# block 1

## src/rtl/mux_pkg.sv

```systemverilog
// Shared types and defaults for the N:1 registered word selector.
package mux_pkg;

    localparam int DEF_WIDTH  = 32;
    localparam int DEF_NUM_IN = 4;

    // Encoding doubles as the occupancy count.
    typedef enum logic [1:0] {
        EMPTY = 2'd0,
        ONE   = 2'd1,
        FULL  = 2'd2
    } occ_state_t;

    // Entry layout at the default width: error flag above the data word.
    typedef struct packed {
        logic                 err;
        logic [DEF_WIDTH-1:0] data;
    } mux_entry_t;

endpackage

```

## src/rtl/skid_buf.sv

```systemverilog
// Two-entry valid/ready skid buffer: main (output) register plus skid register,
// with in_ready taken straight from a flop.
module skid_buf
    import mux_pkg::*;
#(
    parameter int DW = 33
) (
    input  logic          clk,
    input  logic          rst_n,
    input  logic          in_valid,
    input  logic [DW-1:0] in_data,
    output logic          in_ready,
    output logic          out_valid,
    output logic [DW-1:0] out_data,
    input  logic          out_ready,
    output logic [1:0]    occupancy
);

    occ_state_t    state_reg, state_next;
    logic [DW-1:0] main_reg, main_next;
    logic [DW-1:0] skid_reg, skid_next;
    logic          in_ready_reg;
    logic          accept;
    logic          drain;

    assign accept    = in_valid && in_ready_reg;
    assign drain     = out_valid && out_ready;
    assign in_ready  = in_ready_reg;
    assign out_valid = (state_reg != EMPTY);
    assign out_data  = main_reg;
    assign occupancy = state_reg;

    always_comb begin
        state_next = state_reg;
        main_next  = main_reg;
        skid_next  = skid_reg;
        case (state_reg)
            EMPTY: begin
                if (accept) begin
                    main_next  = in_data;
                    state_next = ONE;
                end
            end
            ONE: begin
                if (accept && !drain) begin
                    skid_next  = in_data;
                    state_next = FULL;
                end else if (accept && drain) begin
                    main_next  = in_data;
                end else if (drain) begin
                    state_next = EMPTY;
                end
            end
            FULL: begin
                // in_ready is low here, so only a drain can happen.
                if (drain) begin
                    main_next  = skid_reg;
                    state_next = ONE;
                end
            end
            default: state_next = EMPTY;
        endcase
    end

    always_ff @(posedge clk or negedge rst_n) begin
        if (!rst_n) begin
            state_reg    <= EMPTY;
            main_reg     <= '0;
            skid_reg     <= '0;
            in_ready_reg <= 1'b1;
        end else begin
            state_reg    <= state_next;
            main_reg     <= main_next;
            skid_reg     <= skid_next;
            in_ready_reg <= (state_next != FULL);
        end
    end

endmodule

```

## src/rtl/mux_nx1_pipe.sv

```systemverilog
// NUM_IN:1 word selector with out-of-range flag, registered behind a skid buffer.
module mux_nx1_pipe
    import mux_pkg::*;
#(
    parameter int WIDTH  = DEF_WIDTH,
    parameter int NUM_IN = DEF_NUM_IN,
    parameter int SEL_W  = $clog2(NUM_IN)
) (
    input  logic                    clk,
    input  logic                    rst_n,
    input  logic [NUM_IN*WIDTH-1:0] in_data,
    input  logic [SEL_W-1:0]        sel,
    input  logic                    in_valid,
    output logic                    in_ready,
    output logic [WIDTH-1:0]        out_data,
    output logic                    out_sel_err,
    output logic                    out_valid,
    input  logic                    out_ready,
    output logic [1:0]              occupancy
);

    localparam int              NUM_CODES = 1 << SEL_W;
    localparam logic [SEL_W:0]  NUM_IN_L  = (SEL_W + 1)'(NUM_IN);

    typedef struct packed {
        logic             err;
        logic [WIDTH-1:0] data;
    } entry_t;

    logic [WIDTH-1:0] word_arr [NUM_CODES];
    logic             sel_err;
    entry_t           entry_in;
    entry_t           entry_out;

    // Unused select codes read as zero, so out-of-range data is 0 without an extra mux.
    generate
        for (genvar gi = 0; gi < NUM_CODES; gi++) begin : g_word
            if (gi < NUM_IN) begin : g_used
                assign word_arr[gi] = in_data[gi*WIDTH +: WIDTH];
            end else begin : g_unused
                assign word_arr[gi] = '0;
            end
        end
    endgenerate

    assign sel_err  = ({1'b0, sel} >= NUM_IN_L);
    assign entry_in = '{err: sel_err, data: word_arr[sel]};

    skid_buf #(
        .DW(WIDTH + 1)
    ) u_skid (
        .clk       (clk),
        .rst_n     (rst_n),
        .in_valid  (in_valid),
        .in_data   (entry_in),
        .in_ready  (in_ready),
        .out_valid (out_valid),
        .out_data  (entry_out),
        .out_ready (out_ready),
        .occupancy (occupancy)
    );

    assign out_data    = entry_out.data;
    assign out_sel_err = entry_out.err;

endmodule

```

## config.mk

```make
export PLATFORM = sky130hd
export DESIGN_NAME = mux_nx1_pipe
export DESIGN_NICKNAME = d
export VERILOG_FILES = /design/src/rtl/mux_pkg.sv /design/src/rtl/skid_buf.sv /design/src/rtl/mux_nx1_pipe.sv
export SDC_FILE = /design/constraint.sdc
export NUM_CORES = 1
export LEC_CHECK = 0
export CORE_MARGIN = 2
export CORE_UTILIZATION = 48
export DETAILED_ROUTE_END_ITERATION = 10
export HOLD_SLACK_MARGIN = 0.1
export PLACE_DENSITY = 0.95
export SYNTH_ARGS = -nofsm -noshare
export SYNTH_HDL_FRONTEND = slang
export SYNTH_SLANG_ARGS = --single-unit
```

## constraint.sdc

```tcl
create_clock -name clk -period 2.73 [get_ports clk]
set_clock_uncertainty 0.1 [all_clocks]
set_input_delay 0.4095 -clock clk [delete_from_list [all_inputs] [get_ports clk]]
set_output_delay 0.4095 -clock clk [all_outputs]
set_load 0.1 [all_outputs]
```

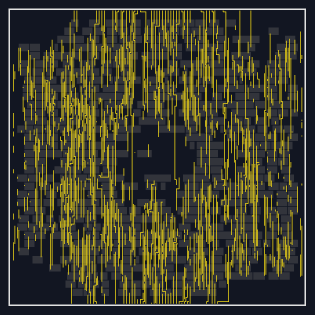
**Above:** block 1 (signal wires on met2).
Drawn at 3 px/um. Cells faint in the background.
wire length on this layer: 5830 um
main direction: vertical
share of all routed wire: 53%
nets with wire on the layer: 576
longest straight run: 37.7 um

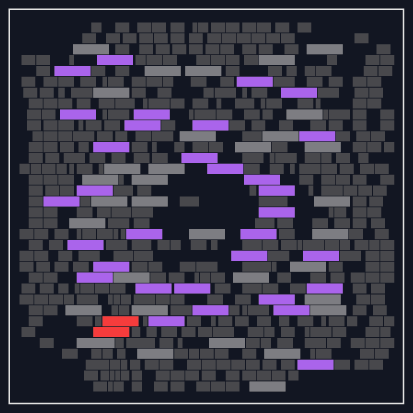
**Above:** block 1 (register map, names as in the netlist).
Drawn at 4 px/um.
[red] u_skid.occupancy | placed flops: 2
[purple] u_skid.skid_reg | placed flops: 32
not colored: 33

==> impl_metrics.csv <==
group,metric,value,unit
outcome,status,"completed",
run,drv_cap,0,
layout,largest_class,"multi-input combinational cells",
layout,final_cells,610,
route,routed_via_density,5.62,
worst_setup_path,cp.required,2840,ps
clock_tree,cts_tree,"built",
layout,nets,632,
final_timing,fin_crit,2360,ps
final_timing,worst_slack,375,ps
layout,regArea,1680,um^2
layout,logic_area,2390,um^2
layout,clk_share,2.95,%
final_timing,tns,0,ps
global_route,top_usage_layer,"met2",
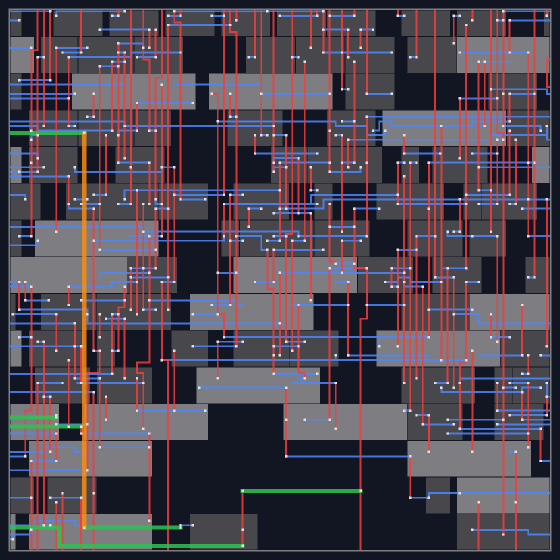
**Above:** block 1 (close-up of the layout).
Region (29, 49) to (69, 89) um. Cells in gray, sequential cells in the stronger gray; small squares are vias.
[blue] metal 1
[orange] metal 4
[green] metal 3
[red] metal 2
sequential cells in the window: 17
netlist names of flops here include: u_skid.out_data (9), u_skid.skid_reg (8)
cells with their middle in the window: 81
most frequent: dfrtp_1 (17), mux2_2 (16), mux2i_1 (16)

-- power by group --
part	internal [mW]	switching, mW	total (mW)	leakage [nW]
combinational	1.13	2.61	3.75	1.78
sequential	1.49	0.293	1.78	0.780
clock	0.397	0.350	0.747	0.0953
-- logic make-up (layout without fill, tap and decap cells) --
group / Yosys count / after routing / synth area share [%]
compound gates: 39 / 39 / 12.0
buf+inv: 30 / 192 / 4.61
flops: 67 / 67 / 39.4
mux: 160 / 160 / 39.5
other cells: 1 / 1 / 0.0880
simple gates: 43 / 43 / 4.38
-- worst paths after layout --
path	startpoint	endpoint	slack, ps	depth (start not counted)
min in group asynchronous	rst_n	u_skid.skid_reg[25]	610	2
worst min register to register	u_skid.skid_reg[4]	u_skid.skid_reg[4]	410	1
worst max register to register	u_skid.occupancy[1]	u_skid.out_data[27]	520	4
max in group asynchronous	rst_n	u_skid.skid_reg[15]	1250	3
worst min-delay path	u_skid.skid_reg[4]	u_skid.skid_reg[4]	410	1
worst max-delay path	out_ready	u_skid.out_data[27]	370	5
-- worst reg2reg max path: cells and delay by family, from the launching register on --
family / cells / cell delay, ps
and+or+nand+nor: 1 / 150
DFF: 1 / 430
muxes: 1 / 440
AOI/OAI and AO/OA: 2 / 970

# block 2

**Block 2: logic cells by family**

Drawn at 6 px/um.
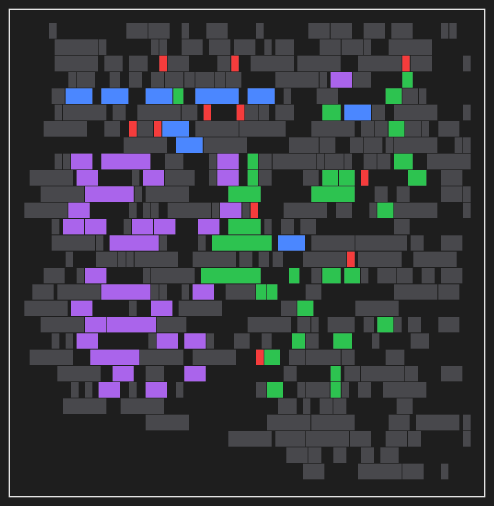
**Block 2: signal wires on met2**

Drawn at 3 px/um. Cells faint in the background.
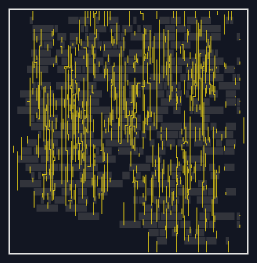
**Block 2: track usage over the die**

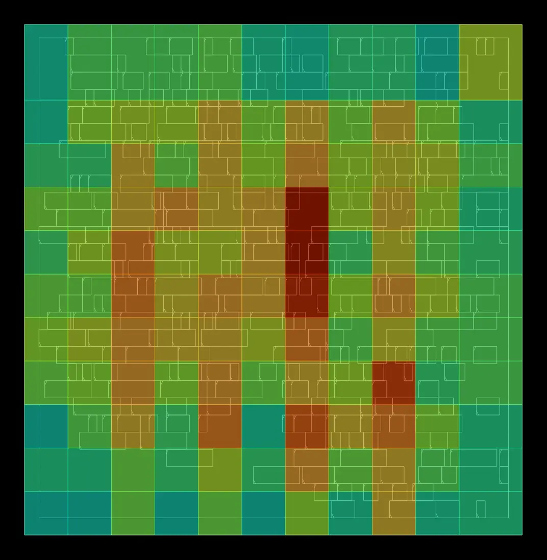
===== src/rtl/rdc_log_pkg.sv =====
// rtl/rdc_log_pkg.sv - shared defaults, width helpers and record type for rdc_event_log
package rdc_log_pkg;

  localparam int unsigned DEF_N_CORES     = 4;
  localparam int unsigned DEF_CORE_EVENTS = 2;
  localparam int unsigned DEF_FIFO_DEPTH  = 8;
  localparam int unsigned DEF_TS_WIDTH    = 16;
  localparam int unsigned DEF_DROP_WIDTH  = 8;

  // Index width that never collapses to zero bits for a single-entry range.
  function automatic int unsigned idx_w(input int unsigned n);
    return (n > 1) ? $clog2(n) : 1;
  endfunction

  // Occupancy counter width: one extra bit so a full FIFO is representable.
  function automatic int unsigned cnt_w(input int unsigned depth);
    return $clog2(depth) + 1;
  endfunction

  localparam int unsigned DEF_CORE_W = idx_w(DEF_N_CORES);
  localparam int unsigned DEF_EVT_W  = idx_w(DEF_CORE_EVENTS);

  // Logged record layout for the default configuration, MSB first.
  typedef struct packed {
    logic [DEF_CORE_W-1:0]   core;
    logic [DEF_EVT_W-1:0]    evt;
    logic [DEF_TS_WIDTH-1:0] ts;
  } rec_t;

endpackage


===== src/rtl/rdc_log_fifo.sv =====
// rtl/rdc_log_fifo.sv - synchronous record FIFO with wrap-bit pointers
module rdc_log_fifo #(
  parameter int unsigned DW    = 8,
  parameter int unsigned DEPTH = 8
) (
  input  logic                     clk_i,
  input  logic                     rst_i,
  input  logic                     push_i,
  input  logic [DW-1:0]            wdata_i,
  input  logic                     pop_i,
  output logic [DW-1:0]            rdata_o,
  output logic                     full_o,
  output logic                     empty_o,
  output logic [$clog2(DEPTH):0]   count_o
);

  localparam int unsigned AW = $clog2(DEPTH);

  logic [DW-1:0] mem_q [DEPTH];
  logic [DW-1:0] mem_d [DEPTH];
  logic [AW:0]   wptr_q, wptr_d;
  logic [AW:0]   rptr_q, rptr_d;
  logic          do_push, do_pop;

  // Status, accepted push/pop and next pointer/storage values; a push into a
  // full FIFO is accepted only when the head leaves in the same cycle.
  always_comb begin
    empty_o = (wptr_q == rptr_q);
    full_o  = (wptr_q[AW] != rptr_q[AW]) && (wptr_q[AW-1:0] == rptr_q[AW-1:0]);
    do_pop  = pop_i & ~empty_o;
    do_push = push_i & (~full_o | do_pop);
    mem_d   = mem_q;
    if (do_push) begin
      mem_d[wptr_q[AW-1:0]] = wdata_i;
    end
    wptr_d  = wptr_q + (AW+1)'(do_push);
    rptr_d  = rptr_q + (AW+1)'(do_pop);
    count_o = wptr_q - rptr_q;
    rdata_o = mem_q[rptr_q[AW-1:0]];
  end

  // Pointer and storage registers, fully cleared on reset.
  always_ff @(posedge clk_i) begin
    if (rst_i) begin
      wptr_q <= '0;
      rptr_q <= '0;
      for (int i = 0; i < int'(DEPTH); i++) begin
        mem_q[i] <= '0;
      end
    end else begin
      wptr_q <= wptr_d;
      rptr_q <= rptr_d;
      mem_q  <= mem_d;
    end
  end

endmodule


===== src/rtl/rdc_event_log.sv =====
// rtl/rdc_event_log.sv - logs newly raised RDC interrupt bits; timestamps built with RDC_LOG_TIMESTAMP_EN
module rdc_event_log
  import rdc_log_pkg::*;
#(
  parameter int unsigned N_CORES     = DEF_N_CORES,
  parameter int unsigned CORE_EVENTS = DEF_CORE_EVENTS,
  parameter int unsigned FIFO_DEPTH  = DEF_FIFO_DEPTH,
  parameter int unsigned TS_WIDTH    = DEF_TS_WIDTH,
  parameter int unsigned DROP_WIDTH  = DEF_DROP_WIDTH
) (
  input  logic                             clk_i,
  input  logic                             rst_i,
  input  logic                             enable_i,
  input  logic                             clear_i,
  input  logic [N_CORES*CORE_EVENTS-1:0]   irq_vector_i,
  output logic                             rec_valid_o,
  input  logic                             rec_ready_i,
  output logic [idx_w(N_CORES)-1:0]        rec_core_o,
  output logic [idx_w(CORE_EVENTS)-1:0]    rec_event_o,
  output logic [TS_WIDTH-1:0]              rec_ts_o,
  output logic [cnt_w(FIFO_DEPTH)-1:0]     count_o,
  output logic                             overflow_o,
  output logic [DROP_WIDTH-1:0]            drop_cnt_o,
  output logic                             irq_o
);

  localparam int unsigned N_BITS = N_CORES * CORE_EVENTS;
  localparam int unsigned CORE_W = idx_w(N_CORES);
  localparam int unsigned EVT_W  = idx_w(CORE_EVENTS);
`ifdef RDC_LOG_TIMESTAMP_EN
  localparam int unsigned REC_TS_W = TS_WIDTH;
`else
  localparam int unsigned REC_TS_W = 0;
`endif
  localparam int unsigned REC_W = CORE_W + EVT_W + REC_TS_W;

  logic [N_BITS-1:0]     prev_q, prev_d;
  logic [N_BITS-1:0]     pending_q, pending_d;
  logic [N_BITS-1:0]     rise, cand, grant;
  logic                  grant_vld;
  logic [CORE_W-1:0]     grant_core;
  logic [EVT_W-1:0]      grant_evt;
  logic                  overflow_q, overflow_d;
  logic [DROP_WIDTH-1:0] drop_cnt_q, drop_cnt_d;
  logic                  fifo_full, fifo_empty;
  logic                  pop, drop;
  logic [REC_W-1:0]      wdata, rdata;

  // Rising-edge detect, lowest-index grant and pending-mask update; the
  // descending scan lets the lowest set index overwrite earlier hits.
  always_comb begin
    rise       = irq_vector_i & ~prev_q & {N_BITS{enable_i}};
    cand       = pending_q | rise;
    grant      = '0;
    grant_vld  = 1'b0;
    grant_core = '0;
    grant_evt  = '0;
    for (int i = N_BITS - 1; i >= 0; i--) begin
      if (cand[i]) begin
        grant      = '0;
        grant[i]   = 1'b1;
        grant_vld  = 1'b1;
        grant_core = CORE_W'(i / int'(CORE_EVENTS));
        grant_evt  = EVT_W'(i % int'(CORE_EVENTS));
      end
    end
    prev_d    = enable_i ? irq_vector_i : '0;
    pending_d = enable_i ? (cand & ~grant) : '0;
  end

  // Drop detection and sticky overflow bookkeeping; clear wins over a drop.
  always_comb begin
    pop        = ~fifo_empty & rec_ready_i;
    drop       = grant_vld & fifo_full & ~pop;
    overflow_d = overflow_q;
    drop_cnt_d = drop_cnt_q;
    if (clear_i) begin
      overflow_d = 1'b0;
      drop_cnt_d = '0;
    end else if (drop) begin
      overflow_d = 1'b1;
      if (drop_cnt_q != {DROP_WIDTH{1'b1}}) begin
        drop_cnt_d = drop_cnt_q + DROP_WIDTH'(1);
      end
    end
  end

`ifdef RDC_LOG_TIMESTAMP_EN
  logic [TS_WIDTH-1:0] ts_q, ts_d;

  // Free-running cycle stamp while enabled, held at zero otherwise.
  always_comb begin
    ts_d = enable_i ? (ts_q + TS_WIDTH'(1)) : '0;
  end

  // Timestamp register.
  always_ff @(posedge clk_i) begin
    if (rst_i) begin
      ts_q <= '0;
    end else begin
      ts_q <= ts_d;
    end
  end

  assign wdata    = {grant_core, grant_evt, ts_q};
  assign rec_ts_o = rdata[TS_WIDTH-1:0];
`else
  assign wdata    = {grant_core, grant_evt};
  assign rec_ts_o = {TS_WIDTH{1'b0}};
`endif

  // Detector, pending mask and overflow state registers.
  always_ff @(posedge clk_i) begin
    if (rst_i) begin
      prev_q     <= '0;
      pending_q  <= '0;
      overflow_q <= 1'b0;
      drop_cnt_q <= '0;
    end else begin
      prev_q     <= prev_d;
      pending_q  <= pending_d;
      overflow_q <= overflow_d;
      drop_cnt_q <= drop_cnt_d;
    end
  end

  rdc_log_fifo #(
    .DW    (REC_W),
    .DEPTH (FIFO_DEPTH)
  ) u_fifo (
    .clk_i   (clk_i),
    .rst_i   (rst_i),
    .push_i  (grant_vld),
    .wdata_i (wdata),
    .pop_i   (pop),
    .rdata_o (rdata),
    .full_o  (fifo_full),
    .empty_o (fifo_empty),
    .count_o (count_o)
  );

  assign rec_valid_o = ~fifo_empty;
  assign irq_o       = ~fifo_empty;
  assign rec_core_o  = rdata[REC_W-1 -: CORE_W];
  assign rec_event_o = rdata[REC_TS_W +: EVT_W];
  assign overflow_o  = overflow_q;
  assign drop_cnt_o  = drop_cnt_q;

endmodule


===== config.mk =====
export PLATFORM = sky130hd
export DESIGN_NAME = rdc_event_log
export DESIGN_NICKNAME = d
export VERILOG_FILES = /design/src/rtl/rdc_log_pkg.sv /design/src/rtl/rdc_log_fifo.sv /design/src/rtl/rdc_event_log.sv
export SDC_FILE = /design/constraint.sdc
export NUM_CORES = 1
export LEC_CHECK = 0
export CORE_AREA = 2 2 77 79
export CTS_BUF_LIST = sky130_fd_sc_hd__clkbuf_4 sky130_fd_sc_hd__clkbuf_8 sky130_fd_sc_hd__clkbuf_16
export DETAILED_ROUTE_END_ITERATION = 8
export DIE_AREA = 0 0 79 81
export HOLD_SLACK_MARGIN = 0.06
export PLACE_DENSITY_LB_ADDON = 0.2
export SLEW_MARGIN = 20
export SYNTH_ARGS = -nofsm -noshare
export SYNTH_HDL_FRONTEND = slang
export SYNTH_SLANG_ARGS = --single-unit
export TNS_END_PERCENT = 10

===== constraint.sdc =====
create_clock -name clk_i -period 3.3 [get_ports clk_i]
set_clock_uncertainty 0.1 [all_clocks]
set_input_delay 0.66 -clock clk_i [delete_from_list [all_inputs] [get_ports clk_i]]
set_output_delay 0.66 -clock clk_i [all_outputs]
set_load 0.03 [all_outputs]

==> impl_metrics.csv <==
group,metric,value,unit
route,met3WireLength,154,um
place,hpwl,3960,um
pwr,p_leak,1.24,nW
outcome,status,"completed",
layout,comb.multi_input.count,211,
floorplanning,fp_util,50.6,%
final_timing,tns,0,ps
logic_synthesis,ys_cells,292,
place,io_buffer_count,30,
final_timing,tightest_slew,763,ps
worst_setup_path,cp-start-kind,"flop",
floorplanning,pin_count,47,
logic_synthesis,synth-seq-cells,56,
worst_setup_path,crit_chain,"inv_1 -> ha_1 -> fa_1 -> xnor2_1 -> clkdlybuf4s50_1",
layout,final_layout_size_suffix_gt1_share,11.3,%
About 'logic cells by family' of block 2:
[purple] mux cells | cells: 31 | most used: mux2i_1
[red] inv cells | cells: 11 | most used: inv_1
[blue] fa/ha/maj cells | cells: 9 | most used: ha_1
[green] aoi and oai cells | cells: 30 | most used: a21oi_1

About 'signal wires on met2' of block 2:
wire length on this layer: 2470 um
longest straight run: 35.0 um
final wirelength: 5340 um
via count: 2078
GR Util met2: 30.9%

About 'track usage over the die' of block 2:
All-Layer GR Usage: 18.5%
met1 GRT Util: 23.6%
GR Layer Usage met3: 4.00%
routed len/inst: 13.3 um
grt peak-use layer: met2

==> cell usage after synthesis (all sizes together) <==
master   instances  area [um^2]
and3b            5         45.0
o21ai            1         5.00
nor4             2         18.8
or3              1         6.26
a221oi           1         8.76
a21o             2         15.0
o41ai            1         8.76
a211oi           8         72.6
fa               1         20.0
a21oi            9         48.8
a31oi            1         6.26
nand3            5         25.0
nand3b           3         22.5
xnor2            7         61.3
xor2             2         17.5
or2b             1         7.51
and3             1         6.26
nor2            40          150
mux4             6          135
a2111oi          4         85.1
inv             11         41.3
clkbuf           7         26.3
or4              3         26.3
nor4b            1         23.8
and4             1         8.76
nor3             5         25.0
nand2b           3         18.8
or2              1         6.26
ha               8          100
nand4            8         50.1
conb             1         3.75
o211ai           3         22.5
dfxtp           56         1120
o311ai           2         17.5
a21bo            1         10.0
mux2i           25          250
nand2           14         52.6
nor2b            9         56.3
and2             9         56.3
and4bb           1         16.3
buf             22          174
==> power by group <==
part	internal, mW	switching, mW	total [mW]
sequential	0.710	0.0280	0.737
clock	0.157	0.235	0.392
combinational	0.255	0.327	0.582
==> repair_timing <==
item / 4_1_cts / 5_1_grt
hold buffers: 0 / 0
endpoints found under the setup margin: 0 / 1
resized: 0 / 1

# block 3

**Block 3: track usage over the die**

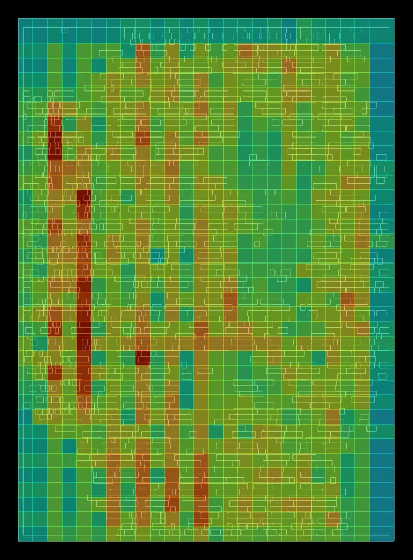
**Block 3: close-up of the layout**

Region (69, 152) to (109, 192) um. Cells in gray, sequential cells in the stronger gray; small squares are vias.
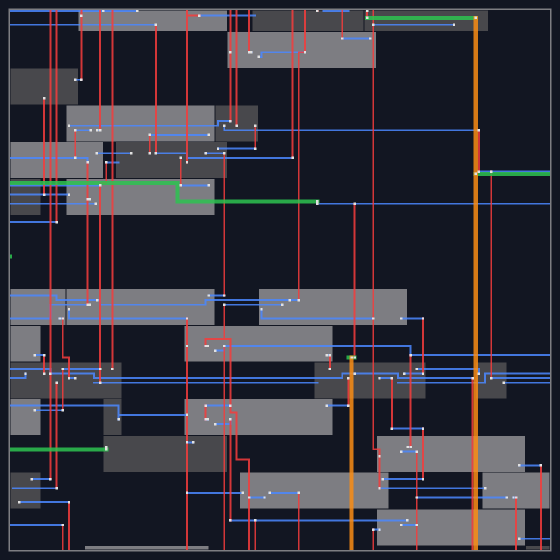
**config.mk**
```make
export PLATFORM = sky130hd
export DESIGN_NAME = ifetch_queue
export DESIGN_NICKNAME = d
export VERILOG_FILES = /design/src/rtl/ifq_pkg.sv /design/src/rtl/ifq_fifo.sv /design/src/rtl/ifetch_queue.sv
export SDC_FILE = /design/constraint.sdc
export NUM_CORES = 1
export LEC_CHECK = 0
export CORE_ASPECT_RATIO = 1.4
export CORE_MARGIN = 2
export CORE_UTILIZATION = 30
export CTS_CLUSTER_SIZE = 8
export DETAILED_ROUTE_END_ITERATION = 16
export PLACE_DENSITY_LB_ADDON = 0.15
export SKIP_CTS_REPAIR_TIMING = 1
export SLEW_MARGIN = 10
export SYNTH_ARGS = -nofsm -noshare
export SYNTH_HDL_FRONTEND = slang
export SYNTH_SLANG_ARGS = --single-unit
export TNS_END_PERCENT = 5
```
**constraint.sdc**
```tcl
create_clock -name clk -period 3.4 [get_ports clk]
set_input_delay 0.85 -clock clk [delete_from_list [all_inputs] [get_ports clk]]
set_output_delay 0.85 -clock clk [all_outputs]
set_load 0.01 [all_outputs]
```
**src/rtl/ifq_pkg.sv**
```systemverilog
// ----------------------------------------------------------------------------
// ifq_pkg
//   Shared definitions for the instruction-fetch queue:
//     - default address/data widths and the default reset PC
//     - ifq_entry_t : one queued fetch result {pc, data} at default widths
//     - ifq_ptr_w() : index width of a DEPTH-entry queue
// ----------------------------------------------------------------------------
package ifq_pkg;

  localparam int unsigned IFQ_ADDR_W = 32;
  localparam int unsigned IFQ_DATA_W = 32;

  localparam logic [IFQ_ADDR_W-1:0] IFQ_RESET_PC = 32'h0000_0000;

  typedef struct packed {
    logic [IFQ_ADDR_W-1:0] pc;
    logic [IFQ_DATA_W-1:0] data;
  } ifq_entry_t;

  // Index width of a DEPTH-entry queue (IFQ_PTR_W).
  function automatic int unsigned ifq_ptr_w(input int unsigned depth);
    return $clog2(depth);
  endfunction

endpackage

```
**src/rtl/ifq_fifo.sv**
```systemverilog
// ----------------------------------------------------------------------------
// ifq_fifo
//   Synchronous-write, combinational-read FIFO. Pointers carry one extra wrap
//   bit so that full (wrap bits differ) and empty (pointers equal) are
//   distinguishable. clear empties the queue and overrides push/pop.
// Ports
//   clk, rst       clock, asynchronous active-low reset
//   push, wdata    write wdata at the tail
//   pop            drop the head (ignored when empty)
//   clear          empty the queue
//   rdata          head entry (combinational)
//   empty          no entries held
//   count          number of entries held, 0..DEPTH
// ----------------------------------------------------------------------------
module ifq_fifo
  import ifq_pkg::*;
#(
  parameter int unsigned  DEPTH = 4,
  parameter int unsigned  WIDTH = 64,
  localparam int unsigned PTR_W = ifq_ptr_w(DEPTH)
) (
  input  logic             clk,
  input  logic             rst,
  input  logic             push,
  input  logic [WIDTH-1:0] wdata,
  input  logic             pop,
  input  logic             clear,
  output logic [WIDTH-1:0] rdata,
  output logic             empty,
  output logic [PTR_W:0]   count
);

  logic [WIDTH-1:0] mem_q [DEPTH];
  logic [PTR_W:0]   wr_ptr_q, wr_ptr_d;
  logic [PTR_W:0]   rd_ptr_q, rd_ptr_d;
  logic             do_push, do_pop;

  assign empty   = (wr_ptr_q == rd_ptr_q);
  assign count   = wr_ptr_q - rd_ptr_q;
  assign rdata   = mem_q[rd_ptr_q[PTR_W-1:0]];
  assign do_push = push & ~clear;
  assign do_pop  = pop & ~clear & ~empty;

  always_comb begin
    wr_ptr_d = wr_ptr_q;
    rd_ptr_d = rd_ptr_q;
    if (clear) begin
      wr_ptr_d = '0;
      rd_ptr_d = '0;
    end else begin
      if (do_push) wr_ptr_d = wr_ptr_q + 1'b1;
      if (do_pop)  rd_ptr_d = rd_ptr_q + 1'b1;
    end
  end

  // NOTE: sequential state uses non-blocking assignments so every register
  // samples pre-edge values regardless of block evaluation order.
  always_ff @(posedge clk or negedge rst) begin
    if (!rst) begin
      wr_ptr_q <= '0;
      rd_ptr_q <= '0;
    end else begin
      wr_ptr_q <= wr_ptr_d;
      rd_ptr_q <= rd_ptr_d;
    end
  end

  // NOTE: storage is deliberately not reset; an entry is only ever read after
  // it was written, and the pointers alone define what is valid.
  always_ff @(posedge clk) begin
    if (do_push) mem_q[wr_ptr_q[PTR_W-1:0]] <= wdata;
  end

endmodule

```
**src/rtl/ifetch_queue.sv**
```systemverilog
// ----------------------------------------------------------------------------
// ifetch_queue
//   Instruction-fetch front end between the core and instruction memory.
//   Issues sequential fetches, buffers returned words with their PCs in a
//   DEPTH-entry queue and hands them to the core over valid/ready. A redirect
//   flushes the queue and the in-flight fetch and restarts at redirect_pc.
//   Memory latency is a fixed single cycle; at most one fetch is in flight.
// Ports
//   clk, rst                    clock, asynchronous active-low reset
//   redirect_valid, redirect_pc flush and restart fetch (low PC bits ignored)
//   imem_ren, imem_addr         memory read request / address
//   imem_rdata                  read data, valid the cycle after imem_ren
//   inst_valid, inst_data,      queue head (data/pc forced to 0 when invalid)
//   inst_pc, inst_ready         core accepts the head when valid & ready
//   stat_fetch_cnt,             saturating statistics, present only when
//   stat_stall_cnt              the IFQ_STATS_EN macro is defined
// ----------------------------------------------------------------------------
module ifetch_queue
  import ifq_pkg::*;
#(
  parameter int unsigned       ADDR_W   = IFQ_ADDR_W,
  parameter int unsigned       DATA_W   = IFQ_DATA_W,
  parameter int unsigned       DEPTH    = 4,
  parameter logic [ADDR_W-1:0] RESET_PC = ADDR_W'(IFQ_RESET_PC),
  parameter int unsigned       PC_STEP  = 4
) (
  input  logic              clk,
  input  logic              rst,
  input  logic              redirect_valid,
  input  logic [ADDR_W-1:0] redirect_pc,
  output logic              imem_ren,
  output logic [ADDR_W-1:0] imem_addr,
  input  logic [DATA_W-1:0] imem_rdata,
  output logic              inst_valid,
  output logic [DATA_W-1:0] inst_data,
  output logic [ADDR_W-1:0] inst_pc,
  input  logic              inst_ready
`ifdef IFQ_STATS_EN
  ,
  output logic [31:0]       stat_fetch_cnt,
  output logic [31:0]       stat_stall_cnt
`endif
);

  localparam int unsigned       PTR_W      = ifq_ptr_w(DEPTH);
  localparam logic [ADDR_W-1:0] STEP       = ADDR_W'(PC_STEP);
  localparam logic [ADDR_W-1:0] ALIGN_MASK = ~(STEP - ADDR_W'(1));

  typedef struct packed {
    logic [ADDR_W-1:0] pc;
    logic [DATA_W-1:0] data;
  } entry_t;

  logic [ADDR_W-1:0] fetch_pc_q, fetch_pc_d;
  logic              inflight_q;
  logic [ADDR_W-1:0] inflight_pc_q;
  logic [PTR_W:0]    fifo_count;
  logic [PTR_W+1:0]  credits_used;
  logic              fifo_empty;
  logic              fetch_req;
  logic              push, pop;
  entry_t            push_entry, head_entry;

  // Credits: queued entries plus the fetch still in flight. Issuing only while
  // credits remain guarantees a response always finds a free slot, even when
  // nothing is popped in the cycle it arrives.
  assign credits_used = {1'b0, fifo_count} + (PTR_W+2)'(inflight_q);

  // rst gates the request so imem_ren drops the instant reset asserts, not at
  // the next edge.
  assign fetch_req = rst & ~redirect_valid & (credits_used < (PTR_W+2)'(DEPTH));

  assign imem_ren  = fetch_req;
  assign imem_addr = fetch_pc_q;

  // The response of a fetch killed by a redirect is simply not pushed.
  assign push       = inflight_q & ~redirect_valid;
  assign push_entry = '{pc: inflight_pc_q, data: imem_rdata};

  assign inst_valid = ~fifo_empty;
  assign pop        = inst_valid & inst_ready;
  assign inst_data  = inst_valid ? head_entry.data : '0;
  assign inst_pc    = inst_valid ? head_entry.pc   : '0;

  // NOTE: every always_comb output gets a default first so no path leaves it
  // unassigned, which would infer a latch.
  always_comb begin
    fetch_pc_d = fetch_pc_q;
    if (redirect_valid) begin
      fetch_pc_d = redirect_pc & ALIGN_MASK;
    end else if (fetch_req) begin
      fetch_pc_d = fetch_pc_q + STEP;
    end
  end

  always_ff @(posedge clk or negedge rst) begin
    if (!rst) begin
      fetch_pc_q    <= RESET_PC;
      inflight_q    <= 1'b0;
      inflight_pc_q <= '0;
    end else begin
      fetch_pc_q    <= fetch_pc_d;
      inflight_q    <= fetch_req;
      inflight_pc_q <= fetch_pc_q;
    end
  end

  ifq_fifo #(
    .DEPTH (DEPTH),
    .WIDTH (ADDR_W + DATA_W)
  ) u_fifo (
    .clk   (clk),
    .rst   (rst),
    .push  (push),
    .wdata (push_entry),
    .pop   (pop),
    .clear (redirect_valid),
    .rdata (head_entry),
    .empty (fifo_empty),
    .count (fifo_count)
  );

`ifdef IFQ_STATS_EN
  logic [31:0] fetch_cnt_q, stall_cnt_q;

  always_ff @(posedge clk or negedge rst) begin
    if (!rst) begin
      fetch_cnt_q <= '0;
      stall_cnt_q <= '0;
    end else begin
      if (fetch_req && (fetch_cnt_q != 32'hFFFF_FFFF)) begin
        fetch_cnt_q <= fetch_cnt_q + 32'd1;
      end
      if (inst_valid && !inst_ready && (stall_cnt_q != 32'hFFFF_FFFF)) begin
        stall_cnt_q <= stall_cnt_q + 32'd1;
      end
    end
  end

  assign stat_fetch_cnt = fetch_cnt_q;
  assign stat_stall_cnt = stall_cnt_q;
`endif

endmodule

```
==> impl_metrics.csv <==
group,metric,value,unit
outcome,status,"completed",
route,drt.antenna.violating_nets,0,
route,routed_via_density,4.84,
floorplanning,dieHeight,246,um
final_timing,setup_viol,0,
route,drtPass1Iterations,4,
worst_setup_path,rr_worst_depth,7,
pwr,p_leak,6.39,nW
floorplanning,coreArea,41300,um^2
place,place.gp.congestion,0.761,
final_timing,period_used_share,99.2,%
logic_synthesis,ys_sh_simple,9.32,%
layout,sh_comb_area,20.0,%
route,via_count,7091,
logic_synthesis,synth_top_area_share,59.2,%
clock_tree,cts_num_sinks,315,
layout,logic_area,3280,um^2
final_timing,max_freq,297,MHz
layout,final_cell_mix,"edfxtp_1, clkdlybuf4s50_1, dfrtp_1",
layout,fill_cells,3812,
layout,buffers,185,
place,hpwl,17500,um
final_timing,worst_slack,28.7,ps
clock_tree,cts-root-buf,"clkbuf_16",
run,drv_cap,0,
layout,clk_share,7.65,%
final_timing,slew_headroom,27.8,%
place,place_ws,276,ps
Notes on 'track usage over the die' of block 3 above:
routed len/inst: 20.6 um
All-Layer GR Usage: 13.9%
Core Util, Final: 39.8%
GR Layer Usage met3: 2.48%

Notes on 'close-up of the layout' of block 3 above:
[red] metal 2
[blue] metal 1
[green] metal 3
[orange] metal 4
netlist names of flops here include: u_fifo.mem_q (12)
sequential cells in the window: 12
cells with their middle in the window: 22
most frequent: edfxtp_1 (12), mux4_2 (4), clkbuf_16 (3)

-- synth_stat cells (all sizes together) (9+ instances only) --
cell and number:
or4 13, clkbuf 27, nor2 23, buf 15
mux4 62, nor2b 68, nand3 16, o21ai 10
edfxtp 248, dfrtp 67, nand2 32, and3 10
nand4 13, inv 9
-- registers in the layout, indices dropped and copies added, names as in the netlist --
name and count:
u_fifo.mem_q 248, u_fifo.rd_ptr_q 3, inflight_q 1, inflight_pc_q 30, u_fifo.wr_ptr_q 3, imem_addr 30
-- per-layer routing --
layer / routed length [um] / vias to the layer above / track usage, %
li1: - / 3182 / -
met1: 13000 / 3635 / 17.6
met2: 14900 / 224 / 23.7
met3: 1470 / 50 / 2.48
met4: 724 / 0 / 5.20
met5: 0 / - / 0
-- power by group --
group	total [mW]	switching, mW	internal [mW]
Sequential	4.52	0.154	4.37
Clock	4.02	1.53	2.48
Combinational	2.25	1.07	1.18
Total	10.8	2.76	8.03
-- critical path, cell delays in order, from the launching register on --
cell	delay, ps
dfrtp_4	480
clkbuf_16	330
mux4_2	530
nor2b_1	160
clkdlybuf4s50_1	480

# block 4

==> src/rtl/spi_access_arbiter_pkg.sv <==
`default_nettype none
// ============================================================================
// Module      : spi_access_arbiter_pkg
// Description : Shared types and constants for the SPI access arbiter.
//               Holds the arbiter FSM state encoding, the default timeout
//               and the SPI package width used to size the datapath.
// Revision    : 1.0 - initial release
// ============================================================================
package spi_access_arbiter_pkg;

    // Width of one SPI data package; the register address is one bit narrower.
    localparam int CAC_SPI_PACKAGE_WIDTH = 8;

    // Default abort limit for the busy-rise and busy-fall waits.
    localparam int ARB_TIMEOUT_DEFAULT = 4096;

    typedef enum logic [2:0] {
        ARB_IDLE      = 3'd0,
        ARB_LAUNCH    = 3'd1,
        ARB_WAIT_BUSY = 3'd2,
        ARB_WAIT_DONE = 3'd3,
        ARB_RESPOND   = 3'd4
    } arb_state_t;

endpackage
`default_nettype wire

==> src/rtl/spi_access_arbiter_if.sv <==
`default_nettype none
// ============================================================================
// Module      : spi_access_arbiter_if
// Description : Bundle of requester-side and SPI-driver-side signals of the
//               SPI access arbiter.
//               slave  : arbiter view (requests/SPI status in, grants/SPI
//                        commands out)
//               master : environment view (requesters + SPI driver)
//               req_addr/req_data are flattened, requester i at
//               [i*(PACKAGE_SIZE-1) +: PACKAGE_SIZE-1] / [i*PACKAGE_SIZE +: PACKAGE_SIZE].
// Revision    : 1.0 - initial release
// ============================================================================
interface spi_access_arbiter_if #(
    parameter int PACKAGE_SIZE = 8,
    parameter int NUM_REQ      = 2
);
    logic [NUM_REQ-1:0]                  req_valid;
    logic [NUM_REQ-1:0]                  req_rw;
    logic [NUM_REQ*(PACKAGE_SIZE-1)-1:0] req_addr;
    logic [NUM_REQ*PACKAGE_SIZE-1:0]     req_data;
    logic [NUM_REQ-1:0]                  req_ready;
    logic [NUM_REQ-1:0]                  rsp_valid;
    logic                                rsp_err;
    logic [PACKAGE_SIZE-1:0]             rsp_data;
    logic                                spi_rw_op;
    logic [PACKAGE_SIZE-2:0]             spi_addr;
    logic [PACKAGE_SIZE-1:0]             spi_data;
    logic                                spi_send;
    logic                                spi_busy;
    logic                                spi_data_ready;
    logic [PACKAGE_SIZE-1:0]             spi_data_out;

    modport slave (
        input  req_valid, req_rw, req_addr, req_data,
        input  spi_busy, spi_data_ready, spi_data_out,
        output req_ready, rsp_valid, rsp_err, rsp_data,
        output spi_rw_op, spi_addr, spi_data, spi_send
    );

    modport master (
        output req_valid, req_rw, req_addr, req_data,
        output spi_busy, spi_data_ready, spi_data_out,
        input  req_ready, rsp_valid, rsp_err, rsp_data,
        input  spi_rw_op, spi_addr, spi_data, spi_send
    );
endinterface
`default_nettype wire

==> src/rtl/spi_access_arbiter_rr.sv <==
`default_nettype none
// ============================================================================
// Module      : spi_rr_arbiter
// Description : Combinational round-robin winner selection.
//               req_valid  : pending requests, one bit per requester
//               last_grant : index of the requester served last
//               any_valid  : at least one request pending
//               winner     : index of the selected requester
//               grant      : one-hot form of winner (0 when none pending)
//               The search starts at last_grant+1 and wraps at NUM_REQ-1,
//               so the most recently served requester has lowest priority.
// Revision    : 1.0 - initial release
// ============================================================================
module spi_rr_arbiter
    import spi_access_arbiter_pkg::*;
#(
    parameter int NUM_REQ = 2,
    parameter int IDX_W   = $clog2(NUM_REQ)
) (
    input  logic [NUM_REQ-1:0] req_valid,
    input  logic [IDX_W-1:0]   last_grant,
    output logic               any_valid,
    output logic [IDX_W-1:0]   winner,
    output logic [NUM_REQ-1:0] grant
);

    logic [IDX_W-1:0] w_idx;

    always_comb begin
        any_valid = 1'b0;
        winner    = '0;
        w_idx     = '0;
        for (int k = 1; k <= NUM_REQ; k++) begin
            w_idx = IDX_W'((int'(last_grant) + k) % NUM_REQ);
            if (!any_valid && req_valid[w_idx]) begin
                any_valid = 1'b1;
                winner    = w_idx;
            end
        end
        grant = any_valid ? (NUM_REQ'(1) << winner) : '0;
    end

endmodule
`default_nettype wire

==> src/rtl/spi_access_arbiter.sv <==
`default_nettype none
// ============================================================================
// Module      : spi_access_arbiter
// Description : Shares one SPI master among NUM_REQ requesters. One
//               transaction in flight; the grant is held until the SPI
//               driver raises and drops busy (or the wait times out), then
//               a per-requester response pulse is returned.
//               clk  : system clock
//               rstb : synchronous active-low reset
//               bus  : requester handshake + SPI driver signals (slave view)
// Revision    : 1.0 - initial release
// ============================================================================
module spi_access_arbiter
    import spi_access_arbiter_pkg::*;
#(
    parameter int PACKAGE_SIZE   = CAC_SPI_PACKAGE_WIDTH,
    parameter int NUM_REQ        = 2,
    parameter int TIMEOUT_CYCLES = ARB_TIMEOUT_DEFAULT
) (
    input  logic                  clk,
    input  logic                  rstb,
    spi_access_arbiter_if.slave   bus
);

    localparam int IDX_W = $clog2(NUM_REQ);
    localparam int CNT_W = $clog2(TIMEOUT_CYCLES + 1);
    localparam int AW    = PACKAGE_SIZE - 1;
    localparam logic [CNT_W-1:0] c_CNT_MAX = CNT_W'(TIMEOUT_CYCLES);

    arb_state_t              r_state, w_state_n;
    logic [IDX_W-1:0]        r_ptr, w_ptr_n;
    logic [IDX_W-1:0]        r_owner, w_owner_n;
    logic [CNT_W-1:0]        r_cnt, w_cnt_n;
    logic                    r_rw, w_rw_n;
    logic [AW-1:0]           r_addr, w_addr_n;
    logic [PACKAGE_SIZE-1:0] r_data, w_data_n;
    logic                    r_send, w_send_n;
    logic [NUM_REQ-1:0]      r_req_ready, w_req_ready_n;
    logic [NUM_REQ-1:0]      r_rsp_valid, w_rsp_valid_n;
    logic                    r_rsp_err, w_rsp_err_n;
    logic [PACKAGE_SIZE-1:0] r_rsp_data, w_rsp_data_n;
    logic [PACKAGE_SIZE-1:0] r_cap, w_cap_n;
    logic                    r_got, w_got_n;

    logic                    w_any;
    logic [IDX_W-1:0]        w_winner;
    logic [NUM_REQ-1:0]      w_grant;
    logic [CNT_W-1:0]        w_cnt_inc;
    logic                    w_timeout;
    logic                    w_dr_hit;
    logic                    w_done;
    logic                    w_err;

    spi_rr_arbiter #(
        .NUM_REQ (NUM_REQ),
        .IDX_W   (IDX_W)
    ) u_rr (
        .req_valid  (bus.req_valid),
        .last_grant (r_ptr),
        .any_valid  (w_any),
        .winner     (w_winner),
        .grant      (w_grant)
    );

    always_ff @(posedge clk) begin
        if (!rstb) begin
            r_state     <= ARB_IDLE;
            r_ptr       <= '0;
            r_owner     <= '0;
            r_cnt       <= '0;
            r_rw        <= 1'b0;
            r_addr      <= '0;
            r_data      <= '0;
            r_send      <= 1'b0;
            r_req_ready <= '0;
            r_rsp_valid <= '0;
            r_rsp_err   <= 1'b0;
            r_rsp_data  <= '0;
            r_cap       <= '0;
            r_got       <= 1'b0;
        end else begin
            r_state     <= w_state_n;
            r_ptr       <= w_ptr_n;
            r_owner     <= w_owner_n;
            r_cnt       <= w_cnt_n;
            r_rw        <= w_rw_n;
            r_addr      <= w_addr_n;
            r_data      <= w_data_n;
            r_send      <= w_send_n;
            r_req_ready <= w_req_ready_n;
            r_rsp_valid <= w_rsp_valid_n;
            r_rsp_err   <= w_rsp_err_n;
            r_rsp_data  <= w_rsp_data_n;
            r_cap       <= w_cap_n;
            r_got       <= w_got_n;
        end
    end

    always_comb begin
        w_state_n     = r_state;
        w_ptr_n       = r_ptr;
        w_owner_n     = r_owner;
        w_cnt_n       = r_cnt;
        w_rw_n        = r_rw;
        w_addr_n      = r_addr;
        w_data_n      = r_data;
        w_send_n      = 1'b0;
        w_req_ready_n = '0;
        w_rsp_valid_n = '0;
        w_rsp_err_n   = r_rsp_err;
        w_rsp_data_n  = r_rsp_data;
        w_cap_n       = r_cap;
        w_got_n       = r_got;
        w_done        = 1'b0;
        w_err         = 1'b0;

        // Saturating increment; the abort fires on the cycle the count
        // would reach the limit, so a wait lasts at most TIMEOUT_CYCLES.
        w_cnt_inc = (r_cnt == c_CNT_MAX) ? r_cnt : r_cnt + CNT_W'(1);
        w_timeout = (w_cnt_inc == c_CNT_MAX);
        w_dr_hit  = r_rw && bus.spi_data_ready;

        case (r_state)
            ARB_IDLE: begin
                if (w_any && !bus.spi_busy) begin
                    w_owner_n     = w_winner;
                    w_rw_n        = bus.req_rw[w_winner];
                    w_addr_n      = bus.req_addr[w_winner*AW +: AW];
                    w_data_n      = bus.req_data[w_winner*PACKAGE_SIZE +: PACKAGE_SIZE];
                    w_req_ready_n = w_grant;
                    w_cnt_n       = '0;
                    w_cap_n       = '0;
                    w_got_n       = 1'b0;
                    w_state_n     = ARB_LAUNCH;
                end
            end
            ARB_LAUNCH: begin
                w_send_n  = 1'b1;
                w_state_n = ARB_WAIT_BUSY;
            end
            ARB_WAIT_BUSY: begin
                if (bus.spi_busy) begin
                    w_cnt_n   = '0;
                    w_state_n = ARB_WAIT_DONE;
                end else if (w_timeout) begin
                    w_done = 1'b1;
                    w_err  = 1'b1;
                end else begin
                    w_cnt_n = w_cnt_inc;
                end
            end
            ARB_WAIT_DONE: begin
                if (!bus.spi_busy) begin
                    w_done = 1'b1;
                    // A pulse on the final edge still counts as read data.
                    w_err  = r_rw && !(r_got || w_dr_hit);
                end else if (w_timeout) begin
                    w_done = 1'b1;
                    w_err  = 1'b1;
                end else begin
                    w_cnt_n = w_cnt_inc;
                end
            end
            ARB_RESPOND: begin
                w_ptr_n   = r_owner;
                w_state_n = ARB_IDLE;
            end
            default: begin
                w_state_n = ARB_IDLE;
            end
        endcase

        if ((r_state == ARB_WAIT_BUSY) || (r_state == ARB_WAIT_DONE)) begin
            if (w_dr_hit) begin
                w_cap_n = bus.spi_data_out;
                w_got_n = 1'b1;
            end
        end

        if (w_done) begin
            w_state_n     = ARB_RESPOND;
            w_rsp_valid_n = NUM_REQ'(1) << r_owner;
            w_rsp_err_n   = w_err;
            if (w_err || !r_rw) begin
                w_rsp_data_n = '0;
            end else begin
                w_rsp_data_n = w_dr_hit ? bus.spi_data_out : r_cap;
            end
        end
    end

    assign bus.req_ready = r_req_ready;
    assign bus.rsp_valid = r_rsp_valid;
    assign bus.rsp_err   = r_rsp_err;
    assign bus.rsp_data  = r_rsp_data;
    assign bus.spi_rw_op = r_rw;
    assign bus.spi_addr  = r_addr;
    assign bus.spi_data  = r_data;
    assign bus.spi_send  = r_send;

endmodule
`default_nettype wire

==> src/flat_wrapper.sv <==
// flat-port wrapper written by rule: the top's interface ports become plain ports
module spi_access_arbiter_flat import spi_access_arbiter_pkg::*;
#(
    parameter int PACKAGE_SIZE   = CAC_SPI_PACKAGE_WIDTH,
    parameter int NUM_REQ        = 2,
    parameter int TIMEOUT_CYCLES = ARB_TIMEOUT_DEFAULT
)
  (clk, rstb, bus_req_valid, bus_req_rw, bus_req_addr, bus_req_data, bus_spi_busy, bus_spi_data_ready, bus_spi_data_out, bus_req_ready, bus_rsp_valid, bus_rsp_err, bus_rsp_data, bus_spi_rw_op, bus_spi_addr, bus_spi_data, bus_spi_send);
  spi_access_arbiter_if #(.PACKAGE_SIZE(PACKAGE_SIZE), .NUM_REQ(NUM_REQ)) bus_i ();
  input  logic clk;
  input  logic rstb;
  input wire logic [$bits(bus_i.req_valid)-1:0] bus_req_valid;
  input wire logic [$bits(bus_i.req_rw)-1:0] bus_req_rw;
  input wire logic [$bits(bus_i.req_addr)-1:0] bus_req_addr;
  input wire logic [$bits(bus_i.req_data)-1:0] bus_req_data;
  input wire logic [$bits(bus_i.spi_busy)-1:0] bus_spi_busy;
  input wire logic [$bits(bus_i.spi_data_ready)-1:0] bus_spi_data_ready;
  input wire logic [$bits(bus_i.spi_data_out)-1:0] bus_spi_data_out;
  output wire logic [$bits(bus_i.req_ready)-1:0] bus_req_ready;
  output wire logic [$bits(bus_i.rsp_valid)-1:0] bus_rsp_valid;
  output wire logic [$bits(bus_i.rsp_err)-1:0] bus_rsp_err;
  output wire logic [$bits(bus_i.rsp_data)-1:0] bus_rsp_data;
  output wire logic [$bits(bus_i.spi_rw_op)-1:0] bus_spi_rw_op;
  output wire logic [$bits(bus_i.spi_addr)-1:0] bus_spi_addr;
  output wire logic [$bits(bus_i.spi_data)-1:0] bus_spi_data;
  output wire logic [$bits(bus_i.spi_send)-1:0] bus_spi_send;
  assign bus_i.req_valid = bus_req_valid;
  assign bus_i.req_rw = bus_req_rw;
  assign bus_i.req_addr = bus_req_addr;
  assign bus_i.req_data = bus_req_data;
  assign bus_i.spi_busy = bus_spi_busy;
  assign bus_i.spi_data_ready = bus_spi_data_ready;
  assign bus_i.spi_data_out = bus_spi_data_out;
  assign bus_req_ready = bus_i.req_ready;
  assign bus_rsp_valid = bus_i.rsp_valid;
  assign bus_rsp_err = bus_i.rsp_err;
  assign bus_rsp_data = bus_i.rsp_data;
  assign bus_spi_rw_op = bus_i.spi_rw_op;
  assign bus_spi_addr = bus_i.spi_addr;
  assign bus_spi_data = bus_i.spi_data;
  assign bus_spi_send = bus_i.spi_send;
  spi_access_arbiter #(.PACKAGE_SIZE(PACKAGE_SIZE), .NUM_REQ(NUM_REQ), .TIMEOUT_CYCLES(TIMEOUT_CYCLES)) u_core (.clk(clk), .rstb(rstb), .bus(bus_i));
endmodule
==> config.mk <==
export PLATFORM = sky130hd
export DESIGN_NAME = spi_access_arbiter_flat
export DESIGN_NICKNAME = d
export VERILOG_FILES = /design/src/rtl/spi_access_arbiter_pkg.sv /design/src/rtl/spi_access_arbiter_if.sv /design/src/rtl/spi_access_arbiter_rr.sv /design/src/rtl/spi_access_arbiter.sv /design/src/flat_wrapper.sv
export SDC_FILE = /design/constraint.sdc
export NUM_CORES = 1
export LEC_CHECK = 0
export CAP_MARGIN = 40
export CORE_MARGIN = 3
export CORE_UTILIZATION = 44
export DETAILED_ROUTE_END_ITERATION = 8
export PLACE_DENSITY_LB_ADDON = 0.25
export SLEW_MARGIN = 30
export SYNTH_ARGS = -nofsm -noshare
export SYNTH_HDL_FRONTEND = slang
export SYNTH_HIERARCHICAL = 1
export SYNTH_SLANG_ARGS = --single-unit
==> constraint.sdc <==
create_clock -name clk -period 2.5 [get_ports clk]
set_input_delay 0.75 -clock clk [delete_from_list [all_inputs] [get_ports clk]]
set_output_delay 0.75 -clock clk [all_outputs]
set_load 0.005 [all_outputs]
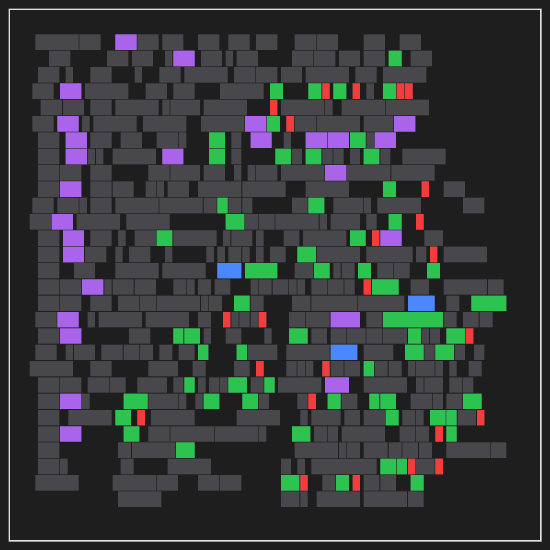
**Above:** block 4 (logic cells by family).
Drawn at 6 px/um.
[green] aoi and oai cells | cells: 61
[purple] mux cells | cells: 26 | most used: mux2i_1
[red] inv cells | cells: 24 | most used: inv_1
[blue] fa/ha/maj cells | cells: 3 | most used: ha_1
Comb/total area: 39.6%
final non-filler cell total: 522
most frequent logic cell in the layout: clkdlybuf4s50_1

==> impl_metrics.csv <==
group,metric,value,unit
outcome,status,"completed",
place,place_ws,-96.4,ps
logic_synthesis,avgSynthCellArea,8.65,um^2
logic_synthesis,synth-main-ff-cell,"dfxtp_1",
clock_tree,cts-root-buf,"clkbuf_8",
clock_tree,cts_resized,3,
logic_synthesis,synth_seq_share,38.3,%
clock_tree,post_cts_buffers,2,
route,drcViolationCount,0,
worst_setup_path,path_depth,7,
final_timing,max_freq,407,MHz
route,met2_wirelength,3740,um
logic_synthesis,synth_cells,345,
final_timing,rsz0062_at_grt,"yes",
route,drt_iter0_drc,189,
pwr,seqPwrFrac,43.5,%
place,placed_cell_area,3970,um^2
floorplanning,pin_count,76,
pwr,clock_power,0.875,mW
logic_synthesis,synth_area,2980,um^2
global_route,grt_pass1_wl,13000,um
logic_synthesis,yosys-top-cells-area,"dfxtp_1, mux2i_1, nand2_1",
logic_synthesis,synth-async-reset-ratio,0,%
route,wl_met1,3120,um
place,hpwl,5590,um
logic_synthesis,synth_nets,393,
layout,final_util,65.5,%
pwr,clockPowerShare,39.0,%
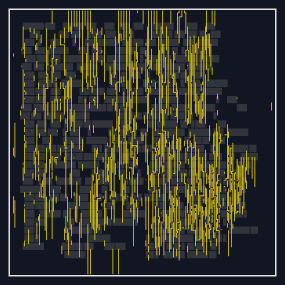
**Above:** block 4 (signal wires on met2).
Drawn at 3 px/um. Cells faint in the background.
nets with wire on the layer: 420
share of all routed wire: 49%
main direction: vertical
longest straight run: 30.9 um
wire length on this layer: 3740 um
GR Util met2: 34.3%
via count: 2897
final wirelength: 7630 um

## final cells by class
cell class / count / area (um^2)
tap: 77 / 96.3
multi-input combinational: 241 / 1680
inverter: 24 / 90.1
clock inverter: 4 / 51.3
timing repair buffer: 107 / 1020
sequential: 57 / 1140
fill: 542 / 2230
clock buffer: 12 / 155
## per-layer routing
layer  vias to the layer above  GRT usage (%)
li1                       1443              -
met1                      1329           25.1
met2                       107           34.3
met3                        18           7.73
met4                         0           9.07
met5                         -              0
## kinds of logic after synthesis
family                     count (synthesis)  share of synthesized area [%]
muxes                                     26                           8.77
adders and majority gates                  3                           1.22
and+or+nand+nor                          126                           21.8
DFF                                       57                           38.3
xor gates and xnor gates                   5                           1.47
buffers and inverters                     47                           6.80
AOI/OAI and AO/OA                         81                           21.7
## flip-flops by register name, indices dropped and copies added, names as in the netlist
name / flops
u_core/bus.spi_data: 8
u_core/bus.req_ready: 2
u_core/r_cnt: 13
u_core/bus.rsp_valid: 2
u_core/r_state: 3
u_core/r_got: 1
u_core/r_owner: 1
u_core/bus.spi_addr: 7
u_core/r_ptr: 1
u_core/bus.spi_rw_op: 1
u_core/bus.spi_send: 1
u_core/bus.rsp_data: 8
u_core/bus.rsp_err: 1
u_core/r_cap: 8

# block 5

**Block 5: register map, names as in the netlist**

Drawn at 2 px/um.
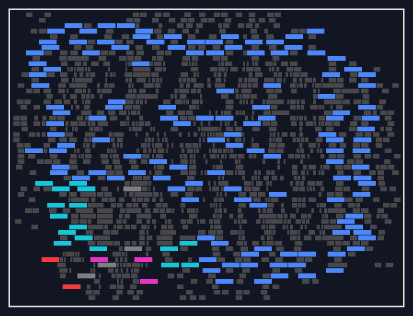
<file path="src/rtl/writeback_queue_if.sv">
// rtl/writeback_queue_if.sv - bundle of writeback queue push, drain and lookup signals
//
// Purpose: groups every signal of writeback_queue except clk/reset.
// Ports (slave = queue side):
//   push     : in_valid, in_ready, in_dest, in_data
//   drain    : hold, a3, d3, iswb (register file write port)
//   lookup   : rd_a1, rd_a2 -> fwd_hit1/2, fwd_d1/2
//   status   : count, empty, full
interface writeback_queue_if #(
  parameter int DEPTH = 4,
  parameter int AW    = 4,
  parameter int DW    = 32
);
  localparam int CW = $clog2(DEPTH) + 1;

  logic          in_valid;
  logic          in_ready;
  logic [AW-1:0] in_dest;
  logic [DW-1:0] in_data;
  logic          hold;
  logic [AW-1:0] a3;
  logic [DW-1:0] d3;
  logic          iswb;
  logic [AW-1:0] rd_a1;
  logic [AW-1:0] rd_a2;
  logic          fwd_hit1;
  logic          fwd_hit2;
  logic [DW-1:0] fwd_d1;
  logic [DW-1:0] fwd_d2;
  logic [CW-1:0] count;
  logic          empty;
  logic          full;

  modport master (
    output in_valid, in_dest, in_data, hold, rd_a1, rd_a2,
    input  in_ready, a3, d3, iswb, fwd_hit1, fwd_hit2, fwd_d1, fwd_d2,
           count, empty, full
  );

  modport slave (
    input  in_valid, in_dest, in_data, hold, rd_a1, rd_a2,
    output in_ready, a3, d3, iswb, fwd_hit1, fwd_hit2, fwd_d1, fwd_d2,
           count, empty, full
  );
endinterface

</file>
<file path="src/rtl/writeback_queue.sv">
// rtl/writeback_queue.sv - in-order result queue draining into the register file write port
//
// Purpose: buffers completed results, retires one per cycle to a3/d3/iswb and
// offers decode a combinational lookup of still-pending results.
// Ports:
//   clk   : clock, all state updates on posedge
//   reset : asynchronous, active-low
//   bus   : writeback_queue_if.slave (push, drain, lookup and status signals)
module writeback_queue #(
  parameter int DEPTH = 4,
  parameter int AW    = 4,
  parameter int DW    = 32
) (
  input  logic                clk,
  input  logic                reset,
  writeback_queue_if.slave    bus
);
  localparam int PW = $clog2(DEPTH);
  localparam int CW = PW + 1;

  logic [AW-1:0] mem_dest [DEPTH];
  logic [DW-1:0] mem_data [DEPTH];
  logic [PW-1:0] head;
  logic [PW-1:0] tail;
  logic [CW-1:0] count;
  logic [CW-1:0] count_next;
  logic          empty;
  logic          full;
  logic          push;
  logic          pop;

  // in_ready is gated by reset so nothing is offered as accepted while the
  // queue is being held in reset.
  assign bus.in_ready = reset && !full;
  assign bus.iswb     = !empty && !bus.hold;
  assign bus.a3       = empty ? '0 : mem_dest[head];
  assign bus.d3       = empty ? '0 : mem_data[head];
  assign bus.count    = count;
  assign bus.empty    = empty;
  assign bus.full     = full;

  assign push = bus.in_valid && bus.in_ready;
  assign pop  = bus.iswb;

  always_comb begin
    count_next = count;
    if (push && !pop) begin
      count_next = count + CW'(1);
    end else if (pop && !push) begin
      count_next = count - CW'(1);
    end
  end

  always_ff @(posedge clk or negedge reset) begin
    if (!reset) begin
      head  <= '0;
      tail  <= '0;
      count <= '0;
      empty <= 1'b1;
      full  <= 1'b0;
      for (int i = 0; i < DEPTH; i++) begin
        mem_dest[i] <= '0;
        mem_data[i] <= '0;
      end
    end else begin
      if (push) begin
        mem_dest[tail] <= bus.in_dest;
        mem_data[tail] <= bus.in_data;
        tail           <= tail + PW'(1);
      end
      if (pop) begin
        head <= head + PW'(1);
      end
      count <= count_next;
      empty <= (count_next == '0);
      full  <= (count_next == CW'(DEPTH));
    end
  end

  // Walk occupied slots from oldest (head) to youngest; a later match
  // overwrites an earlier one, so the youngest pending result wins.
  always_comb begin
    logic [PW-1:0] idx;
    idx          = '0;
    bus.fwd_hit1 = 1'b0;
    bus.fwd_hit2 = 1'b0;
    bus.fwd_d1   = '0;
    bus.fwd_d2   = '0;
    for (int i = 0; i < DEPTH; i++) begin
      idx = head + PW'(i);
      if (CW'(i) < count) begin
        if (mem_dest[idx] == bus.rd_a1) begin
          bus.fwd_hit1 = 1'b1;
          bus.fwd_d1   = mem_data[idx];
        end
        if (mem_dest[idx] == bus.rd_a2) begin
          bus.fwd_hit2 = 1'b1;
          bus.fwd_d2   = mem_data[idx];
        end
      end
    end
  end
endmodule

</file>
<file path="src/flat_wrapper.sv">
// flat-port wrapper written by rule: the top's interface ports become plain ports
module writeback_queue_flat 
#(
  parameter int DEPTH = 4,
  parameter int AW    = 4,
  parameter int DW    = 32
)
  (clk, reset, bus_in_valid, bus_in_dest, bus_in_data, bus_hold, bus_rd_a1, bus_rd_a2, bus_in_ready, bus_a3, bus_d3, bus_iswb, bus_fwd_hit1, bus_fwd_hit2, bus_fwd_d1, bus_fwd_d2, bus_count, bus_empty, bus_full);
  writeback_queue_if #(.DEPTH(DEPTH), .AW(AW), .DW(DW)) bus_i ();
  input  logic clk;
  input  logic reset;
  input wire logic [$bits(bus_i.in_valid)-1:0] bus_in_valid;
  input wire logic [$bits(bus_i.in_dest)-1:0] bus_in_dest;
  input wire logic [$bits(bus_i.in_data)-1:0] bus_in_data;
  input wire logic [$bits(bus_i.hold)-1:0] bus_hold;
  input wire logic [$bits(bus_i.rd_a1)-1:0] bus_rd_a1;
  input wire logic [$bits(bus_i.rd_a2)-1:0] bus_rd_a2;
  output wire logic [$bits(bus_i.in_ready)-1:0] bus_in_ready;
  output wire logic [$bits(bus_i.a3)-1:0] bus_a3;
  output wire logic [$bits(bus_i.d3)-1:0] bus_d3;
  output wire logic [$bits(bus_i.iswb)-1:0] bus_iswb;
  output wire logic [$bits(bus_i.fwd_hit1)-1:0] bus_fwd_hit1;
  output wire logic [$bits(bus_i.fwd_hit2)-1:0] bus_fwd_hit2;
  output wire logic [$bits(bus_i.fwd_d1)-1:0] bus_fwd_d1;
  output wire logic [$bits(bus_i.fwd_d2)-1:0] bus_fwd_d2;
  output wire logic [$bits(bus_i.count)-1:0] bus_count;
  output wire logic [$bits(bus_i.empty)-1:0] bus_empty;
  output wire logic [$bits(bus_i.full)-1:0] bus_full;
  assign bus_i.in_valid = bus_in_valid;
  assign bus_i.in_dest = bus_in_dest;
  assign bus_i.in_data = bus_in_data;
  assign bus_i.hold = bus_hold;
  assign bus_i.rd_a1 = bus_rd_a1;
  assign bus_i.rd_a2 = bus_rd_a2;
  assign bus_in_ready = bus_i.in_ready;
  assign bus_a3 = bus_i.a3;
  assign bus_d3 = bus_i.d3;
  assign bus_iswb = bus_i.iswb;
  assign bus_fwd_hit1 = bus_i.fwd_hit1;
  assign bus_fwd_hit2 = bus_i.fwd_hit2;
  assign bus_fwd_d1 = bus_i.fwd_d1;
  assign bus_fwd_d2 = bus_i.fwd_d2;
  assign bus_count = bus_i.count;
  assign bus_empty = bus_i.empty;
  assign bus_full = bus_i.full;
  writeback_queue #(.DEPTH(DEPTH), .AW(AW), .DW(DW)) u_core (.clk(clk), .reset(reset), .bus(bus_i));
endmodule
</file>
<file path="config.mk">
export PLATFORM = sky130hd
export DESIGN_NAME = writeback_queue_flat
export DESIGN_NICKNAME = d
export VERILOG_FILES = /design/src/rtl/writeback_queue_if.sv /design/src/rtl/writeback_queue.sv /design/src/flat_wrapper.sv
export SDC_FILE = /design/constraint.sdc
export NUM_CORES = 1
export LEC_CHECK = 0
export CORE_ASPECT_RATIO = 0.75
export CORE_UTILIZATION = 40
export DETAILED_ROUTE_END_ITERATION = 10
export GPL_TIMING_DRIVEN = 0
export SYNTH_ARGS = -nofsm -noshare
export SYNTH_HDL_FRONTEND = slang
export SYNTH_SLANG_ARGS = --single-unit
</file>
<file path="constraint.sdc">
create_clock -name clk -period 7.8 [get_ports clk]
set_input_delay 0.78 -clock clk [delete_from_list [all_inputs] [get_ports clk]]
set_output_delay 0.78 -clock clk [all_outputs]
set_load 0.02 [all_outputs]
</file>
==> impl_metrics.csv <==
group,metric,value,unit
final_timing,rsz0062_at_grt,"no",
clock_tree,cts_num_sinks,153,
layout,largestRegisters,"u_core.mem_data x128, u_core.mem_dest x16, u_core.bus.count x3",
logic_synthesis,synth_cells,1098,
logic_synthesis,synth-seq-cells,153,
layout,sh_comb_area,50.4,%
global_route,grt_pass1_vias,10000,
layout,sh_seq_area,27.3,%
outcome,status,"completed",
worst_setup_path,rr_worst_depth,5,
floorplanning,pin_count,157,
logic_synthesis,synth.most_common_cell,"mux2_2",
layout,logic_area,7090,um^2
worst_setup_path,path_buffers,5,
clock_tree,path_clk_slew,70,ps
run,warnings,31,
layout,final_layout_size_suffix_gt1_share,28.0,%
floorplanning,nWellTaps,385,
final_timing,maxSlewViolCount,0,
layout,largest_reg_flops,128,
final_timing,worst_slack,2590,ps
layout,final_cell_mix,"mux2_2, clkdlybuf4s50_1, dfrtp_1",
worst_setup_path,r2r_slack,5300,ps
layout,diodes,0,
clock_tree,cts_hold_buf,0,
layout,nets,1329,
## Picture notes: 'register map, names as in the netlist' of block 5
[blue] u_core.mem_data | placed flops: 128 | where: widely spread
[magenta] u_core.bus.count | placed flops: 3
[red] u_core.tail | placed flops: 2
[cyan] u_core.mem_dest | placed flops: 16 | where: bottom left

-- worst max-delay path by stage --
| stage | startpoint | end | slack, ps | depth (start not counted) |
|---|---|---|---|---|
| after global routing | u_core.head[0] | bus_fwd_d1[20] | 2420 | 11 |
| after detailed placement | bus_rd_a1[1] | bus_fwd_d1[4] | 3140 | 7 |
| after global placement | reset | u_core.mem_data[17] | -1370 | 6 |
| after floorplan | u_core.head[1] | bus_fwd_d2[19] | 4460 | 8 |
| after CTS | u_core.head[0] | bus_fwd_d2[17] | 2660 | 11 |
| final | u_core.head[0] | bus_fwd_d2[4] | 2590 | 11 |
-- routing by layer --
metal  track usage, %  share of wire (%)  vias to the layer above
li1                 -                  -                     4472
met1             41.6                 46                     5130
met2             40.9                 42                      612
met3             5.16                9.2                       79
met4             8.16                2.5                        0
met5                0                  0                        -

# block 6

**Block 6: close-up of the layout**

Region (83, 124) to (123, 164) um. Cells in gray, sequential cells in the stronger gray; small squares are vias.
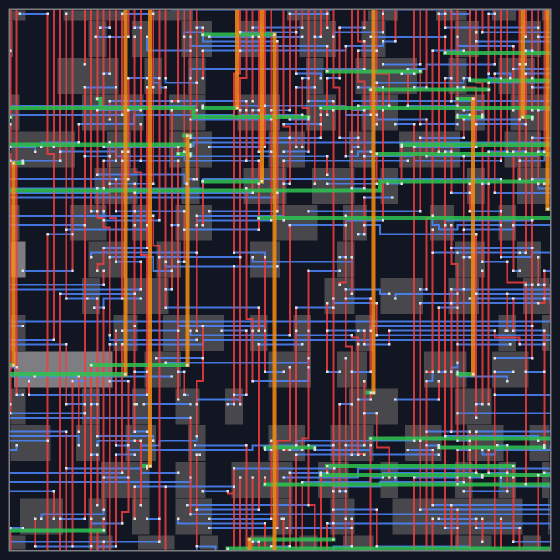
**Block 6: register map, names as in the netlist**

Drawn at 2 px/um.
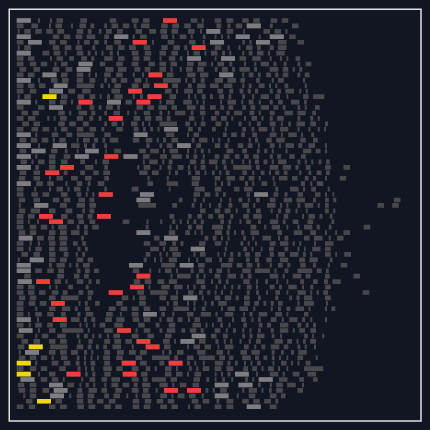
**src/rtl/execute_cycle_if.sv**
```systemverilog
// execute_cycle_if: E-stage bundle and hazard controls in, M-stage bundle and branch resolution out.
interface execute_cycle_if;
   logic        RegWriteE, ALUSrcE, MemWriteE, ResultSrcE, BranchE;
   logic [2:0]  ALUControlE;
   logic [31:0] RD1_E, RD2_E, Imm_Ext_E, PCE, PCPlus4E;
   logic [4:0]  RD_E;
   logic [31:0] ResultW, ALUResultM_fb;
   logic [1:0]  ForwardAE, ForwardBE;
   logic        StallM, FlushM;
   logic        PCSrcE;
   logic [31:0] PCTargetE;
   logic        RegWriteM, MemWriteM, ResultSrcM;
   logic [4:0]  RD_M;
   logic [31:0] ALUResultM, WriteDataM, PCPlus4M;
   modport master (
      output RegWriteE, ALUSrcE, MemWriteE, ResultSrcE, BranchE, ALUControlE, RD1_E, RD2_E,
             Imm_Ext_E, PCE, PCPlus4E, RD_E, ResultW, ALUResultM_fb, ForwardAE, ForwardBE,
             StallM, FlushM,
      input  PCSrcE, PCTargetE, RegWriteM, MemWriteM, ResultSrcM, RD_M, ALUResultM,
             WriteDataM, PCPlus4M
   );
   modport slave (
      input  RegWriteE, ALUSrcE, MemWriteE, ResultSrcE, BranchE, ALUControlE, RD1_E, RD2_E,
             Imm_Ext_E, PCE, PCPlus4E, RD_E, ResultW, ALUResultM_fb, ForwardAE, ForwardBE,
             StallM, FlushM,
      output PCSrcE, PCTargetE, RegWriteM, MemWriteM, ResultSrcM, RD_M, ALUResultM,
             WriteDataM, PCPlus4M
   );
endinterface

```
**src/rtl/execute_cycle.sv**
```systemverilog
// execute_cycle: RV32 execute stage (forwarding, ALU, beq resolution, EX/MEM register).
// Define EXEC_FORWARDING_EN to enable the operand forwarding muxes.
module execute_cycle (
   input logic             clk,
   input logic             rst,
   execute_cycle_if.slave  bus
);
   typedef struct packed {
      logic        rw, mw, rs;
      logic [4:0]  rd;
      logic [31:0] alu, wd, pc4;
   } m_t;
   logic [31:0] fwd_a, fwd_b, src_b, alu_res;
   m_t m_q, m_d;
`ifdef EXEC_FORWARDING_EN
   assign fwd_a = bus.ForwardAE == 2'b01 ? bus.ResultW :
                  bus.ForwardAE == 2'b10 ? bus.ALUResultM_fb : bus.RD1_E;
   assign fwd_b = bus.ForwardBE == 2'b01 ? bus.ResultW :
                  bus.ForwardBE == 2'b10 ? bus.ALUResultM_fb : bus.RD2_E;
`else
   logic unused_fwd;
   assign unused_fwd = ^{bus.ForwardAE, bus.ForwardBE, bus.ResultW, bus.ALUResultM_fb};
   assign fwd_a = bus.RD1_E;
   assign fwd_b = bus.RD2_E;
`endif
   assign src_b   = bus.ALUSrcE ? bus.Imm_Ext_E : fwd_b;
   assign alu_res = bus.ALUControlE == 3'b000 ? fwd_a + src_b :
                    bus.ALUControlE == 3'b001 ? fwd_a - src_b :
                    bus.ALUControlE == 3'b010 ? fwd_a & src_b :
                    bus.ALUControlE == 3'b011 ? fwd_a | src_b :
                    bus.ALUControlE == 3'b101 ? {31'b0, $signed(fwd_a) < $signed(src_b)} : '0;
   assign bus.PCSrcE    = bus.BranchE & (alu_res == '0);
   assign bus.PCTargetE = bus.PCE + bus.Imm_Ext_E;
   // Flush beats stall so a bubble can always be inserted into a held stage.
   always_comb begin
      m_d = m_q;
      if (bus.FlushM)
         m_d = '0;
      else if (!bus.StallM)
         m_d = {bus.RegWriteE, bus.MemWriteE, bus.ResultSrcE, bus.RD_E, alu_res, fwd_b, bus.PCPlus4E};
   end
   always_ff @(posedge clk) begin
      if (!rst)
         m_q <= '0;
      else
         m_q <= m_d;
   end
   assign bus.RegWriteM  = m_q.rw;
   assign bus.MemWriteM  = m_q.mw;
   assign bus.ResultSrcM = m_q.rs;
   assign bus.RD_M       = m_q.rd;
   assign bus.ALUResultM = m_q.alu;
   assign bus.WriteDataM = m_q.wd;
   assign bus.PCPlus4M   = m_q.pc4;
endmodule

```
**src/flat_wrapper.sv**
```systemverilog
// flat-port wrapper written by rule: the top's interface ports become plain ports
module execute_cycle_flat 
  (clk, rst, bus_RegWriteE, bus_ALUSrcE, bus_MemWriteE, bus_ResultSrcE, bus_BranchE, bus_ALUControlE, bus_RD1_E, bus_RD2_E, bus_Imm_Ext_E, bus_PCE, bus_PCPlus4E, bus_RD_E, bus_ResultW, bus_ALUResultM_fb, bus_ForwardAE, bus_ForwardBE, bus_StallM, bus_FlushM, bus_PCSrcE, bus_PCTargetE, bus_RegWriteM, bus_MemWriteM, bus_ResultSrcM, bus_RD_M, bus_ALUResultM, bus_WriteDataM, bus_PCPlus4M);
  execute_cycle_if bus_i ();
  input logic clk;
  input logic rst;
  input wire logic [$bits(bus_i.RegWriteE)-1:0] bus_RegWriteE;
  input wire logic [$bits(bus_i.ALUSrcE)-1:0] bus_ALUSrcE;
  input wire logic [$bits(bus_i.MemWriteE)-1:0] bus_MemWriteE;
  input wire logic [$bits(bus_i.ResultSrcE)-1:0] bus_ResultSrcE;
  input wire logic [$bits(bus_i.BranchE)-1:0] bus_BranchE;
  input wire logic [$bits(bus_i.ALUControlE)-1:0] bus_ALUControlE;
  input wire logic [$bits(bus_i.RD1_E)-1:0] bus_RD1_E;
  input wire logic [$bits(bus_i.RD2_E)-1:0] bus_RD2_E;
  input wire logic [$bits(bus_i.Imm_Ext_E)-1:0] bus_Imm_Ext_E;
  input wire logic [$bits(bus_i.PCE)-1:0] bus_PCE;
  input wire logic [$bits(bus_i.PCPlus4E)-1:0] bus_PCPlus4E;
  input wire logic [$bits(bus_i.RD_E)-1:0] bus_RD_E;
  input wire logic [$bits(bus_i.ResultW)-1:0] bus_ResultW;
  input wire logic [$bits(bus_i.ALUResultM_fb)-1:0] bus_ALUResultM_fb;
  input wire logic [$bits(bus_i.ForwardAE)-1:0] bus_ForwardAE;
  input wire logic [$bits(bus_i.ForwardBE)-1:0] bus_ForwardBE;
  input wire logic [$bits(bus_i.StallM)-1:0] bus_StallM;
  input wire logic [$bits(bus_i.FlushM)-1:0] bus_FlushM;
  output wire logic [$bits(bus_i.PCSrcE)-1:0] bus_PCSrcE;
  output wire logic [$bits(bus_i.PCTargetE)-1:0] bus_PCTargetE;
  output wire logic [$bits(bus_i.RegWriteM)-1:0] bus_RegWriteM;
  output wire logic [$bits(bus_i.MemWriteM)-1:0] bus_MemWriteM;
  output wire logic [$bits(bus_i.ResultSrcM)-1:0] bus_ResultSrcM;
  output wire logic [$bits(bus_i.RD_M)-1:0] bus_RD_M;
  output wire logic [$bits(bus_i.ALUResultM)-1:0] bus_ALUResultM;
  output wire logic [$bits(bus_i.WriteDataM)-1:0] bus_WriteDataM;
  output wire logic [$bits(bus_i.PCPlus4M)-1:0] bus_PCPlus4M;
  assign bus_i.RegWriteE = bus_RegWriteE;
  assign bus_i.ALUSrcE = bus_ALUSrcE;
  assign bus_i.MemWriteE = bus_MemWriteE;
  assign bus_i.ResultSrcE = bus_ResultSrcE;
  assign bus_i.BranchE = bus_BranchE;
  assign bus_i.ALUControlE = bus_ALUControlE;
  assign bus_i.RD1_E = bus_RD1_E;
  assign bus_i.RD2_E = bus_RD2_E;
  assign bus_i.Imm_Ext_E = bus_Imm_Ext_E;
  assign bus_i.PCE = bus_PCE;
  assign bus_i.PCPlus4E = bus_PCPlus4E;
  assign bus_i.RD_E = bus_RD_E;
  assign bus_i.ResultW = bus_ResultW;
  assign bus_i.ALUResultM_fb = bus_ALUResultM_fb;
  assign bus_i.ForwardAE = bus_ForwardAE;
  assign bus_i.ForwardBE = bus_ForwardBE;
  assign bus_i.StallM = bus_StallM;
  assign bus_i.FlushM = bus_FlushM;
  assign bus_PCSrcE = bus_i.PCSrcE;
  assign bus_PCTargetE = bus_i.PCTargetE;
  assign bus_RegWriteM = bus_i.RegWriteM;
  assign bus_MemWriteM = bus_i.MemWriteM;
  assign bus_ResultSrcM = bus_i.ResultSrcM;
  assign bus_RD_M = bus_i.RD_M;
  assign bus_ALUResultM = bus_i.ALUResultM;
  assign bus_WriteDataM = bus_i.WriteDataM;
  assign bus_PCPlus4M = bus_i.PCPlus4M;
  execute_cycle u_core (.clk(clk), .rst(rst), .bus(bus_i));
endmodule
```
**config.mk**
```make
export PLATFORM = sky130hd
export DESIGN_NAME = execute_cycle_flat
export DESIGN_NICKNAME = d
export VERILOG_FILES = /design/src/rtl/execute_cycle_if.sv /design/src/rtl/execute_cycle.sv /design/src/flat_wrapper.sv
export SDC_FILE = /design/constraint.sdc
export NUM_CORES = 1
export LEC_CHECK = 0
export CELL_PAD_IN_SITES_DETAIL_PLACEMENT = 2
export CELL_PAD_IN_SITES_GLOBAL_PLACEMENT = 2
export CORE_MARGIN = 3
export CORE_UTILIZATION = 27
export CTS_CLUSTER_SIZE = 16
export DETAILED_ROUTE_END_ITERATION = 16
export PLACE_DENSITY = 0.95
export SLEW_MARGIN = 10
export SYNTH_ARGS = -nofsm -noshare
export SYNTH_HDL_FRONTEND = slang
export SYNTH_SLANG_ARGS = --single-unit
```
**constraint.sdc**
```tcl
create_clock -name clk -period 14.65 [get_ports clk]
set_input_delay 2.93 -clock clk [delete_from_list [all_inputs] [get_ports clk]]
set_output_delay 2.93 -clock clk [all_outputs]
set_load 0.005 [all_outputs]
```
==> impl_metrics.csv <==
group,metric,value,unit
route,via_count,12000,
worst_setup_path,path_max_fanout,21,
layout,final_cells,2185,
pwr,p_comb,0.563,mW
worst_setup_path,path_depth,15,
layout,design_area,14700,um^2
worst_setup_path,rr_worst_depth,2,
global_route,grt_use_total,26.1,%
outcome,status,"completed",
place,io_buffer_count,313,
final_timing,rsz0062_at_grt,"no",
pwr,power_leader,"combinational logic",
worst_setup_path,end_kind,"primary output",
worst_setup_path,path_buffers,3,
worst_setup_path,cp.required,11720,ps
run,warnings,129,
worst_setup_path,cp-start-kind,"input port",
clock_tree,htreeDepth,3,
route,drt.antenna.violating_nets,0,
logic_synthesis,ys_warn_count,0,
clock_tree,numCtsBuffers,9,
route,routed_via_density,5.48,
floorplanning,die_x,205,um
min_path,min_path_cells,2,
About 'close-up of the layout' of block 6:
[blue] metal 1
[red] metal 2
[orange] metal 4
[green] metal 3
most frequent: nor2_1 (12)
sequential cells in the window: 1
cells with their middle in the window: 95
netlist names of flops here include: u_core.bus.ALUResultM (1)

About 'register map, names as in the netlist' of block 6:
[yellow] u_core.bus.RD_M | placed flops: 5
[red] u_core.bus.WriteDataM | placed flops: 32

## registers in the layout, indices dropped and copies added (netlist names)
register,cells
u_core.bus.ALUResultM,32
u_core.bus.MemWriteM,1
u_core.bus.ResultSrcM,1
u_core.bus.RD_M,5
u_core.bus.PCPlus4M,32
u_core.bus.WriteDataM,32
u_core.bus.RegWriteM,1
## cell type report
| type | instances | area [um^2] | area share [%] |
|---|---|---|---|
| Multi-Input combinational cell | 1102 | 7990 | 54.5 |
| Timing Repair Buffer | 322 | 3190 | 21.8 |
| Sequential cell | 104 | 2080 | 14.2 |
| Tap cell | 518 | 648 | 4.42 |
| Inverter | 118 | 443 | 3.02 |
| Clock buffer | 12 | 236 | 1.61 |
| Clock inverter | 4 | 53.8 | 0.367 |
| Antenna cell | 5 | 12.5 | 0.0854 |
## metal layers
metal / vias up / wire length, um / track usage (%)
met4: 0 / 2280 / 11.1
met5: - / 0 / 0
met2: 434 / 28600 / 46.9
met1: 5966 / 21500 / 29.3
li1: 5451 / - / -
met3: 114 / 3880 / 6.48

# block 7

**Block 7: signal wires on met2**

Drawn at 1 px/um. Cells faint in the background.
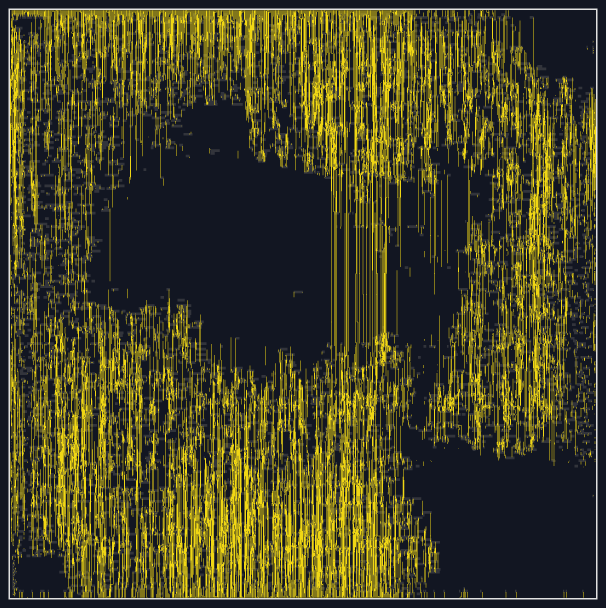
--- config.mk ---
export PLATFORM = sky130hd
export DESIGN_NAME = sysarr_ctrl
export DESIGN_NICKNAME = d
export VERILOG_FILES = /design/src/rtl/sysarr_ctrl.sv
export SDC_FILE = /design/constraint.sdc
export NUM_CORES = 2
export LEC_CHECK = 0
export CORE_AREA = 2 2 584 586
export DETAILED_ROUTE_END_ITERATION = 16
export DIE_AREA = 0 0 586 588
export GPL_ROUTABILITY_DRIVEN = 1
export HOLD_SLACK_MARGIN = 0.08
export PLACE_DENSITY_LB_ADDON = 0.1
export RECOVER_POWER = 100
export SYNTH_ARGS = -nofsm -noshare
export SYNTH_HDL_FRONTEND = slang
export SYNTH_SLANG_ARGS = --single-unit
--- constraint.sdc ---
create_clock -name clock -period 40.5 [get_ports clock]
set_clock_uncertainty 0.1 [all_clocks]
set_input_delay 8.1 -clock clock [delete_from_list [all_inputs] [get_ports clock]]
set_output_delay 8.1 -clock clock [all_outputs]
set_load 0.05 [all_outputs]
--- src/rtl/sysarr_ctrl.sv ---
// Sequencer for the 3x3 systolic multiplier: feeds the skewed A/B wavefronts,
// captures the diagonal C outputs and returns the product over valid/ready.
module sysarr_ctrl #(
  parameter int DW    = 32,
  parameter int FLUSH = 4
) (
  input  logic            clock,
  input  logic            reset,
  input  logic            start_valid,
  output logic            start_ready,
  input  logic [9*DW-1:0] a_mat,
  input  logic [9*DW-1:0] b_mat,
  output logic [DW-1:0]   a00, a10, a20, a30, a40,
  output logic [DW-1:0]   b00, b01, b02, b03, b04,
  output logic [DW-1:0]   c00, c01, c02, c10, c20,
  input  logic [DW-1:0]   c53, c54, c55, c35, c45,
  output logic            res_valid,
  input  logic            res_ready,
  output logic [9*DW-1:0] res_mat,
  output logic            busy
);

  localparam int FW = (FLUSH < 2) ? 1 : $clog2(FLUSH);
  localparam logic [FW-1:0] FLAST = FW'(FLUSH - 1);

  typedef enum logic [2:0] {IDLE, FEED, CAPT, RESP, FLSH} state_t;

  state_t                state, nstate;
  logic [3:0]            tc;      // index of the upcoming edge, relative to accept
  logic [FW-1:0]         fcnt;
  logic [8:0][DW-1:0]    a_q, b_q, a_src, b_src, res_q;
  logic [4:0][DW-1:0]    la, lb, la_n, lb_n;
  logic                  accept, load;
  logic [1:0]            k;

  assign start_ready = (state == IDLE);
  assign busy        = (state != IDLE);
  assign accept      = start_valid && (state == IDLE);
  // on the accept edge the operand registers are not loaded yet, so use the ports
  assign a_src       = accept ? a_mat : a_q;
  assign b_src       = accept ? b_mat : b_q;
  assign load        = accept || (state == FEED && tc < 4'd3);
  assign k           = accept ? 2'd0 : tc[1:0];

  assign {a40, a30, a20, a10, a00} = la;
  assign {b04, b03, b02, b01, b00} = lb;
  assign {c00, c01, c02, c10, c20} = '0;
  assign res_mat = res_q;

  // wavefront k: A lanes carry row k of A, B lanes carry column k of B, skewed by k
  always_comb begin
    la_n = '0;
    lb_n = '0;
    if (load) begin
      for (int l = 0; l < 5; l++) begin
        for (int m = 0; m < 3; m++) begin
          if (l == int'(k) + m) begin
            la_n[l] = a_src[3*int'(k) + m];
            lb_n[l] = b_src[3*m + int'(k)];
          end
        end
      end
    end
  end

  // state register; reset lands in FLUSH so the array is drained before first use
  always_ff @(posedge clock or posedge reset) begin
    if (reset) state <= FLSH;
    else       state <= nstate;
  end

  // next-state logic
  always_comb begin
    nstate = state;
    case (state)
      IDLE: if (accept)         nstate = FEED;
      FEED: if (tc == 4'd5)     nstate = CAPT;
      CAPT: if (tc == 4'd8)     nstate = RESP;
      RESP: if (res_ready)      nstate = FLSH;
      FLSH: if (fcnt == FLAST)  nstate = IDLE;
      default:                  nstate = FLSH;
    endcase
  end

  // lanes, operand latch, edge counter, result capture and flush counter
  always_ff @(posedge clock or posedge reset) begin
    if (reset) begin
      la        <= '0;
      lb        <= '0;
      a_q       <= '0;
      b_q       <= '0;
      tc        <= '0;
      fcnt      <= '0;
      res_q     <= '0;
      res_valid <= 1'b0;
    end else begin
      la <= la_n;
      lb <= lb_n;
      if (accept) begin
        a_q <= a_mat;
        b_q <= b_mat;
        tc  <= 4'd1;
      end else if (state == FEED || state == CAPT) begin
        tc <= tc + 4'd1;
      end
      if (state == CAPT) begin
        case (tc)
          4'd6: begin
            res_q[0] <= c55;
            res_q[1] <= c45;
            res_q[2] <= c35;
            res_q[3] <= c54;
            res_q[6] <= c53;
          end
          4'd7: begin
            res_q[4] <= c55;
            res_q[5] <= c45;
            res_q[7] <= c54;
          end
          4'd8: begin
            res_q[8]  <= c55;
            res_valid <= 1'b1;
          end
          default: ;
        endcase
      end
      if (state == RESP && res_ready) res_valid <= 1'b0;
      if (state == FLSH) fcnt <= (fcnt == FLAST) ? '0 : fcnt + 1'b1;
      else               fcnt <= '0;
    end
  end

endmodule

==> impl_metrics.csv <==
group,metric,value,unit
pwr,combPwrFrac,55.5,%
clock_tree,numCtsBuffers,169,
layout,inverters,170,
place,place_ws,26450,ps
route,routed_via_density,4.31,
route,wl,335000,um
floorplanning,pin_count,1511,
pwr,p_leak,36.7,nW
worst_setup_path,crit_end,"res_mat[112]",
run,drv_cap,38,
logic_synthesis,synth-async-reset-ratio,100,%
pwr,powerSeq,2.04,mW
worst_setup_path,slowest_delay,5640,ps
outcome,status,"finished, violations left",
route,wire_per_inst,28.7,um
logic_synthesis,logic_family,"multiplexers",
final_timing,rsz0062_at_grt,"no",
logic_synthesis,ys_warn_count,0,
pwr,power_leader,"combinational logic",
worst_setup_path,setup.worst_path.start,"reset",
worst_setup_path,cp-start-kind,"input port",
layout,area.growth.synth_to_final,39.2,%
final_timing,maxSlewViolCount,2210,
outcome,violations,"capacitance limit, slew limit",
Notes on 'signal wires on met2' of block 7 above:
nets with wire on the layer: 6602
longest straight run: 233 um
main direction: vertical

-- flip-flops by register name, indices dropped and copies added, names as in the netlist, 3 cells and up --
register,count
b02,32
a20,32
a_q,288
tc,4
res_mat,288
b_q,288
a30,32
b04,32
a10,32
b01,32
b00,32
b03,32
state,3
a00,32
a40,32
-- through the flow --
step | power (mW) | utilization, %
after floorplan | 4.82 | -
after global placement | 6.61 | 22.6
after detailed placement | 6.61 | 22.6
after CTS | 8.20 | 24.3
after global routing | 8.49 | 24.2
final | 8.01 | 24.2
-- per-layer routing --
layer | routed length, um | track usage, % | vias to the layer above
li1 | - | - | 22100
met1 | 143000 | 24.3 | 25700
met2 | 155000 | 30.2 | 1985
met3 | 25000 | 5.19 | 516
met4 | 11400 | 6.19 | 74
met5 | 487 | 0 | -
-- worst min path at each step --
stage / slack, ps / end / from
after floorplan: 310 / fcnt[0] / fcnt[0]
after global placement: 320 / fcnt[0] / fcnt[0]
after detailed placement: 330 / fcnt[0] / fcnt[0]
after CTS: 340 / fcnt[0] / fcnt[0]
after global routing: 360 / fcnt[0] / fcnt[0]
final: 330 / fcnt[0] / fcnt[0]
-- critical path: cells and delay by family --
family,cells,cell delay (ps)
buf+inv,6,15250

# block 8

**Block 8: logic cells by family**

Drawn at 8 px/um.
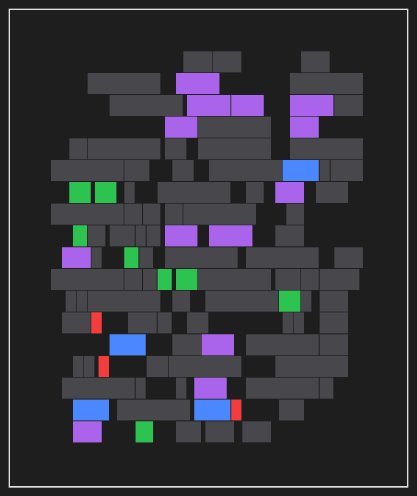
**Block 8: signal wires on met2**

Drawn at 4 px/um. Cells faint in the background.
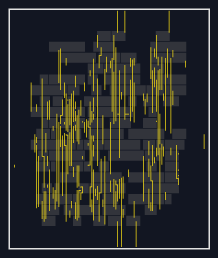
[src/rtl/i_buf_ds_deser.sv]
// i_buf_ds_deser
// Differential input receiver followed by a serial-to-parallel deserializer
// with bitslip-based word alignment.
//
// Parameters
//   WIDTH        word width, 3..10
//   WEAK_KEEPER  failsafe level for an invalid pair: "NONE", "PULLUP", "PULLDOWN"
//   FAULT_CYCLES consecutive invalid samples before FAULT asserts, 1..255
//
// Ports
//   CLK          bit clock, one serial bit per rising edge
//   RST          asynchronous active-low reset
//   I_P, I_N     differential pair legs
//   EN           receiver/deserializer enable
//   BITSLIP_ADJ  level input, each rising edge requests a one-bit frame shift
//   O            resolved single-ended bit, registered
//   Q            deserialized word, first-received bit in Q[WIDTH-1]
//   DATA_VALID   one-cycle pulse when Q is updated
//   FAULT        pair invalid for at least FAULT_CYCLES consecutive samples
//   fsm_state    debug view of the bitslip FSM state
//
// Handshake: Q/DATA_VALID is a valid-only interface. DATA_VALID is high for
// exactly one cycle per word, there is no ready/backpressure, and Q holds its
// value until the next word is assembled.
module i_buf_ds_deser #(
    parameter int    WIDTH        = 4,
    parameter string WEAK_KEEPER  = "NONE",
    parameter int    FAULT_CYCLES = 8
) (
    input  logic             CLK,
    input  logic             RST,
    input  logic             I_P,
    input  logic             I_N,
    input  logic             EN,
    input  logic             BITSLIP_ADJ,
    output logic             O,
    output logic [WIDTH-1:0] Q,
    output logic             DATA_VALID,
    output logic             FAULT,
    output logic [1:0]       fsm_state
);

    generate
        if (WIDTH < 3 || WIDTH > 10) begin : g_bad_width
            $error("i_buf_ds_deser: WIDTH must be 3..10");
        end
        if (!(WEAK_KEEPER == "NONE" || WEAK_KEEPER == "PULLUP" ||
              WEAK_KEEPER == "PULLDOWN")) begin : g_bad_keeper
            $error("i_buf_ds_deser: WEAK_KEEPER must be NONE, PULLUP or PULLDOWN");
        end
        if (FAULT_CYCLES < 1 || FAULT_CYCLES > 255) begin : g_bad_fault
            $error("i_buf_ds_deser: FAULT_CYCLES must be 1..255");
        end
    endgenerate

    localparam int         CW            = $clog2(WIDTH);
    localparam logic [CW-1:0] CNT_LAST   = CW'(WIDTH - 1);
    localparam logic [7:0] FAULT_MAX     = 8'(FAULT_CYCLES);
    localparam logic       KEEP_PULLUP   = (WEAK_KEEPER == "PULLUP");
    localparam logic       KEEP_PULLDOWN = (WEAK_KEEPER == "PULLDOWN");

    typedef enum logic [1:0] {
        IDLE    = 2'd0,
        SLIP    = 2'd1,
        LOCKOUT = 2'd2
    } slip_state_t;

    slip_state_t      state;
    logic             lock_cnt;
    logic             adj_q;
    logic             adj_rise;
    logic             pair_valid;
    logic             rx_bit;
    logic             last_valid;
    logic [7:0]       fault_cnt;
    logic [CW-1:0]    cnt;
    // Only WIDTH-1 history bits are needed: the newest bit comes straight
    // from rx_bit when a word is captured.
    logic [WIDTH-2:0] shift;

    // Pair resolve. The case statement matches 4-state values exactly, so X
    // or Z on either leg falls into the invalid (default) branch.
    always_comb begin
        pair_valid = 1'b0;
        rx_bit     = last_valid;
        case ({I_P, I_N})
            2'b10: begin
                pair_valid = 1'b1;
                rx_bit     = 1'b1;
            end
            2'b01: begin
                pair_valid = 1'b1;
                rx_bit     = 1'b0;
            end
            default: begin
                if (KEEP_PULLUP) begin
                    rx_bit = 1'b1;
                end else if (KEEP_PULLDOWN) begin
                    rx_bit = 1'b0;
                end else begin
                    rx_bit = last_valid;
                end
            end
        endcase
    end

    assign adj_rise  = BITSLIP_ADJ & ~adj_q;
    assign FAULT     = (fault_cnt == FAULT_MAX);
    assign fsm_state = state;

    // Receiver path and fault monitor: run regardless of EN.
    always_ff @(posedge CLK or negedge RST) begin
        if (!RST) begin
            O          <= 1'b0;
            last_valid <= 1'b0;
            fault_cnt  <= 8'd0;
        end else begin
            O <= rx_bit;
            if (pair_valid) begin
                last_valid <= rx_bit;
                fault_cnt  <= 8'd0;
            end else if (fault_cnt != FAULT_MAX) begin
                fault_cnt <= fault_cnt + 8'd1;
            end
        end
    end

    // Bitslip FSM. A rise is accepted only in IDLE; SLIP lasts one cycle and
    // LOCKOUT two, during which further rises are dropped.
    always_ff @(posedge CLK or negedge RST) begin
        if (!RST) begin
            state    <= IDLE;
            lock_cnt <= 1'b0;
            adj_q    <= 1'b0;
        end else begin
            adj_q <= BITSLIP_ADJ;
            if (!EN) begin
                state    <= IDLE;
                lock_cnt <= 1'b0;
            end else begin
                case (state)
                    IDLE: begin
                        if (adj_rise) begin
                            state <= SLIP;
                        end
                    end
                    SLIP: begin
                        state    <= LOCKOUT;
                        lock_cnt <= 1'b0;
                    end
                    LOCKOUT: begin
                        if (lock_cnt) begin
                            state    <= IDLE;
                            lock_cnt <= 1'b0;
                        end else begin
                            lock_cnt <= 1'b1;
                        end
                    end
                    default: begin
                        state    <= IDLE;
                        lock_cnt <= 1'b0;
                    end
                endcase
            end
        end
    end

    // Deserializer. In SLIP the bit is still shifted in but cnt holds, which
    // pushes the word boundary one bit later; the hold also suppresses a word
    // that would otherwise complete on that edge.
    always_ff @(posedge CLK or negedge RST) begin
        if (!RST) begin
            cnt        <= '0;
            shift      <= '0;
            Q          <= '0;
            DATA_VALID <= 1'b0;
        end else if (!EN) begin
            cnt        <= '0;
            DATA_VALID <= 1'b0;
        end else begin
            shift <= {shift[WIDTH-3:0], rx_bit};
            if (state == SLIP) begin
                DATA_VALID <= 1'b0;
            end else if (cnt == CNT_LAST) begin
                Q          <= {shift, rx_bit};
                DATA_VALID <= 1'b1;
                cnt        <= '0;
            end else begin
                cnt        <= cnt + CW'(1);
                DATA_VALID <= 1'b0;
            end
        end
    end

endmodule

[config.mk]
export PLATFORM = sky130hd
export DESIGN_NAME = i_buf_ds_deser
export DESIGN_NICKNAME = d
export VERILOG_FILES = /design/src/rtl/i_buf_ds_deser.sv
export SDC_FILE = /design/constraint.sdc
export NUM_CORES = 1
export LEC_CHECK = 0
export CORE_ASPECT_RATIO = 1.25
export CORE_MARGIN = 5
export CORE_UTILIZATION = 56
export DETAILED_ROUTE_END_ITERATION = 8
export GPL_TIMING_DRIVEN = 0
export PLACE_DENSITY = 0.81
export SKIP_LAST_GASP = 1
export SLEW_MARGIN = 20
export SYNTH_ARGS = -nofsm -noshare
export SYNTH_HDL_FRONTEND = slang
export SYNTH_SLANG_ARGS = --single-unit
[constraint.sdc]
create_clock -name CLK -period 5.5 [get_ports CLK]
set_clock_uncertainty 0.2 [all_clocks]
set_input_delay 1.65 -clock CLK [delete_from_list [all_inputs] [get_ports CLK]]
set_output_delay 1.65 -clock CLK [all_outputs]
set_load 0.02 [all_outputs]
==> impl_metrics.csv <==
group,metric,value,unit
layout,logic_area,467,um^2
clock_tree,cts.path.max_buffers,2,
place,io_buffer_count,14,
outcome,status,"completed",
worst_setup_path,timing.rr.end,"fault_cnt[0]",
final_timing,worst_slack,1440,ps
layout,area.growth.synth_to_final,16.6,%
logic_synthesis,ys_warn_count,0,
clock_tree,numCtsBuffers,3,
logic_synthesis,ys_sh_xor,2.39,%
route,drtPass1Iterations,4,
route,wire_per_inst,14.6,um
logic_synthesis,synth-main-ff-cell,"dfrtp_1",
layout,final_cell_mix,"dfrtp_1, clkdlybuf4s50_1, nand2_1",
min_path,hold_start,"adj_q",
About 'logic cells by family' of block 8:
[green] aoi and oai cells | cells: 8 | most used: o21ai_0
[red] inv cells | cells: 3 | most used: inv_1
[purple] mux cells | cells: 13 | most used: mux2_2
[blue] fa/ha/maj cells | cells: 4 | most used: ha_1

About 'signal wires on met2' of block 8:
wire length on this layer: 1000 um
share of all routed wire: 54%
nets with wire on the layer: 104
GR Util met2: 25.1%
final wirelength: 1850 um
via count: 711

-- cell type report --
type	instances	area share, %
timing repair buffer	14	10.5
sequential	24	46.9
tap	20	1.95
clock buffer	3	1.76
multi-input combinational	59	36.4
buffer	3	1.56
inverter	3	0.879
-- metal layers --
metal  GRT usage (%)  vias up
met1            18.2      351
met5               0        -
met3            3.53        0
li1                -      341
met4            5.99        0
met2            25.1       19
-- where the power goes --
group / internal [mW] / switching, mW / total [mW]
registers: 0.202 / 0.0198 / 0.222
clock network: 0.0255 / 0.0466 / 0.0721
logic: 0.0620 / 0.0486 / 0.111
-- worst max-delay path: cells and delay by family, from the launching register on --
family / cells / cell delay [ps]
fa+ha+maj: 1 / 160
buf+inv: 3 / 870
flops: 1 / 460
simple gates: 2 / 410
-- registers in the layout, summed over array words and instances, names as in the netlist --
register	cells
adj_q	1
Q	4
O	1
last_valid	1
DATA_VALID	1
shift	3
fsm_state	2
cnt	2
lock_cnt	1
fault_cnt	8

# block 9

**Block 9: signal wires on met2**

Drawn at 3 px/um. Cells faint in the background.
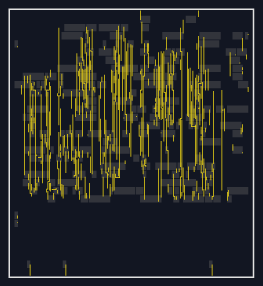
**Block 9: close-up of the layout**

Region (20, 42) to (60, 82) um. Cells in gray, sequential cells in the stronger gray; small squares are vias.
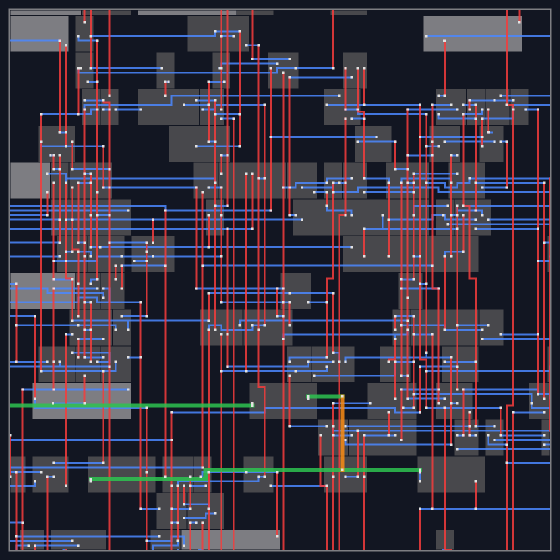
File: src/rtl/sdram_init_ctrl_pkg.sv
// Shared SDRAM definitions used by the init sequencer and the main controller.
// Holds the command encodings {CS_N,RAS_N,CAS_N,WE_N}, the default address
// width, the mode register word, the default init timing figures (in 100 MHz
// clock cycles) and the init sequencer state type.
package sdram_params;

   localparam int ASIZE_DEF = 12;

   localparam logic [3:0] CMD_NOP = 4'b0111;
   localparam logic [3:0] CMD_PRE = 4'b0010;
   localparam logic [3:0] CMD_REF = 4'b0001;
   localparam logic [3:0] CMD_LMR = 4'b0000;

   // Burst write, CAS latency 3, sequential, full-page burst.
   localparam logic [11:0] MODE_VALUE_DEF = 12'h037;

   localparam int INIT_WAIT_DEF = 20000;  // 200 us power-up delay
   localparam int TRP_CYC_DEF   = 2;
   localparam int TRFC_CYC_DEF  = 7;
   localparam int TMRD_CYC_DEF  = 2;
   localparam int REF_COUNT_DEF = 8;

   typedef enum logic [2:0] {
      ST_WAIT,
      ST_PRE,
      ST_TRP,
      ST_REF,
      ST_TRFC,
      ST_LMR,
      ST_TMRD,
      ST_DONE
   } init_state_t;

   function automatic int max2(input int a, input int b);
      return (a > b) ? a : b;
   endfunction

endpackage

File: src/rtl/sdram_init_ctrl.sv
// SDRAM power-up initialisation sequencer.
// After reset: NOP for INIT_WAIT cycles, PRECHARGE ALL, TRP_CYC NOPs,
// REF_COUNT x (AUTO REFRESH + TRFC_CYC NOPs), LOAD MODE, TMRD_CYC NOPs,
// then init_done rises and stays high until the next reset.
// Ports:
//   CLK        controller clock (SDRAM is clocked on ~CLK)
//   RST        synchronous active-high reset
//   command    {CS_N,RAS_N,CAS_N,WE_N}, registered
//   saddr      SDRAM address bus, registered
//   init_done  high once the sequence is complete, registered
module sdram_init_ctrl
   import sdram_params::*;
#(
   parameter int                 ASIZE      = ASIZE_DEF,
   parameter int                 INIT_WAIT  = INIT_WAIT_DEF,
   parameter int                 TRP_CYC    = TRP_CYC_DEF,
   parameter int                 TRFC_CYC   = TRFC_CYC_DEF,
   parameter int                 TMRD_CYC   = TMRD_CYC_DEF,
   parameter int                 REF_COUNT  = REF_COUNT_DEF,
   parameter logic [ASIZE-1:0]   MODE_VALUE = ASIZE'(MODE_VALUE_DEF)
) (
   input  logic             CLK,
   input  logic             RST,
   output logic [3:0]       command,
   output logic [ASIZE-1:0] saddr,
   output logic             init_done
);

   // One counter serves the power-up wait and every tXX gap; it is sized for
   // the largest of them so WAIT can never wrap.
   localparam int CW = $clog2(max2(max2(INIT_WAIT, TRFC_CYC), max2(TRP_CYC, TMRD_CYC)) + 1);
   localparam int RW = $clog2(REF_COUNT + 1);

   localparam logic [CW-1:0] WAIT_END = CW'(INIT_WAIT);
   localparam logic [CW-1:0] TRP_END  = CW'(TRP_CYC);
   localparam logic [CW-1:0] TRFC_END = CW'(TRFC_CYC);
   localparam logic [CW-1:0] TMRD_END = CW'(TMRD_CYC);
   localparam logic [RW-1:0] REF_END  = RW'(REF_COUNT);

   // A10 high selects all banks for PRECHARGE.
   localparam logic [ASIZE-1:0] PRE_ALL = ASIZE'(1) << 10;

   init_state_t      state, state_nxt;
   logic [CW-1:0]    cnt, cnt_nxt;
   logic [RW-1:0]    ref_cnt, ref_cnt_nxt;
   logic [3:0]       cmd_nxt;
   logic [ASIZE-1:0] addr_nxt;
   logic             done_nxt;

   always_ff @(posedge CLK) begin
      if (RST) begin
         state     <= ST_WAIT;
         cnt       <= '0;
         ref_cnt   <= '0;
         command   <= CMD_NOP;
         saddr     <= '0;
         init_done <= 1'b0;
      end else begin
         state     <= state_nxt;
         cnt       <= cnt_nxt;
         ref_cnt   <= ref_cnt_nxt;
         command   <= cmd_nxt;
         saddr     <= addr_nxt;
         init_done <= done_nxt;
      end
   end

   // Outputs are computed for the state being entered, so a command appears
   // on the bus in the same cycle its state becomes current. Leaving a
   // command state loads cnt with 1; the gap state exits when cnt reaches
   // the gap length, giving exactly that many NOP cycles.
   always_comb begin
      state_nxt   = state;
      cnt_nxt     = cnt;
      ref_cnt_nxt = ref_cnt;
      cmd_nxt     = CMD_NOP;
      addr_nxt    = '0;
      done_nxt    = 1'b0;
      case (state)
         ST_WAIT: begin
            if (cnt == WAIT_END) begin
               state_nxt = ST_PRE;
               cmd_nxt   = CMD_PRE;
               addr_nxt  = PRE_ALL;
            end else begin
               cnt_nxt = cnt + 1'b1;
            end
         end
         ST_PRE: begin
            state_nxt = ST_TRP;
            cnt_nxt   = CW'(1);
         end
         ST_TRP: begin
            if (cnt == TRP_END) begin
               state_nxt   = ST_REF;
               cmd_nxt     = CMD_REF;
               ref_cnt_nxt = ref_cnt + 1'b1;
            end else begin
               cnt_nxt = cnt + 1'b1;
            end
         end
         ST_REF: begin
            state_nxt = ST_TRFC;
            cnt_nxt   = CW'(1);
         end
         ST_TRFC: begin
            if (cnt == TRFC_END) begin
               // ref_cnt counts refreshes already issued.
               if (ref_cnt == REF_END) begin
                  state_nxt = ST_LMR;
                  cmd_nxt   = CMD_LMR;
                  addr_nxt  = MODE_VALUE;
               end else begin
                  state_nxt   = ST_REF;
                  cmd_nxt     = CMD_REF;
                  ref_cnt_nxt = ref_cnt + 1'b1;
               end
            end else begin
               cnt_nxt = cnt + 1'b1;
            end
         end
         ST_LMR: begin
            state_nxt = ST_TMRD;
            cnt_nxt   = CW'(1);
         end
         ST_TMRD: begin
            if (cnt == TMRD_END) begin
               state_nxt = ST_DONE;
               done_nxt  = 1'b1;
            end else begin
               cnt_nxt = cnt + 1'b1;
            end
         end
         ST_DONE: begin
            done_nxt = 1'b1;
         end
         default: begin
            state_nxt = ST_WAIT;
            cnt_nxt   = '0;
         end
      endcase
   end

endmodule

File: config.mk
export PLATFORM = sky130hd
export DESIGN_NAME = sdram_init_ctrl
export DESIGN_NICKNAME = d
export VERILOG_FILES = /design/src/rtl/sdram_init_ctrl_pkg.sv /design/src/rtl/sdram_init_ctrl.sv
export SDC_FILE = /design/constraint.sdc
export NUM_CORES = 1
export LEC_CHECK = 0
export CORE_ASPECT_RATIO = 1.1
export CORE_MARGIN = 1
export CORE_UTILIZATION = 25
export CTS_CLUSTER_DIAMETER = 150
export DETAILED_ROUTE_END_ITERATION = 10
export PLACE_DENSITY = 0.41
export SLEW_MARGIN = 20
export SYNTH_ARGS = -nofsm -noshare
export SYNTH_HDL_FRONTEND = slang
export SYNTH_SLANG_ARGS = --single-unit
File: constraint.sdc
create_clock -name CLK -period 3.6 [get_ports CLK]
set_input_delay 0.54 -clock CLK [delete_from_list [all_inputs] [get_ports CLK]]
set_output_delay 0.54 -clock CLK [all_outputs]
set_load 0.03 [all_outputs]
==> impl_metrics.csv <==
group,metric,value,unit
outcome,status,"completed",
pwr,p_leak,0.625,nW
final_timing,holdWs,509,ps
floorplanning,fp-row-count,31,
clock_tree,path_clk_slew,100,ps
clock_tree,post_cts_buffers,0,
floorplanning,dieArea,7190,um^2
final_timing,rsz0062_at_grt,"no",
worst_setup_path,path_max_fanout,5,
layout,clock_buffers,4,
final_timing,period_used_share,64.6,%
worst_setup_path,arrival,2540,ps
layout,buffers,16,
global_route,grt_max_degree,16,
min_path,hp-class,"flop to flop",
worst_setup_path,cp.required,3820,ps
Notes on 'signal wires on met2' of block 9 above:
wire length on this layer: 2180 um
nets with wire on the layer: 183
main direction: vertical

Notes on 'close-up of the layout' of block 9 above:
[orange] metal 4
[green] metal 3
[blue] metal 1
[red] metal 2
most frequent: inv_1 (6), nand2_1 (6)
cells with their middle in the window: 82
netlist names of flops here include: cnt (4), saddr (1)
sequential cells in the window: 5

-- through the flow --
step | instance area [um^2] | power [mW]
detailed placement | 1870 | 0.370
floorplan | 1740 | 0.364
CTS | 1930 | 0.572
global route | 1930 | 0.592
global placement | 1870 | 0.370
finish | 1930 | 0.562
-- Yosys cell counts, types with 4 or more instances --
cell	instances	area share, %
inv_1	20	4.4
nand4_1	9	3.3
a21oi_1	9	2.6
and3_1	4	1.5
buf_4	11	4.8
o211ai_1	10	4.4
dfxtp_1	28	33
o31ai_1	4	1.8
o21ai_0	4	1.2
nand3_1	15	4.4
clkbuf_1	5	1.1
nor2_1	13	2.8
ha_1	5	3.7
nand2_1	12	2.6
nor3_1	11	3.2
or3_1	7	2.6
-- routing by layer --
layer	GRT usage [%]	vias up	part of all wire (%)
met4	1.95	0	0.61
met2	24.9	17	49
met3	2.78	4	2.3
met5	0	-	0
li1	-	781	-
met1	16.7	717	48
-- flip-flops by register name, summed over array words and instances, names as in the netlist --
name	cells
cnt	15
ref_cnt	4
command	3
state	3
saddr	2
init_done	1

# block 10

**Block 10: signal wires on met2**

Drawn at 3 px/um. Cells faint in the background.
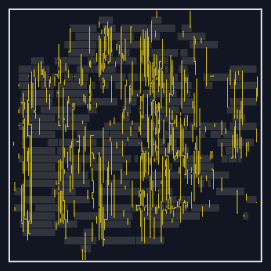
**Block 10: register map, names as in the netlist**

Drawn at 6 px/um.
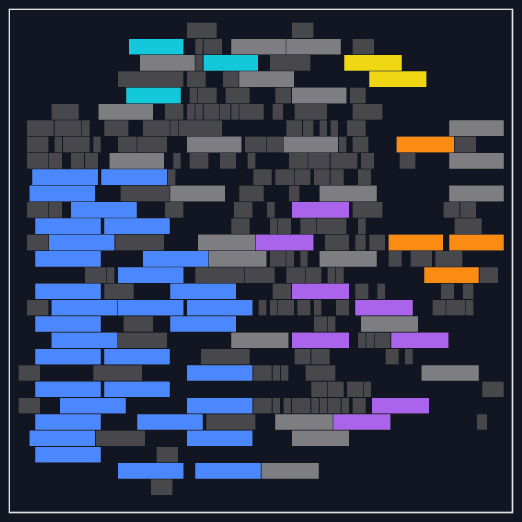
===== config.mk =====
export PLATFORM = sky130hd
export DESIGN_NAME = ser_pad_tx
export DESIGN_NICKNAME = d
export VERILOG_FILES = /design/src/rtl/ser_pad_tx.sv
export SDC_FILE = /design/constraint.sdc
export NUM_CORES = 1
export LEC_CHECK = 0
export CAP_MARGIN = 20
export CORE_UTILIZATION = 45
export DETAILED_ROUTE_END_ITERATION = 7
export PLACE_DENSITY = 0.68
export SLEW_MARGIN = 25
export SYNTH_ARGS = -nofsm -noshare
export SYNTH_HDL_FRONTEND = slang
export SYNTH_SLANG_ARGS = --single-unit

===== constraint.sdc =====
create_clock -name CLK -period 2.9 [get_ports CLK]
set_input_delay 0.435 -clock CLK [delete_from_list [all_inputs] [get_ports CLK]]
set_output_delay 0.435 -clock CLK [all_outputs]
set_load 0.01 [all_outputs]

===== src/rtl/ser_pad_tx.sv =====
// ser_pad_tx -- transmitting end of the Gigatron controller link (SER_DATA).
//
// Emulates a 4021-style game pad. Bytes arrive through a small valid/ready
// FIFO. Each dequeued byte is presented for HOLD_FRAMES video frames. It is
// shifted MSB-first, clocked by the Gigatron's own HSYNC (OUT[6]) and loaded
// on VSYNC (OUT[7]) falling. When nothing is queued, IDLE_BYTE is sent.
//
// Ports:
//   CLK        block clock (pixel clock domain)
//   RST        asynchronous reset, active low
//   DIN        byte to transmit
//   DIN_VALID  DIN is valid
//   DIN_READY  FIFO can accept a byte (registered)
//   HSYNC      Gigatron OUT[6], shift clock, asynchronous to CLK
//   VSYNC      Gigatron OUT[7], active-low load strobe, asynchronous to CLK
//   SER_DATA   serial data towards PER (registered)
//   BUSY       FIFO non-empty or a hold still in progress (registered)
module ser_pad_tx #(
   parameter int unsigned FIFO_DEPTH  = 4,
   parameter int unsigned HOLD_FRAMES = 2,
   parameter logic [7:0]  IDLE_BYTE   = 8'hFF,
   parameter int unsigned SYNC_STAGES = 2
) (
   input  logic       CLK,
   input  logic       RST,
   input  logic [7:0] DIN,
   input  logic       DIN_VALID,
   output logic       DIN_READY,
   input  logic       HSYNC,
   input  logic       VSYNC,
   output logic       SER_DATA,
   output logic       BUSY
);

   localparam int unsigned PW = $clog2(FIFO_DEPTH);
   localparam int unsigned OW = PW + 1;
   localparam logic [OW-1:0] OCC_FULL = OW'(FIFO_DEPTH);

   // ---------------------------------------------------------------------
   // Sync-pin synchronizers and edge detect
   // ---------------------------------------------------------------------
   logic [SYNC_STAGES-1:0] hs_sync_q;
   logic [SYNC_STAGES-1:0] vs_sync_q;
   logic                   hs_prev_q;
   logic                   vs_prev_q;
   logic                   hs_s;
   logic                   vs_s;
   logic                   load_evt;
   logic                   shift_evt;

   // VSYNC idles high, so its chain resets high to avoid a false load.
   always_ff @(posedge CLK or negedge RST) begin
      if (!RST) begin
         hs_sync_q <= '0;
         vs_sync_q <= '1;
         hs_prev_q <= 1'b0;
         vs_prev_q <= 1'b1;
      end else begin
         hs_sync_q <= {hs_sync_q[SYNC_STAGES-2:0], HSYNC};
         vs_sync_q <= {vs_sync_q[SYNC_STAGES-2:0], VSYNC};
         hs_prev_q <= hs_s;
         vs_prev_q <= vs_s;
      end
   end

   assign hs_s      = hs_sync_q[SYNC_STAGES-1];
   assign vs_s      = vs_sync_q[SYNC_STAGES-1];
   assign load_evt  = vs_prev_q & ~vs_s;
   assign shift_evt = hs_s & ~hs_prev_q;

   // ---------------------------------------------------------------------
   // Input FIFO
   // ---------------------------------------------------------------------
   logic [7:0]    mem_q [FIFO_DEPTH];
   logic [PW-1:0] wr_ptr_q, wr_ptr_d;
   logic [PW-1:0] rd_ptr_q, rd_ptr_d;
   logic [OW-1:0] occ_q, occ_d;
   logic          rdy_q, rdy_d;
   logic          push;
   logic          pop;

   // DIN_READY is the registered "not full" flag, so a full FIFO refuses
   // a push even in the cycle a pop frees an entry.
   assign push = DIN_VALID & rdy_q;

   always_ff @(posedge CLK) begin
      if (push) begin
         mem_q[wr_ptr_q] <= DIN;
      end
   end

   // ---------------------------------------------------------------------
   // Load / shift control
   // ---------------------------------------------------------------------
   logic [7:0] sr_q, sr_d;
   logic [7:0] cur_q, cur_d;
   logic [3:0] bcnt_q, bcnt_d;
   logic [3:0] hold_q, hold_d;
   logic       ser_q;
   logic       busy_q, busy_d;

   always_comb begin
      sr_d   = sr_q;
      cur_d  = cur_q;
      bcnt_d = bcnt_q;
      hold_d = hold_q;
      pop    = 1'b0;
      if (load_evt) begin
         // Load outranks a coincident shift.
         if (hold_q != 4'd0) begin
            hold_d = hold_q - 4'd1;
            sr_d   = cur_q;
         end else if (occ_q != '0) begin
            pop    = 1'b1;
            cur_d  = mem_q[rd_ptr_q];
            sr_d   = mem_q[rd_ptr_q];
            hold_d = 4'(HOLD_FRAMES - 1);
         end else begin
            cur_d  = IDLE_BYTE;
            sr_d   = IDLE_BYTE;
         end
         bcnt_d = 4'd0;
      end else if (!vs_s) begin
         // Parallel-load is transparent while VSYNC is low: keep reloading.
         sr_d   = cur_q;
         bcnt_d = 4'd0;
      end else if (shift_evt && (bcnt_q < 4'd8)) begin
         // Ones fill in behind, so the line idles high once the byte is out.
         sr_d   = {sr_q[6:0], 1'b1};
         bcnt_d = bcnt_q + 4'd1;
      end
   end

   always_comb begin
      wr_ptr_d = wr_ptr_q;
      rd_ptr_d = rd_ptr_q;
      occ_d    = occ_q;
      if (push) begin
         wr_ptr_d = wr_ptr_q + PW'(1);
      end
      if (pop) begin
         rd_ptr_d = rd_ptr_q + PW'(1);
      end
      unique case ({push, pop})
         2'b10:   occ_d = occ_q + OW'(1);
         2'b01:   occ_d = occ_q - OW'(1);
         default: occ_d = occ_q;
      endcase
      rdy_d  = (occ_d != OCC_FULL);
      busy_d = (occ_d != '0) | (hold_d != 4'd0);
   end

   // ---------------------------------------------------------------------
   // State registers and registered outputs
   // ---------------------------------------------------------------------
   always_ff @(posedge CLK or negedge RST) begin
      if (!RST) begin
         sr_q     <= 8'hFF;
         cur_q    <= IDLE_BYTE;
         bcnt_q   <= 4'd8;
         hold_q   <= 4'd0;
         ser_q    <= 1'b1;
         wr_ptr_q <= '0;
         rd_ptr_q <= '0;
         occ_q    <= '0;
         rdy_q    <= 1'b0;
         busy_q   <= 1'b0;
      end else begin
         sr_q     <= sr_d;
         cur_q    <= cur_d;
         bcnt_q   <= bcnt_d;
         hold_q   <= hold_d;
         ser_q    <= sr_q[7];
         wr_ptr_q <= wr_ptr_d;
         rd_ptr_q <= rd_ptr_d;
         occ_q    <= occ_d;
         rdy_q    <= rdy_d;
         busy_q   <= busy_d;
      end
   end

   assign SER_DATA  = ser_q;
   assign DIN_READY = rdy_q;
   assign BUSY      = busy_q;

endmodule


==> impl_metrics.csv <==
group,metric,value,unit
global_route,antenna_found_initial,0,
floorplanning,die_x,83.6,um
global_route,grt_use_total,15.5,%
final_timing,holdWs,215,ps
logic_synthesis,synth_top_area_share,32.1,%
worst_setup_path,r2r_slack,200,ps
floorplanning,fp_util,46.9,%
place,placed_cell_area,3250,um^2
clock_tree,post_cts_buffers,0,
worst_setup_path,crit_family,"adder cells",
final_timing,worst_slack,204,ps
logic_synthesis,ys_sh_simple,9.64,%
global_route,grt_max_degree,41,
floorplanning,pin_count,16,
floorplanning,coreArea,6390,um^2
final_timing,setup_viol,0,
route,wire_per_inst,15.6,um
outcome,status,"completed",
layout,design_area,3460,um^2
worst_setup_path,cp-start-kind,"flop",
Notes on 'signal wires on met2' of block 10 above:
wire length on this layer: 2280 um
main direction: vertical
nets with wire on the layer: 210
longest straight run: 37.6 um

Notes on 'register map, names as in the netlist' of block 10 above:
[yellow] vs_sync_q | placed flops: 2
[purple] sr_q | placed flops: 8
[orange] bcnt_q | placed flops: 4 | where: right middle
[blue] mem_q | placed flops: 32
[cyan] occ_q | placed flops: 3
not colored: 23
storage element area: 1990 um^2
Seq. pwr: 1.64 mW
sequential cell area share: 57.5%
Core Util, Final: 54.1%

==> report_power, final <==
group	total [mW]	internal (mW)	switching, mW
clock network	0.779	0.400	0.379
registers	1.64	1.42	0.221
logic	0.771	0.403	0.368
total	3.19	2.22	0.967
==> logic make-up (layout without fill, tap and decap cells) <==
kind of cell / after synthesis / count (layout)
AND-OR/OR-AND: 32 / 32
XOR/XNOR: 8 / 8
adder cells (fa/ha/maj): 9 / 9
buffers and inverters: 16 / 45
flip-flops: 72 / 72
multiplexers: 12 / 12
AND/OR/NAND/NOR: 55 / 55
==> area by class of cell <==
class / instances / area [um^2]
fillers: 527 / 2930
flip-flops and latches: 72 / 1990
multi-input cells: 116 / 955
repair buffers: 21 / 190
clock buffers: 10 / 128
well taps: 77 / 96.3
clock inverters: 6 / 70.1
inverters: 8 / 30.0
==> repair_timing <==
item	4_1_cts	5_1_grt
resized	0	4
hold buffers	0	0
endpoints found under the setup margin	0	1
==> metal layers <==
metal / vias to the layer above / global-route usage (%) / share of wire [%]
li1: 802 / - / -
met1: 835 / 20.3 / 48
met2: 32 / 23.8 / 47
met3: 10 / 3.66 / 3.0
met4: 0 / 8.78 / 2.0
met5: - / 0 / 0


## Gallery

Logic cells by family.
(a)
Drawn at 4 px/um.
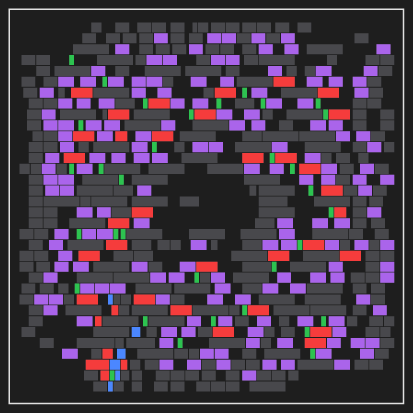
(b)
Drawn at 2 px/um.
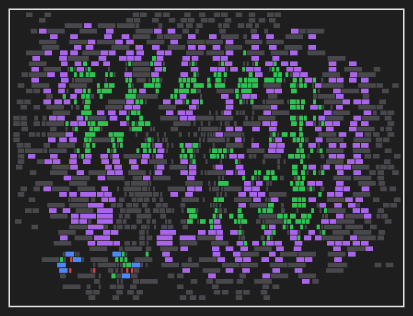
(c)
Drawn at 2 px/um.
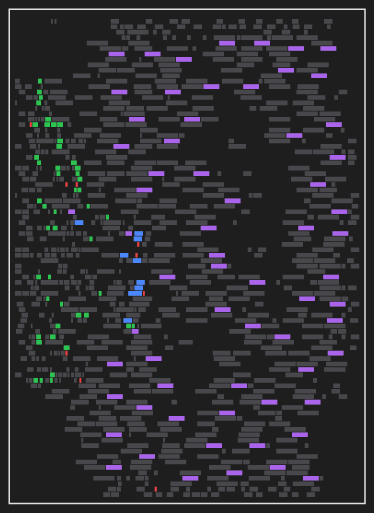
(d)
Drawn at 2 px/um.
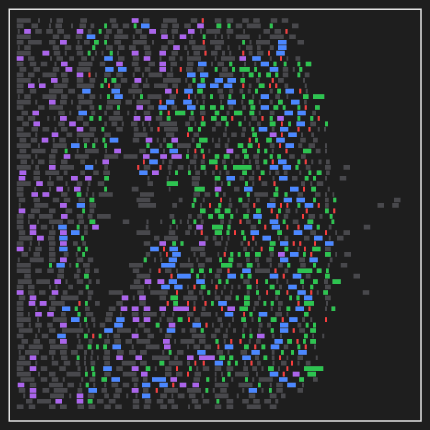
(e)
Drawn at 6 px/um.
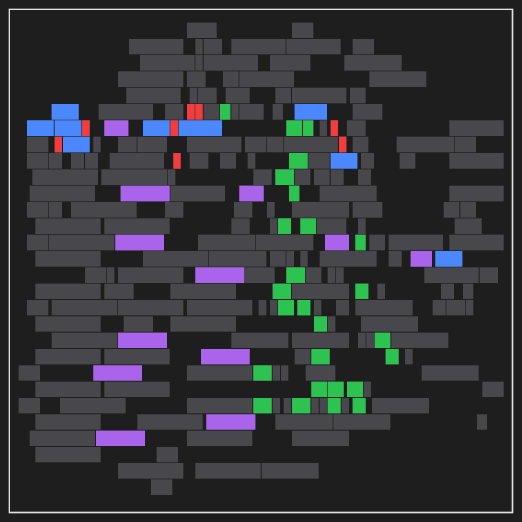
(f)
Drawn at 6 px/um.
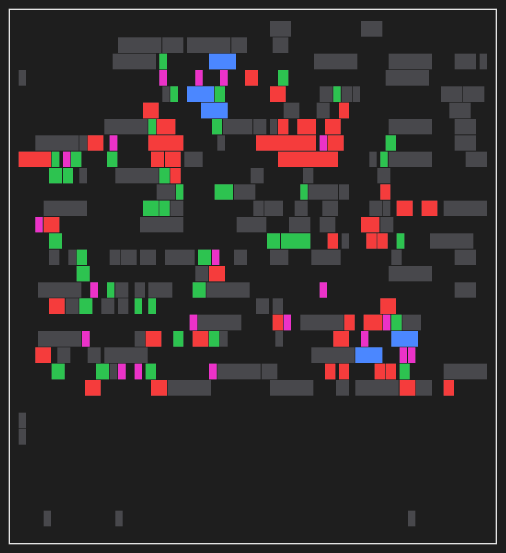
(b): block 5
(f): block 9
(a): block 1
(e): block 10
(d): block 6
(c): block 3
The one with the most cells is (d).

Key to (a):
[red] aoi and oai cells | cells: 38 | most used: a221oi_2 | where: widely spread
[blue] nand cells | cells: 6 | most used: nand2_1 | where: bottom left
[green] nor cells | cells: 33 | most used: nor2_1
[purple] mux cells | cells: 160 | most used: mux2i_1 | where: widely spread


==> notes/layouts.md <==
Pictures saved along the way, in no particular order.

Signal wires on met2.
image #1
Drawn at 1.5 px/um. Cells faint in the background.
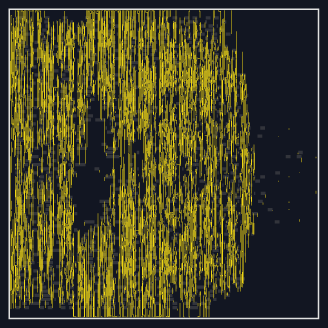
image #2
Drawn at 1 px/um. Cells faint in the background.
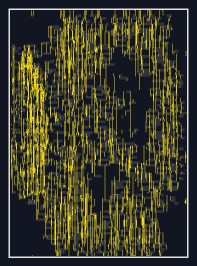
image #3
Drawn at 1.5 px/um. Cells faint in the background.
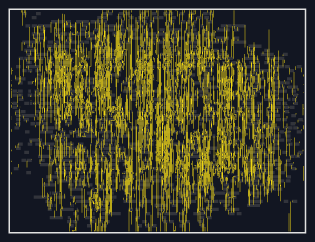
image #2: block 3
image #1: block 6
image #3: block 5

Power is estimated from default activity; no workload was simulated.
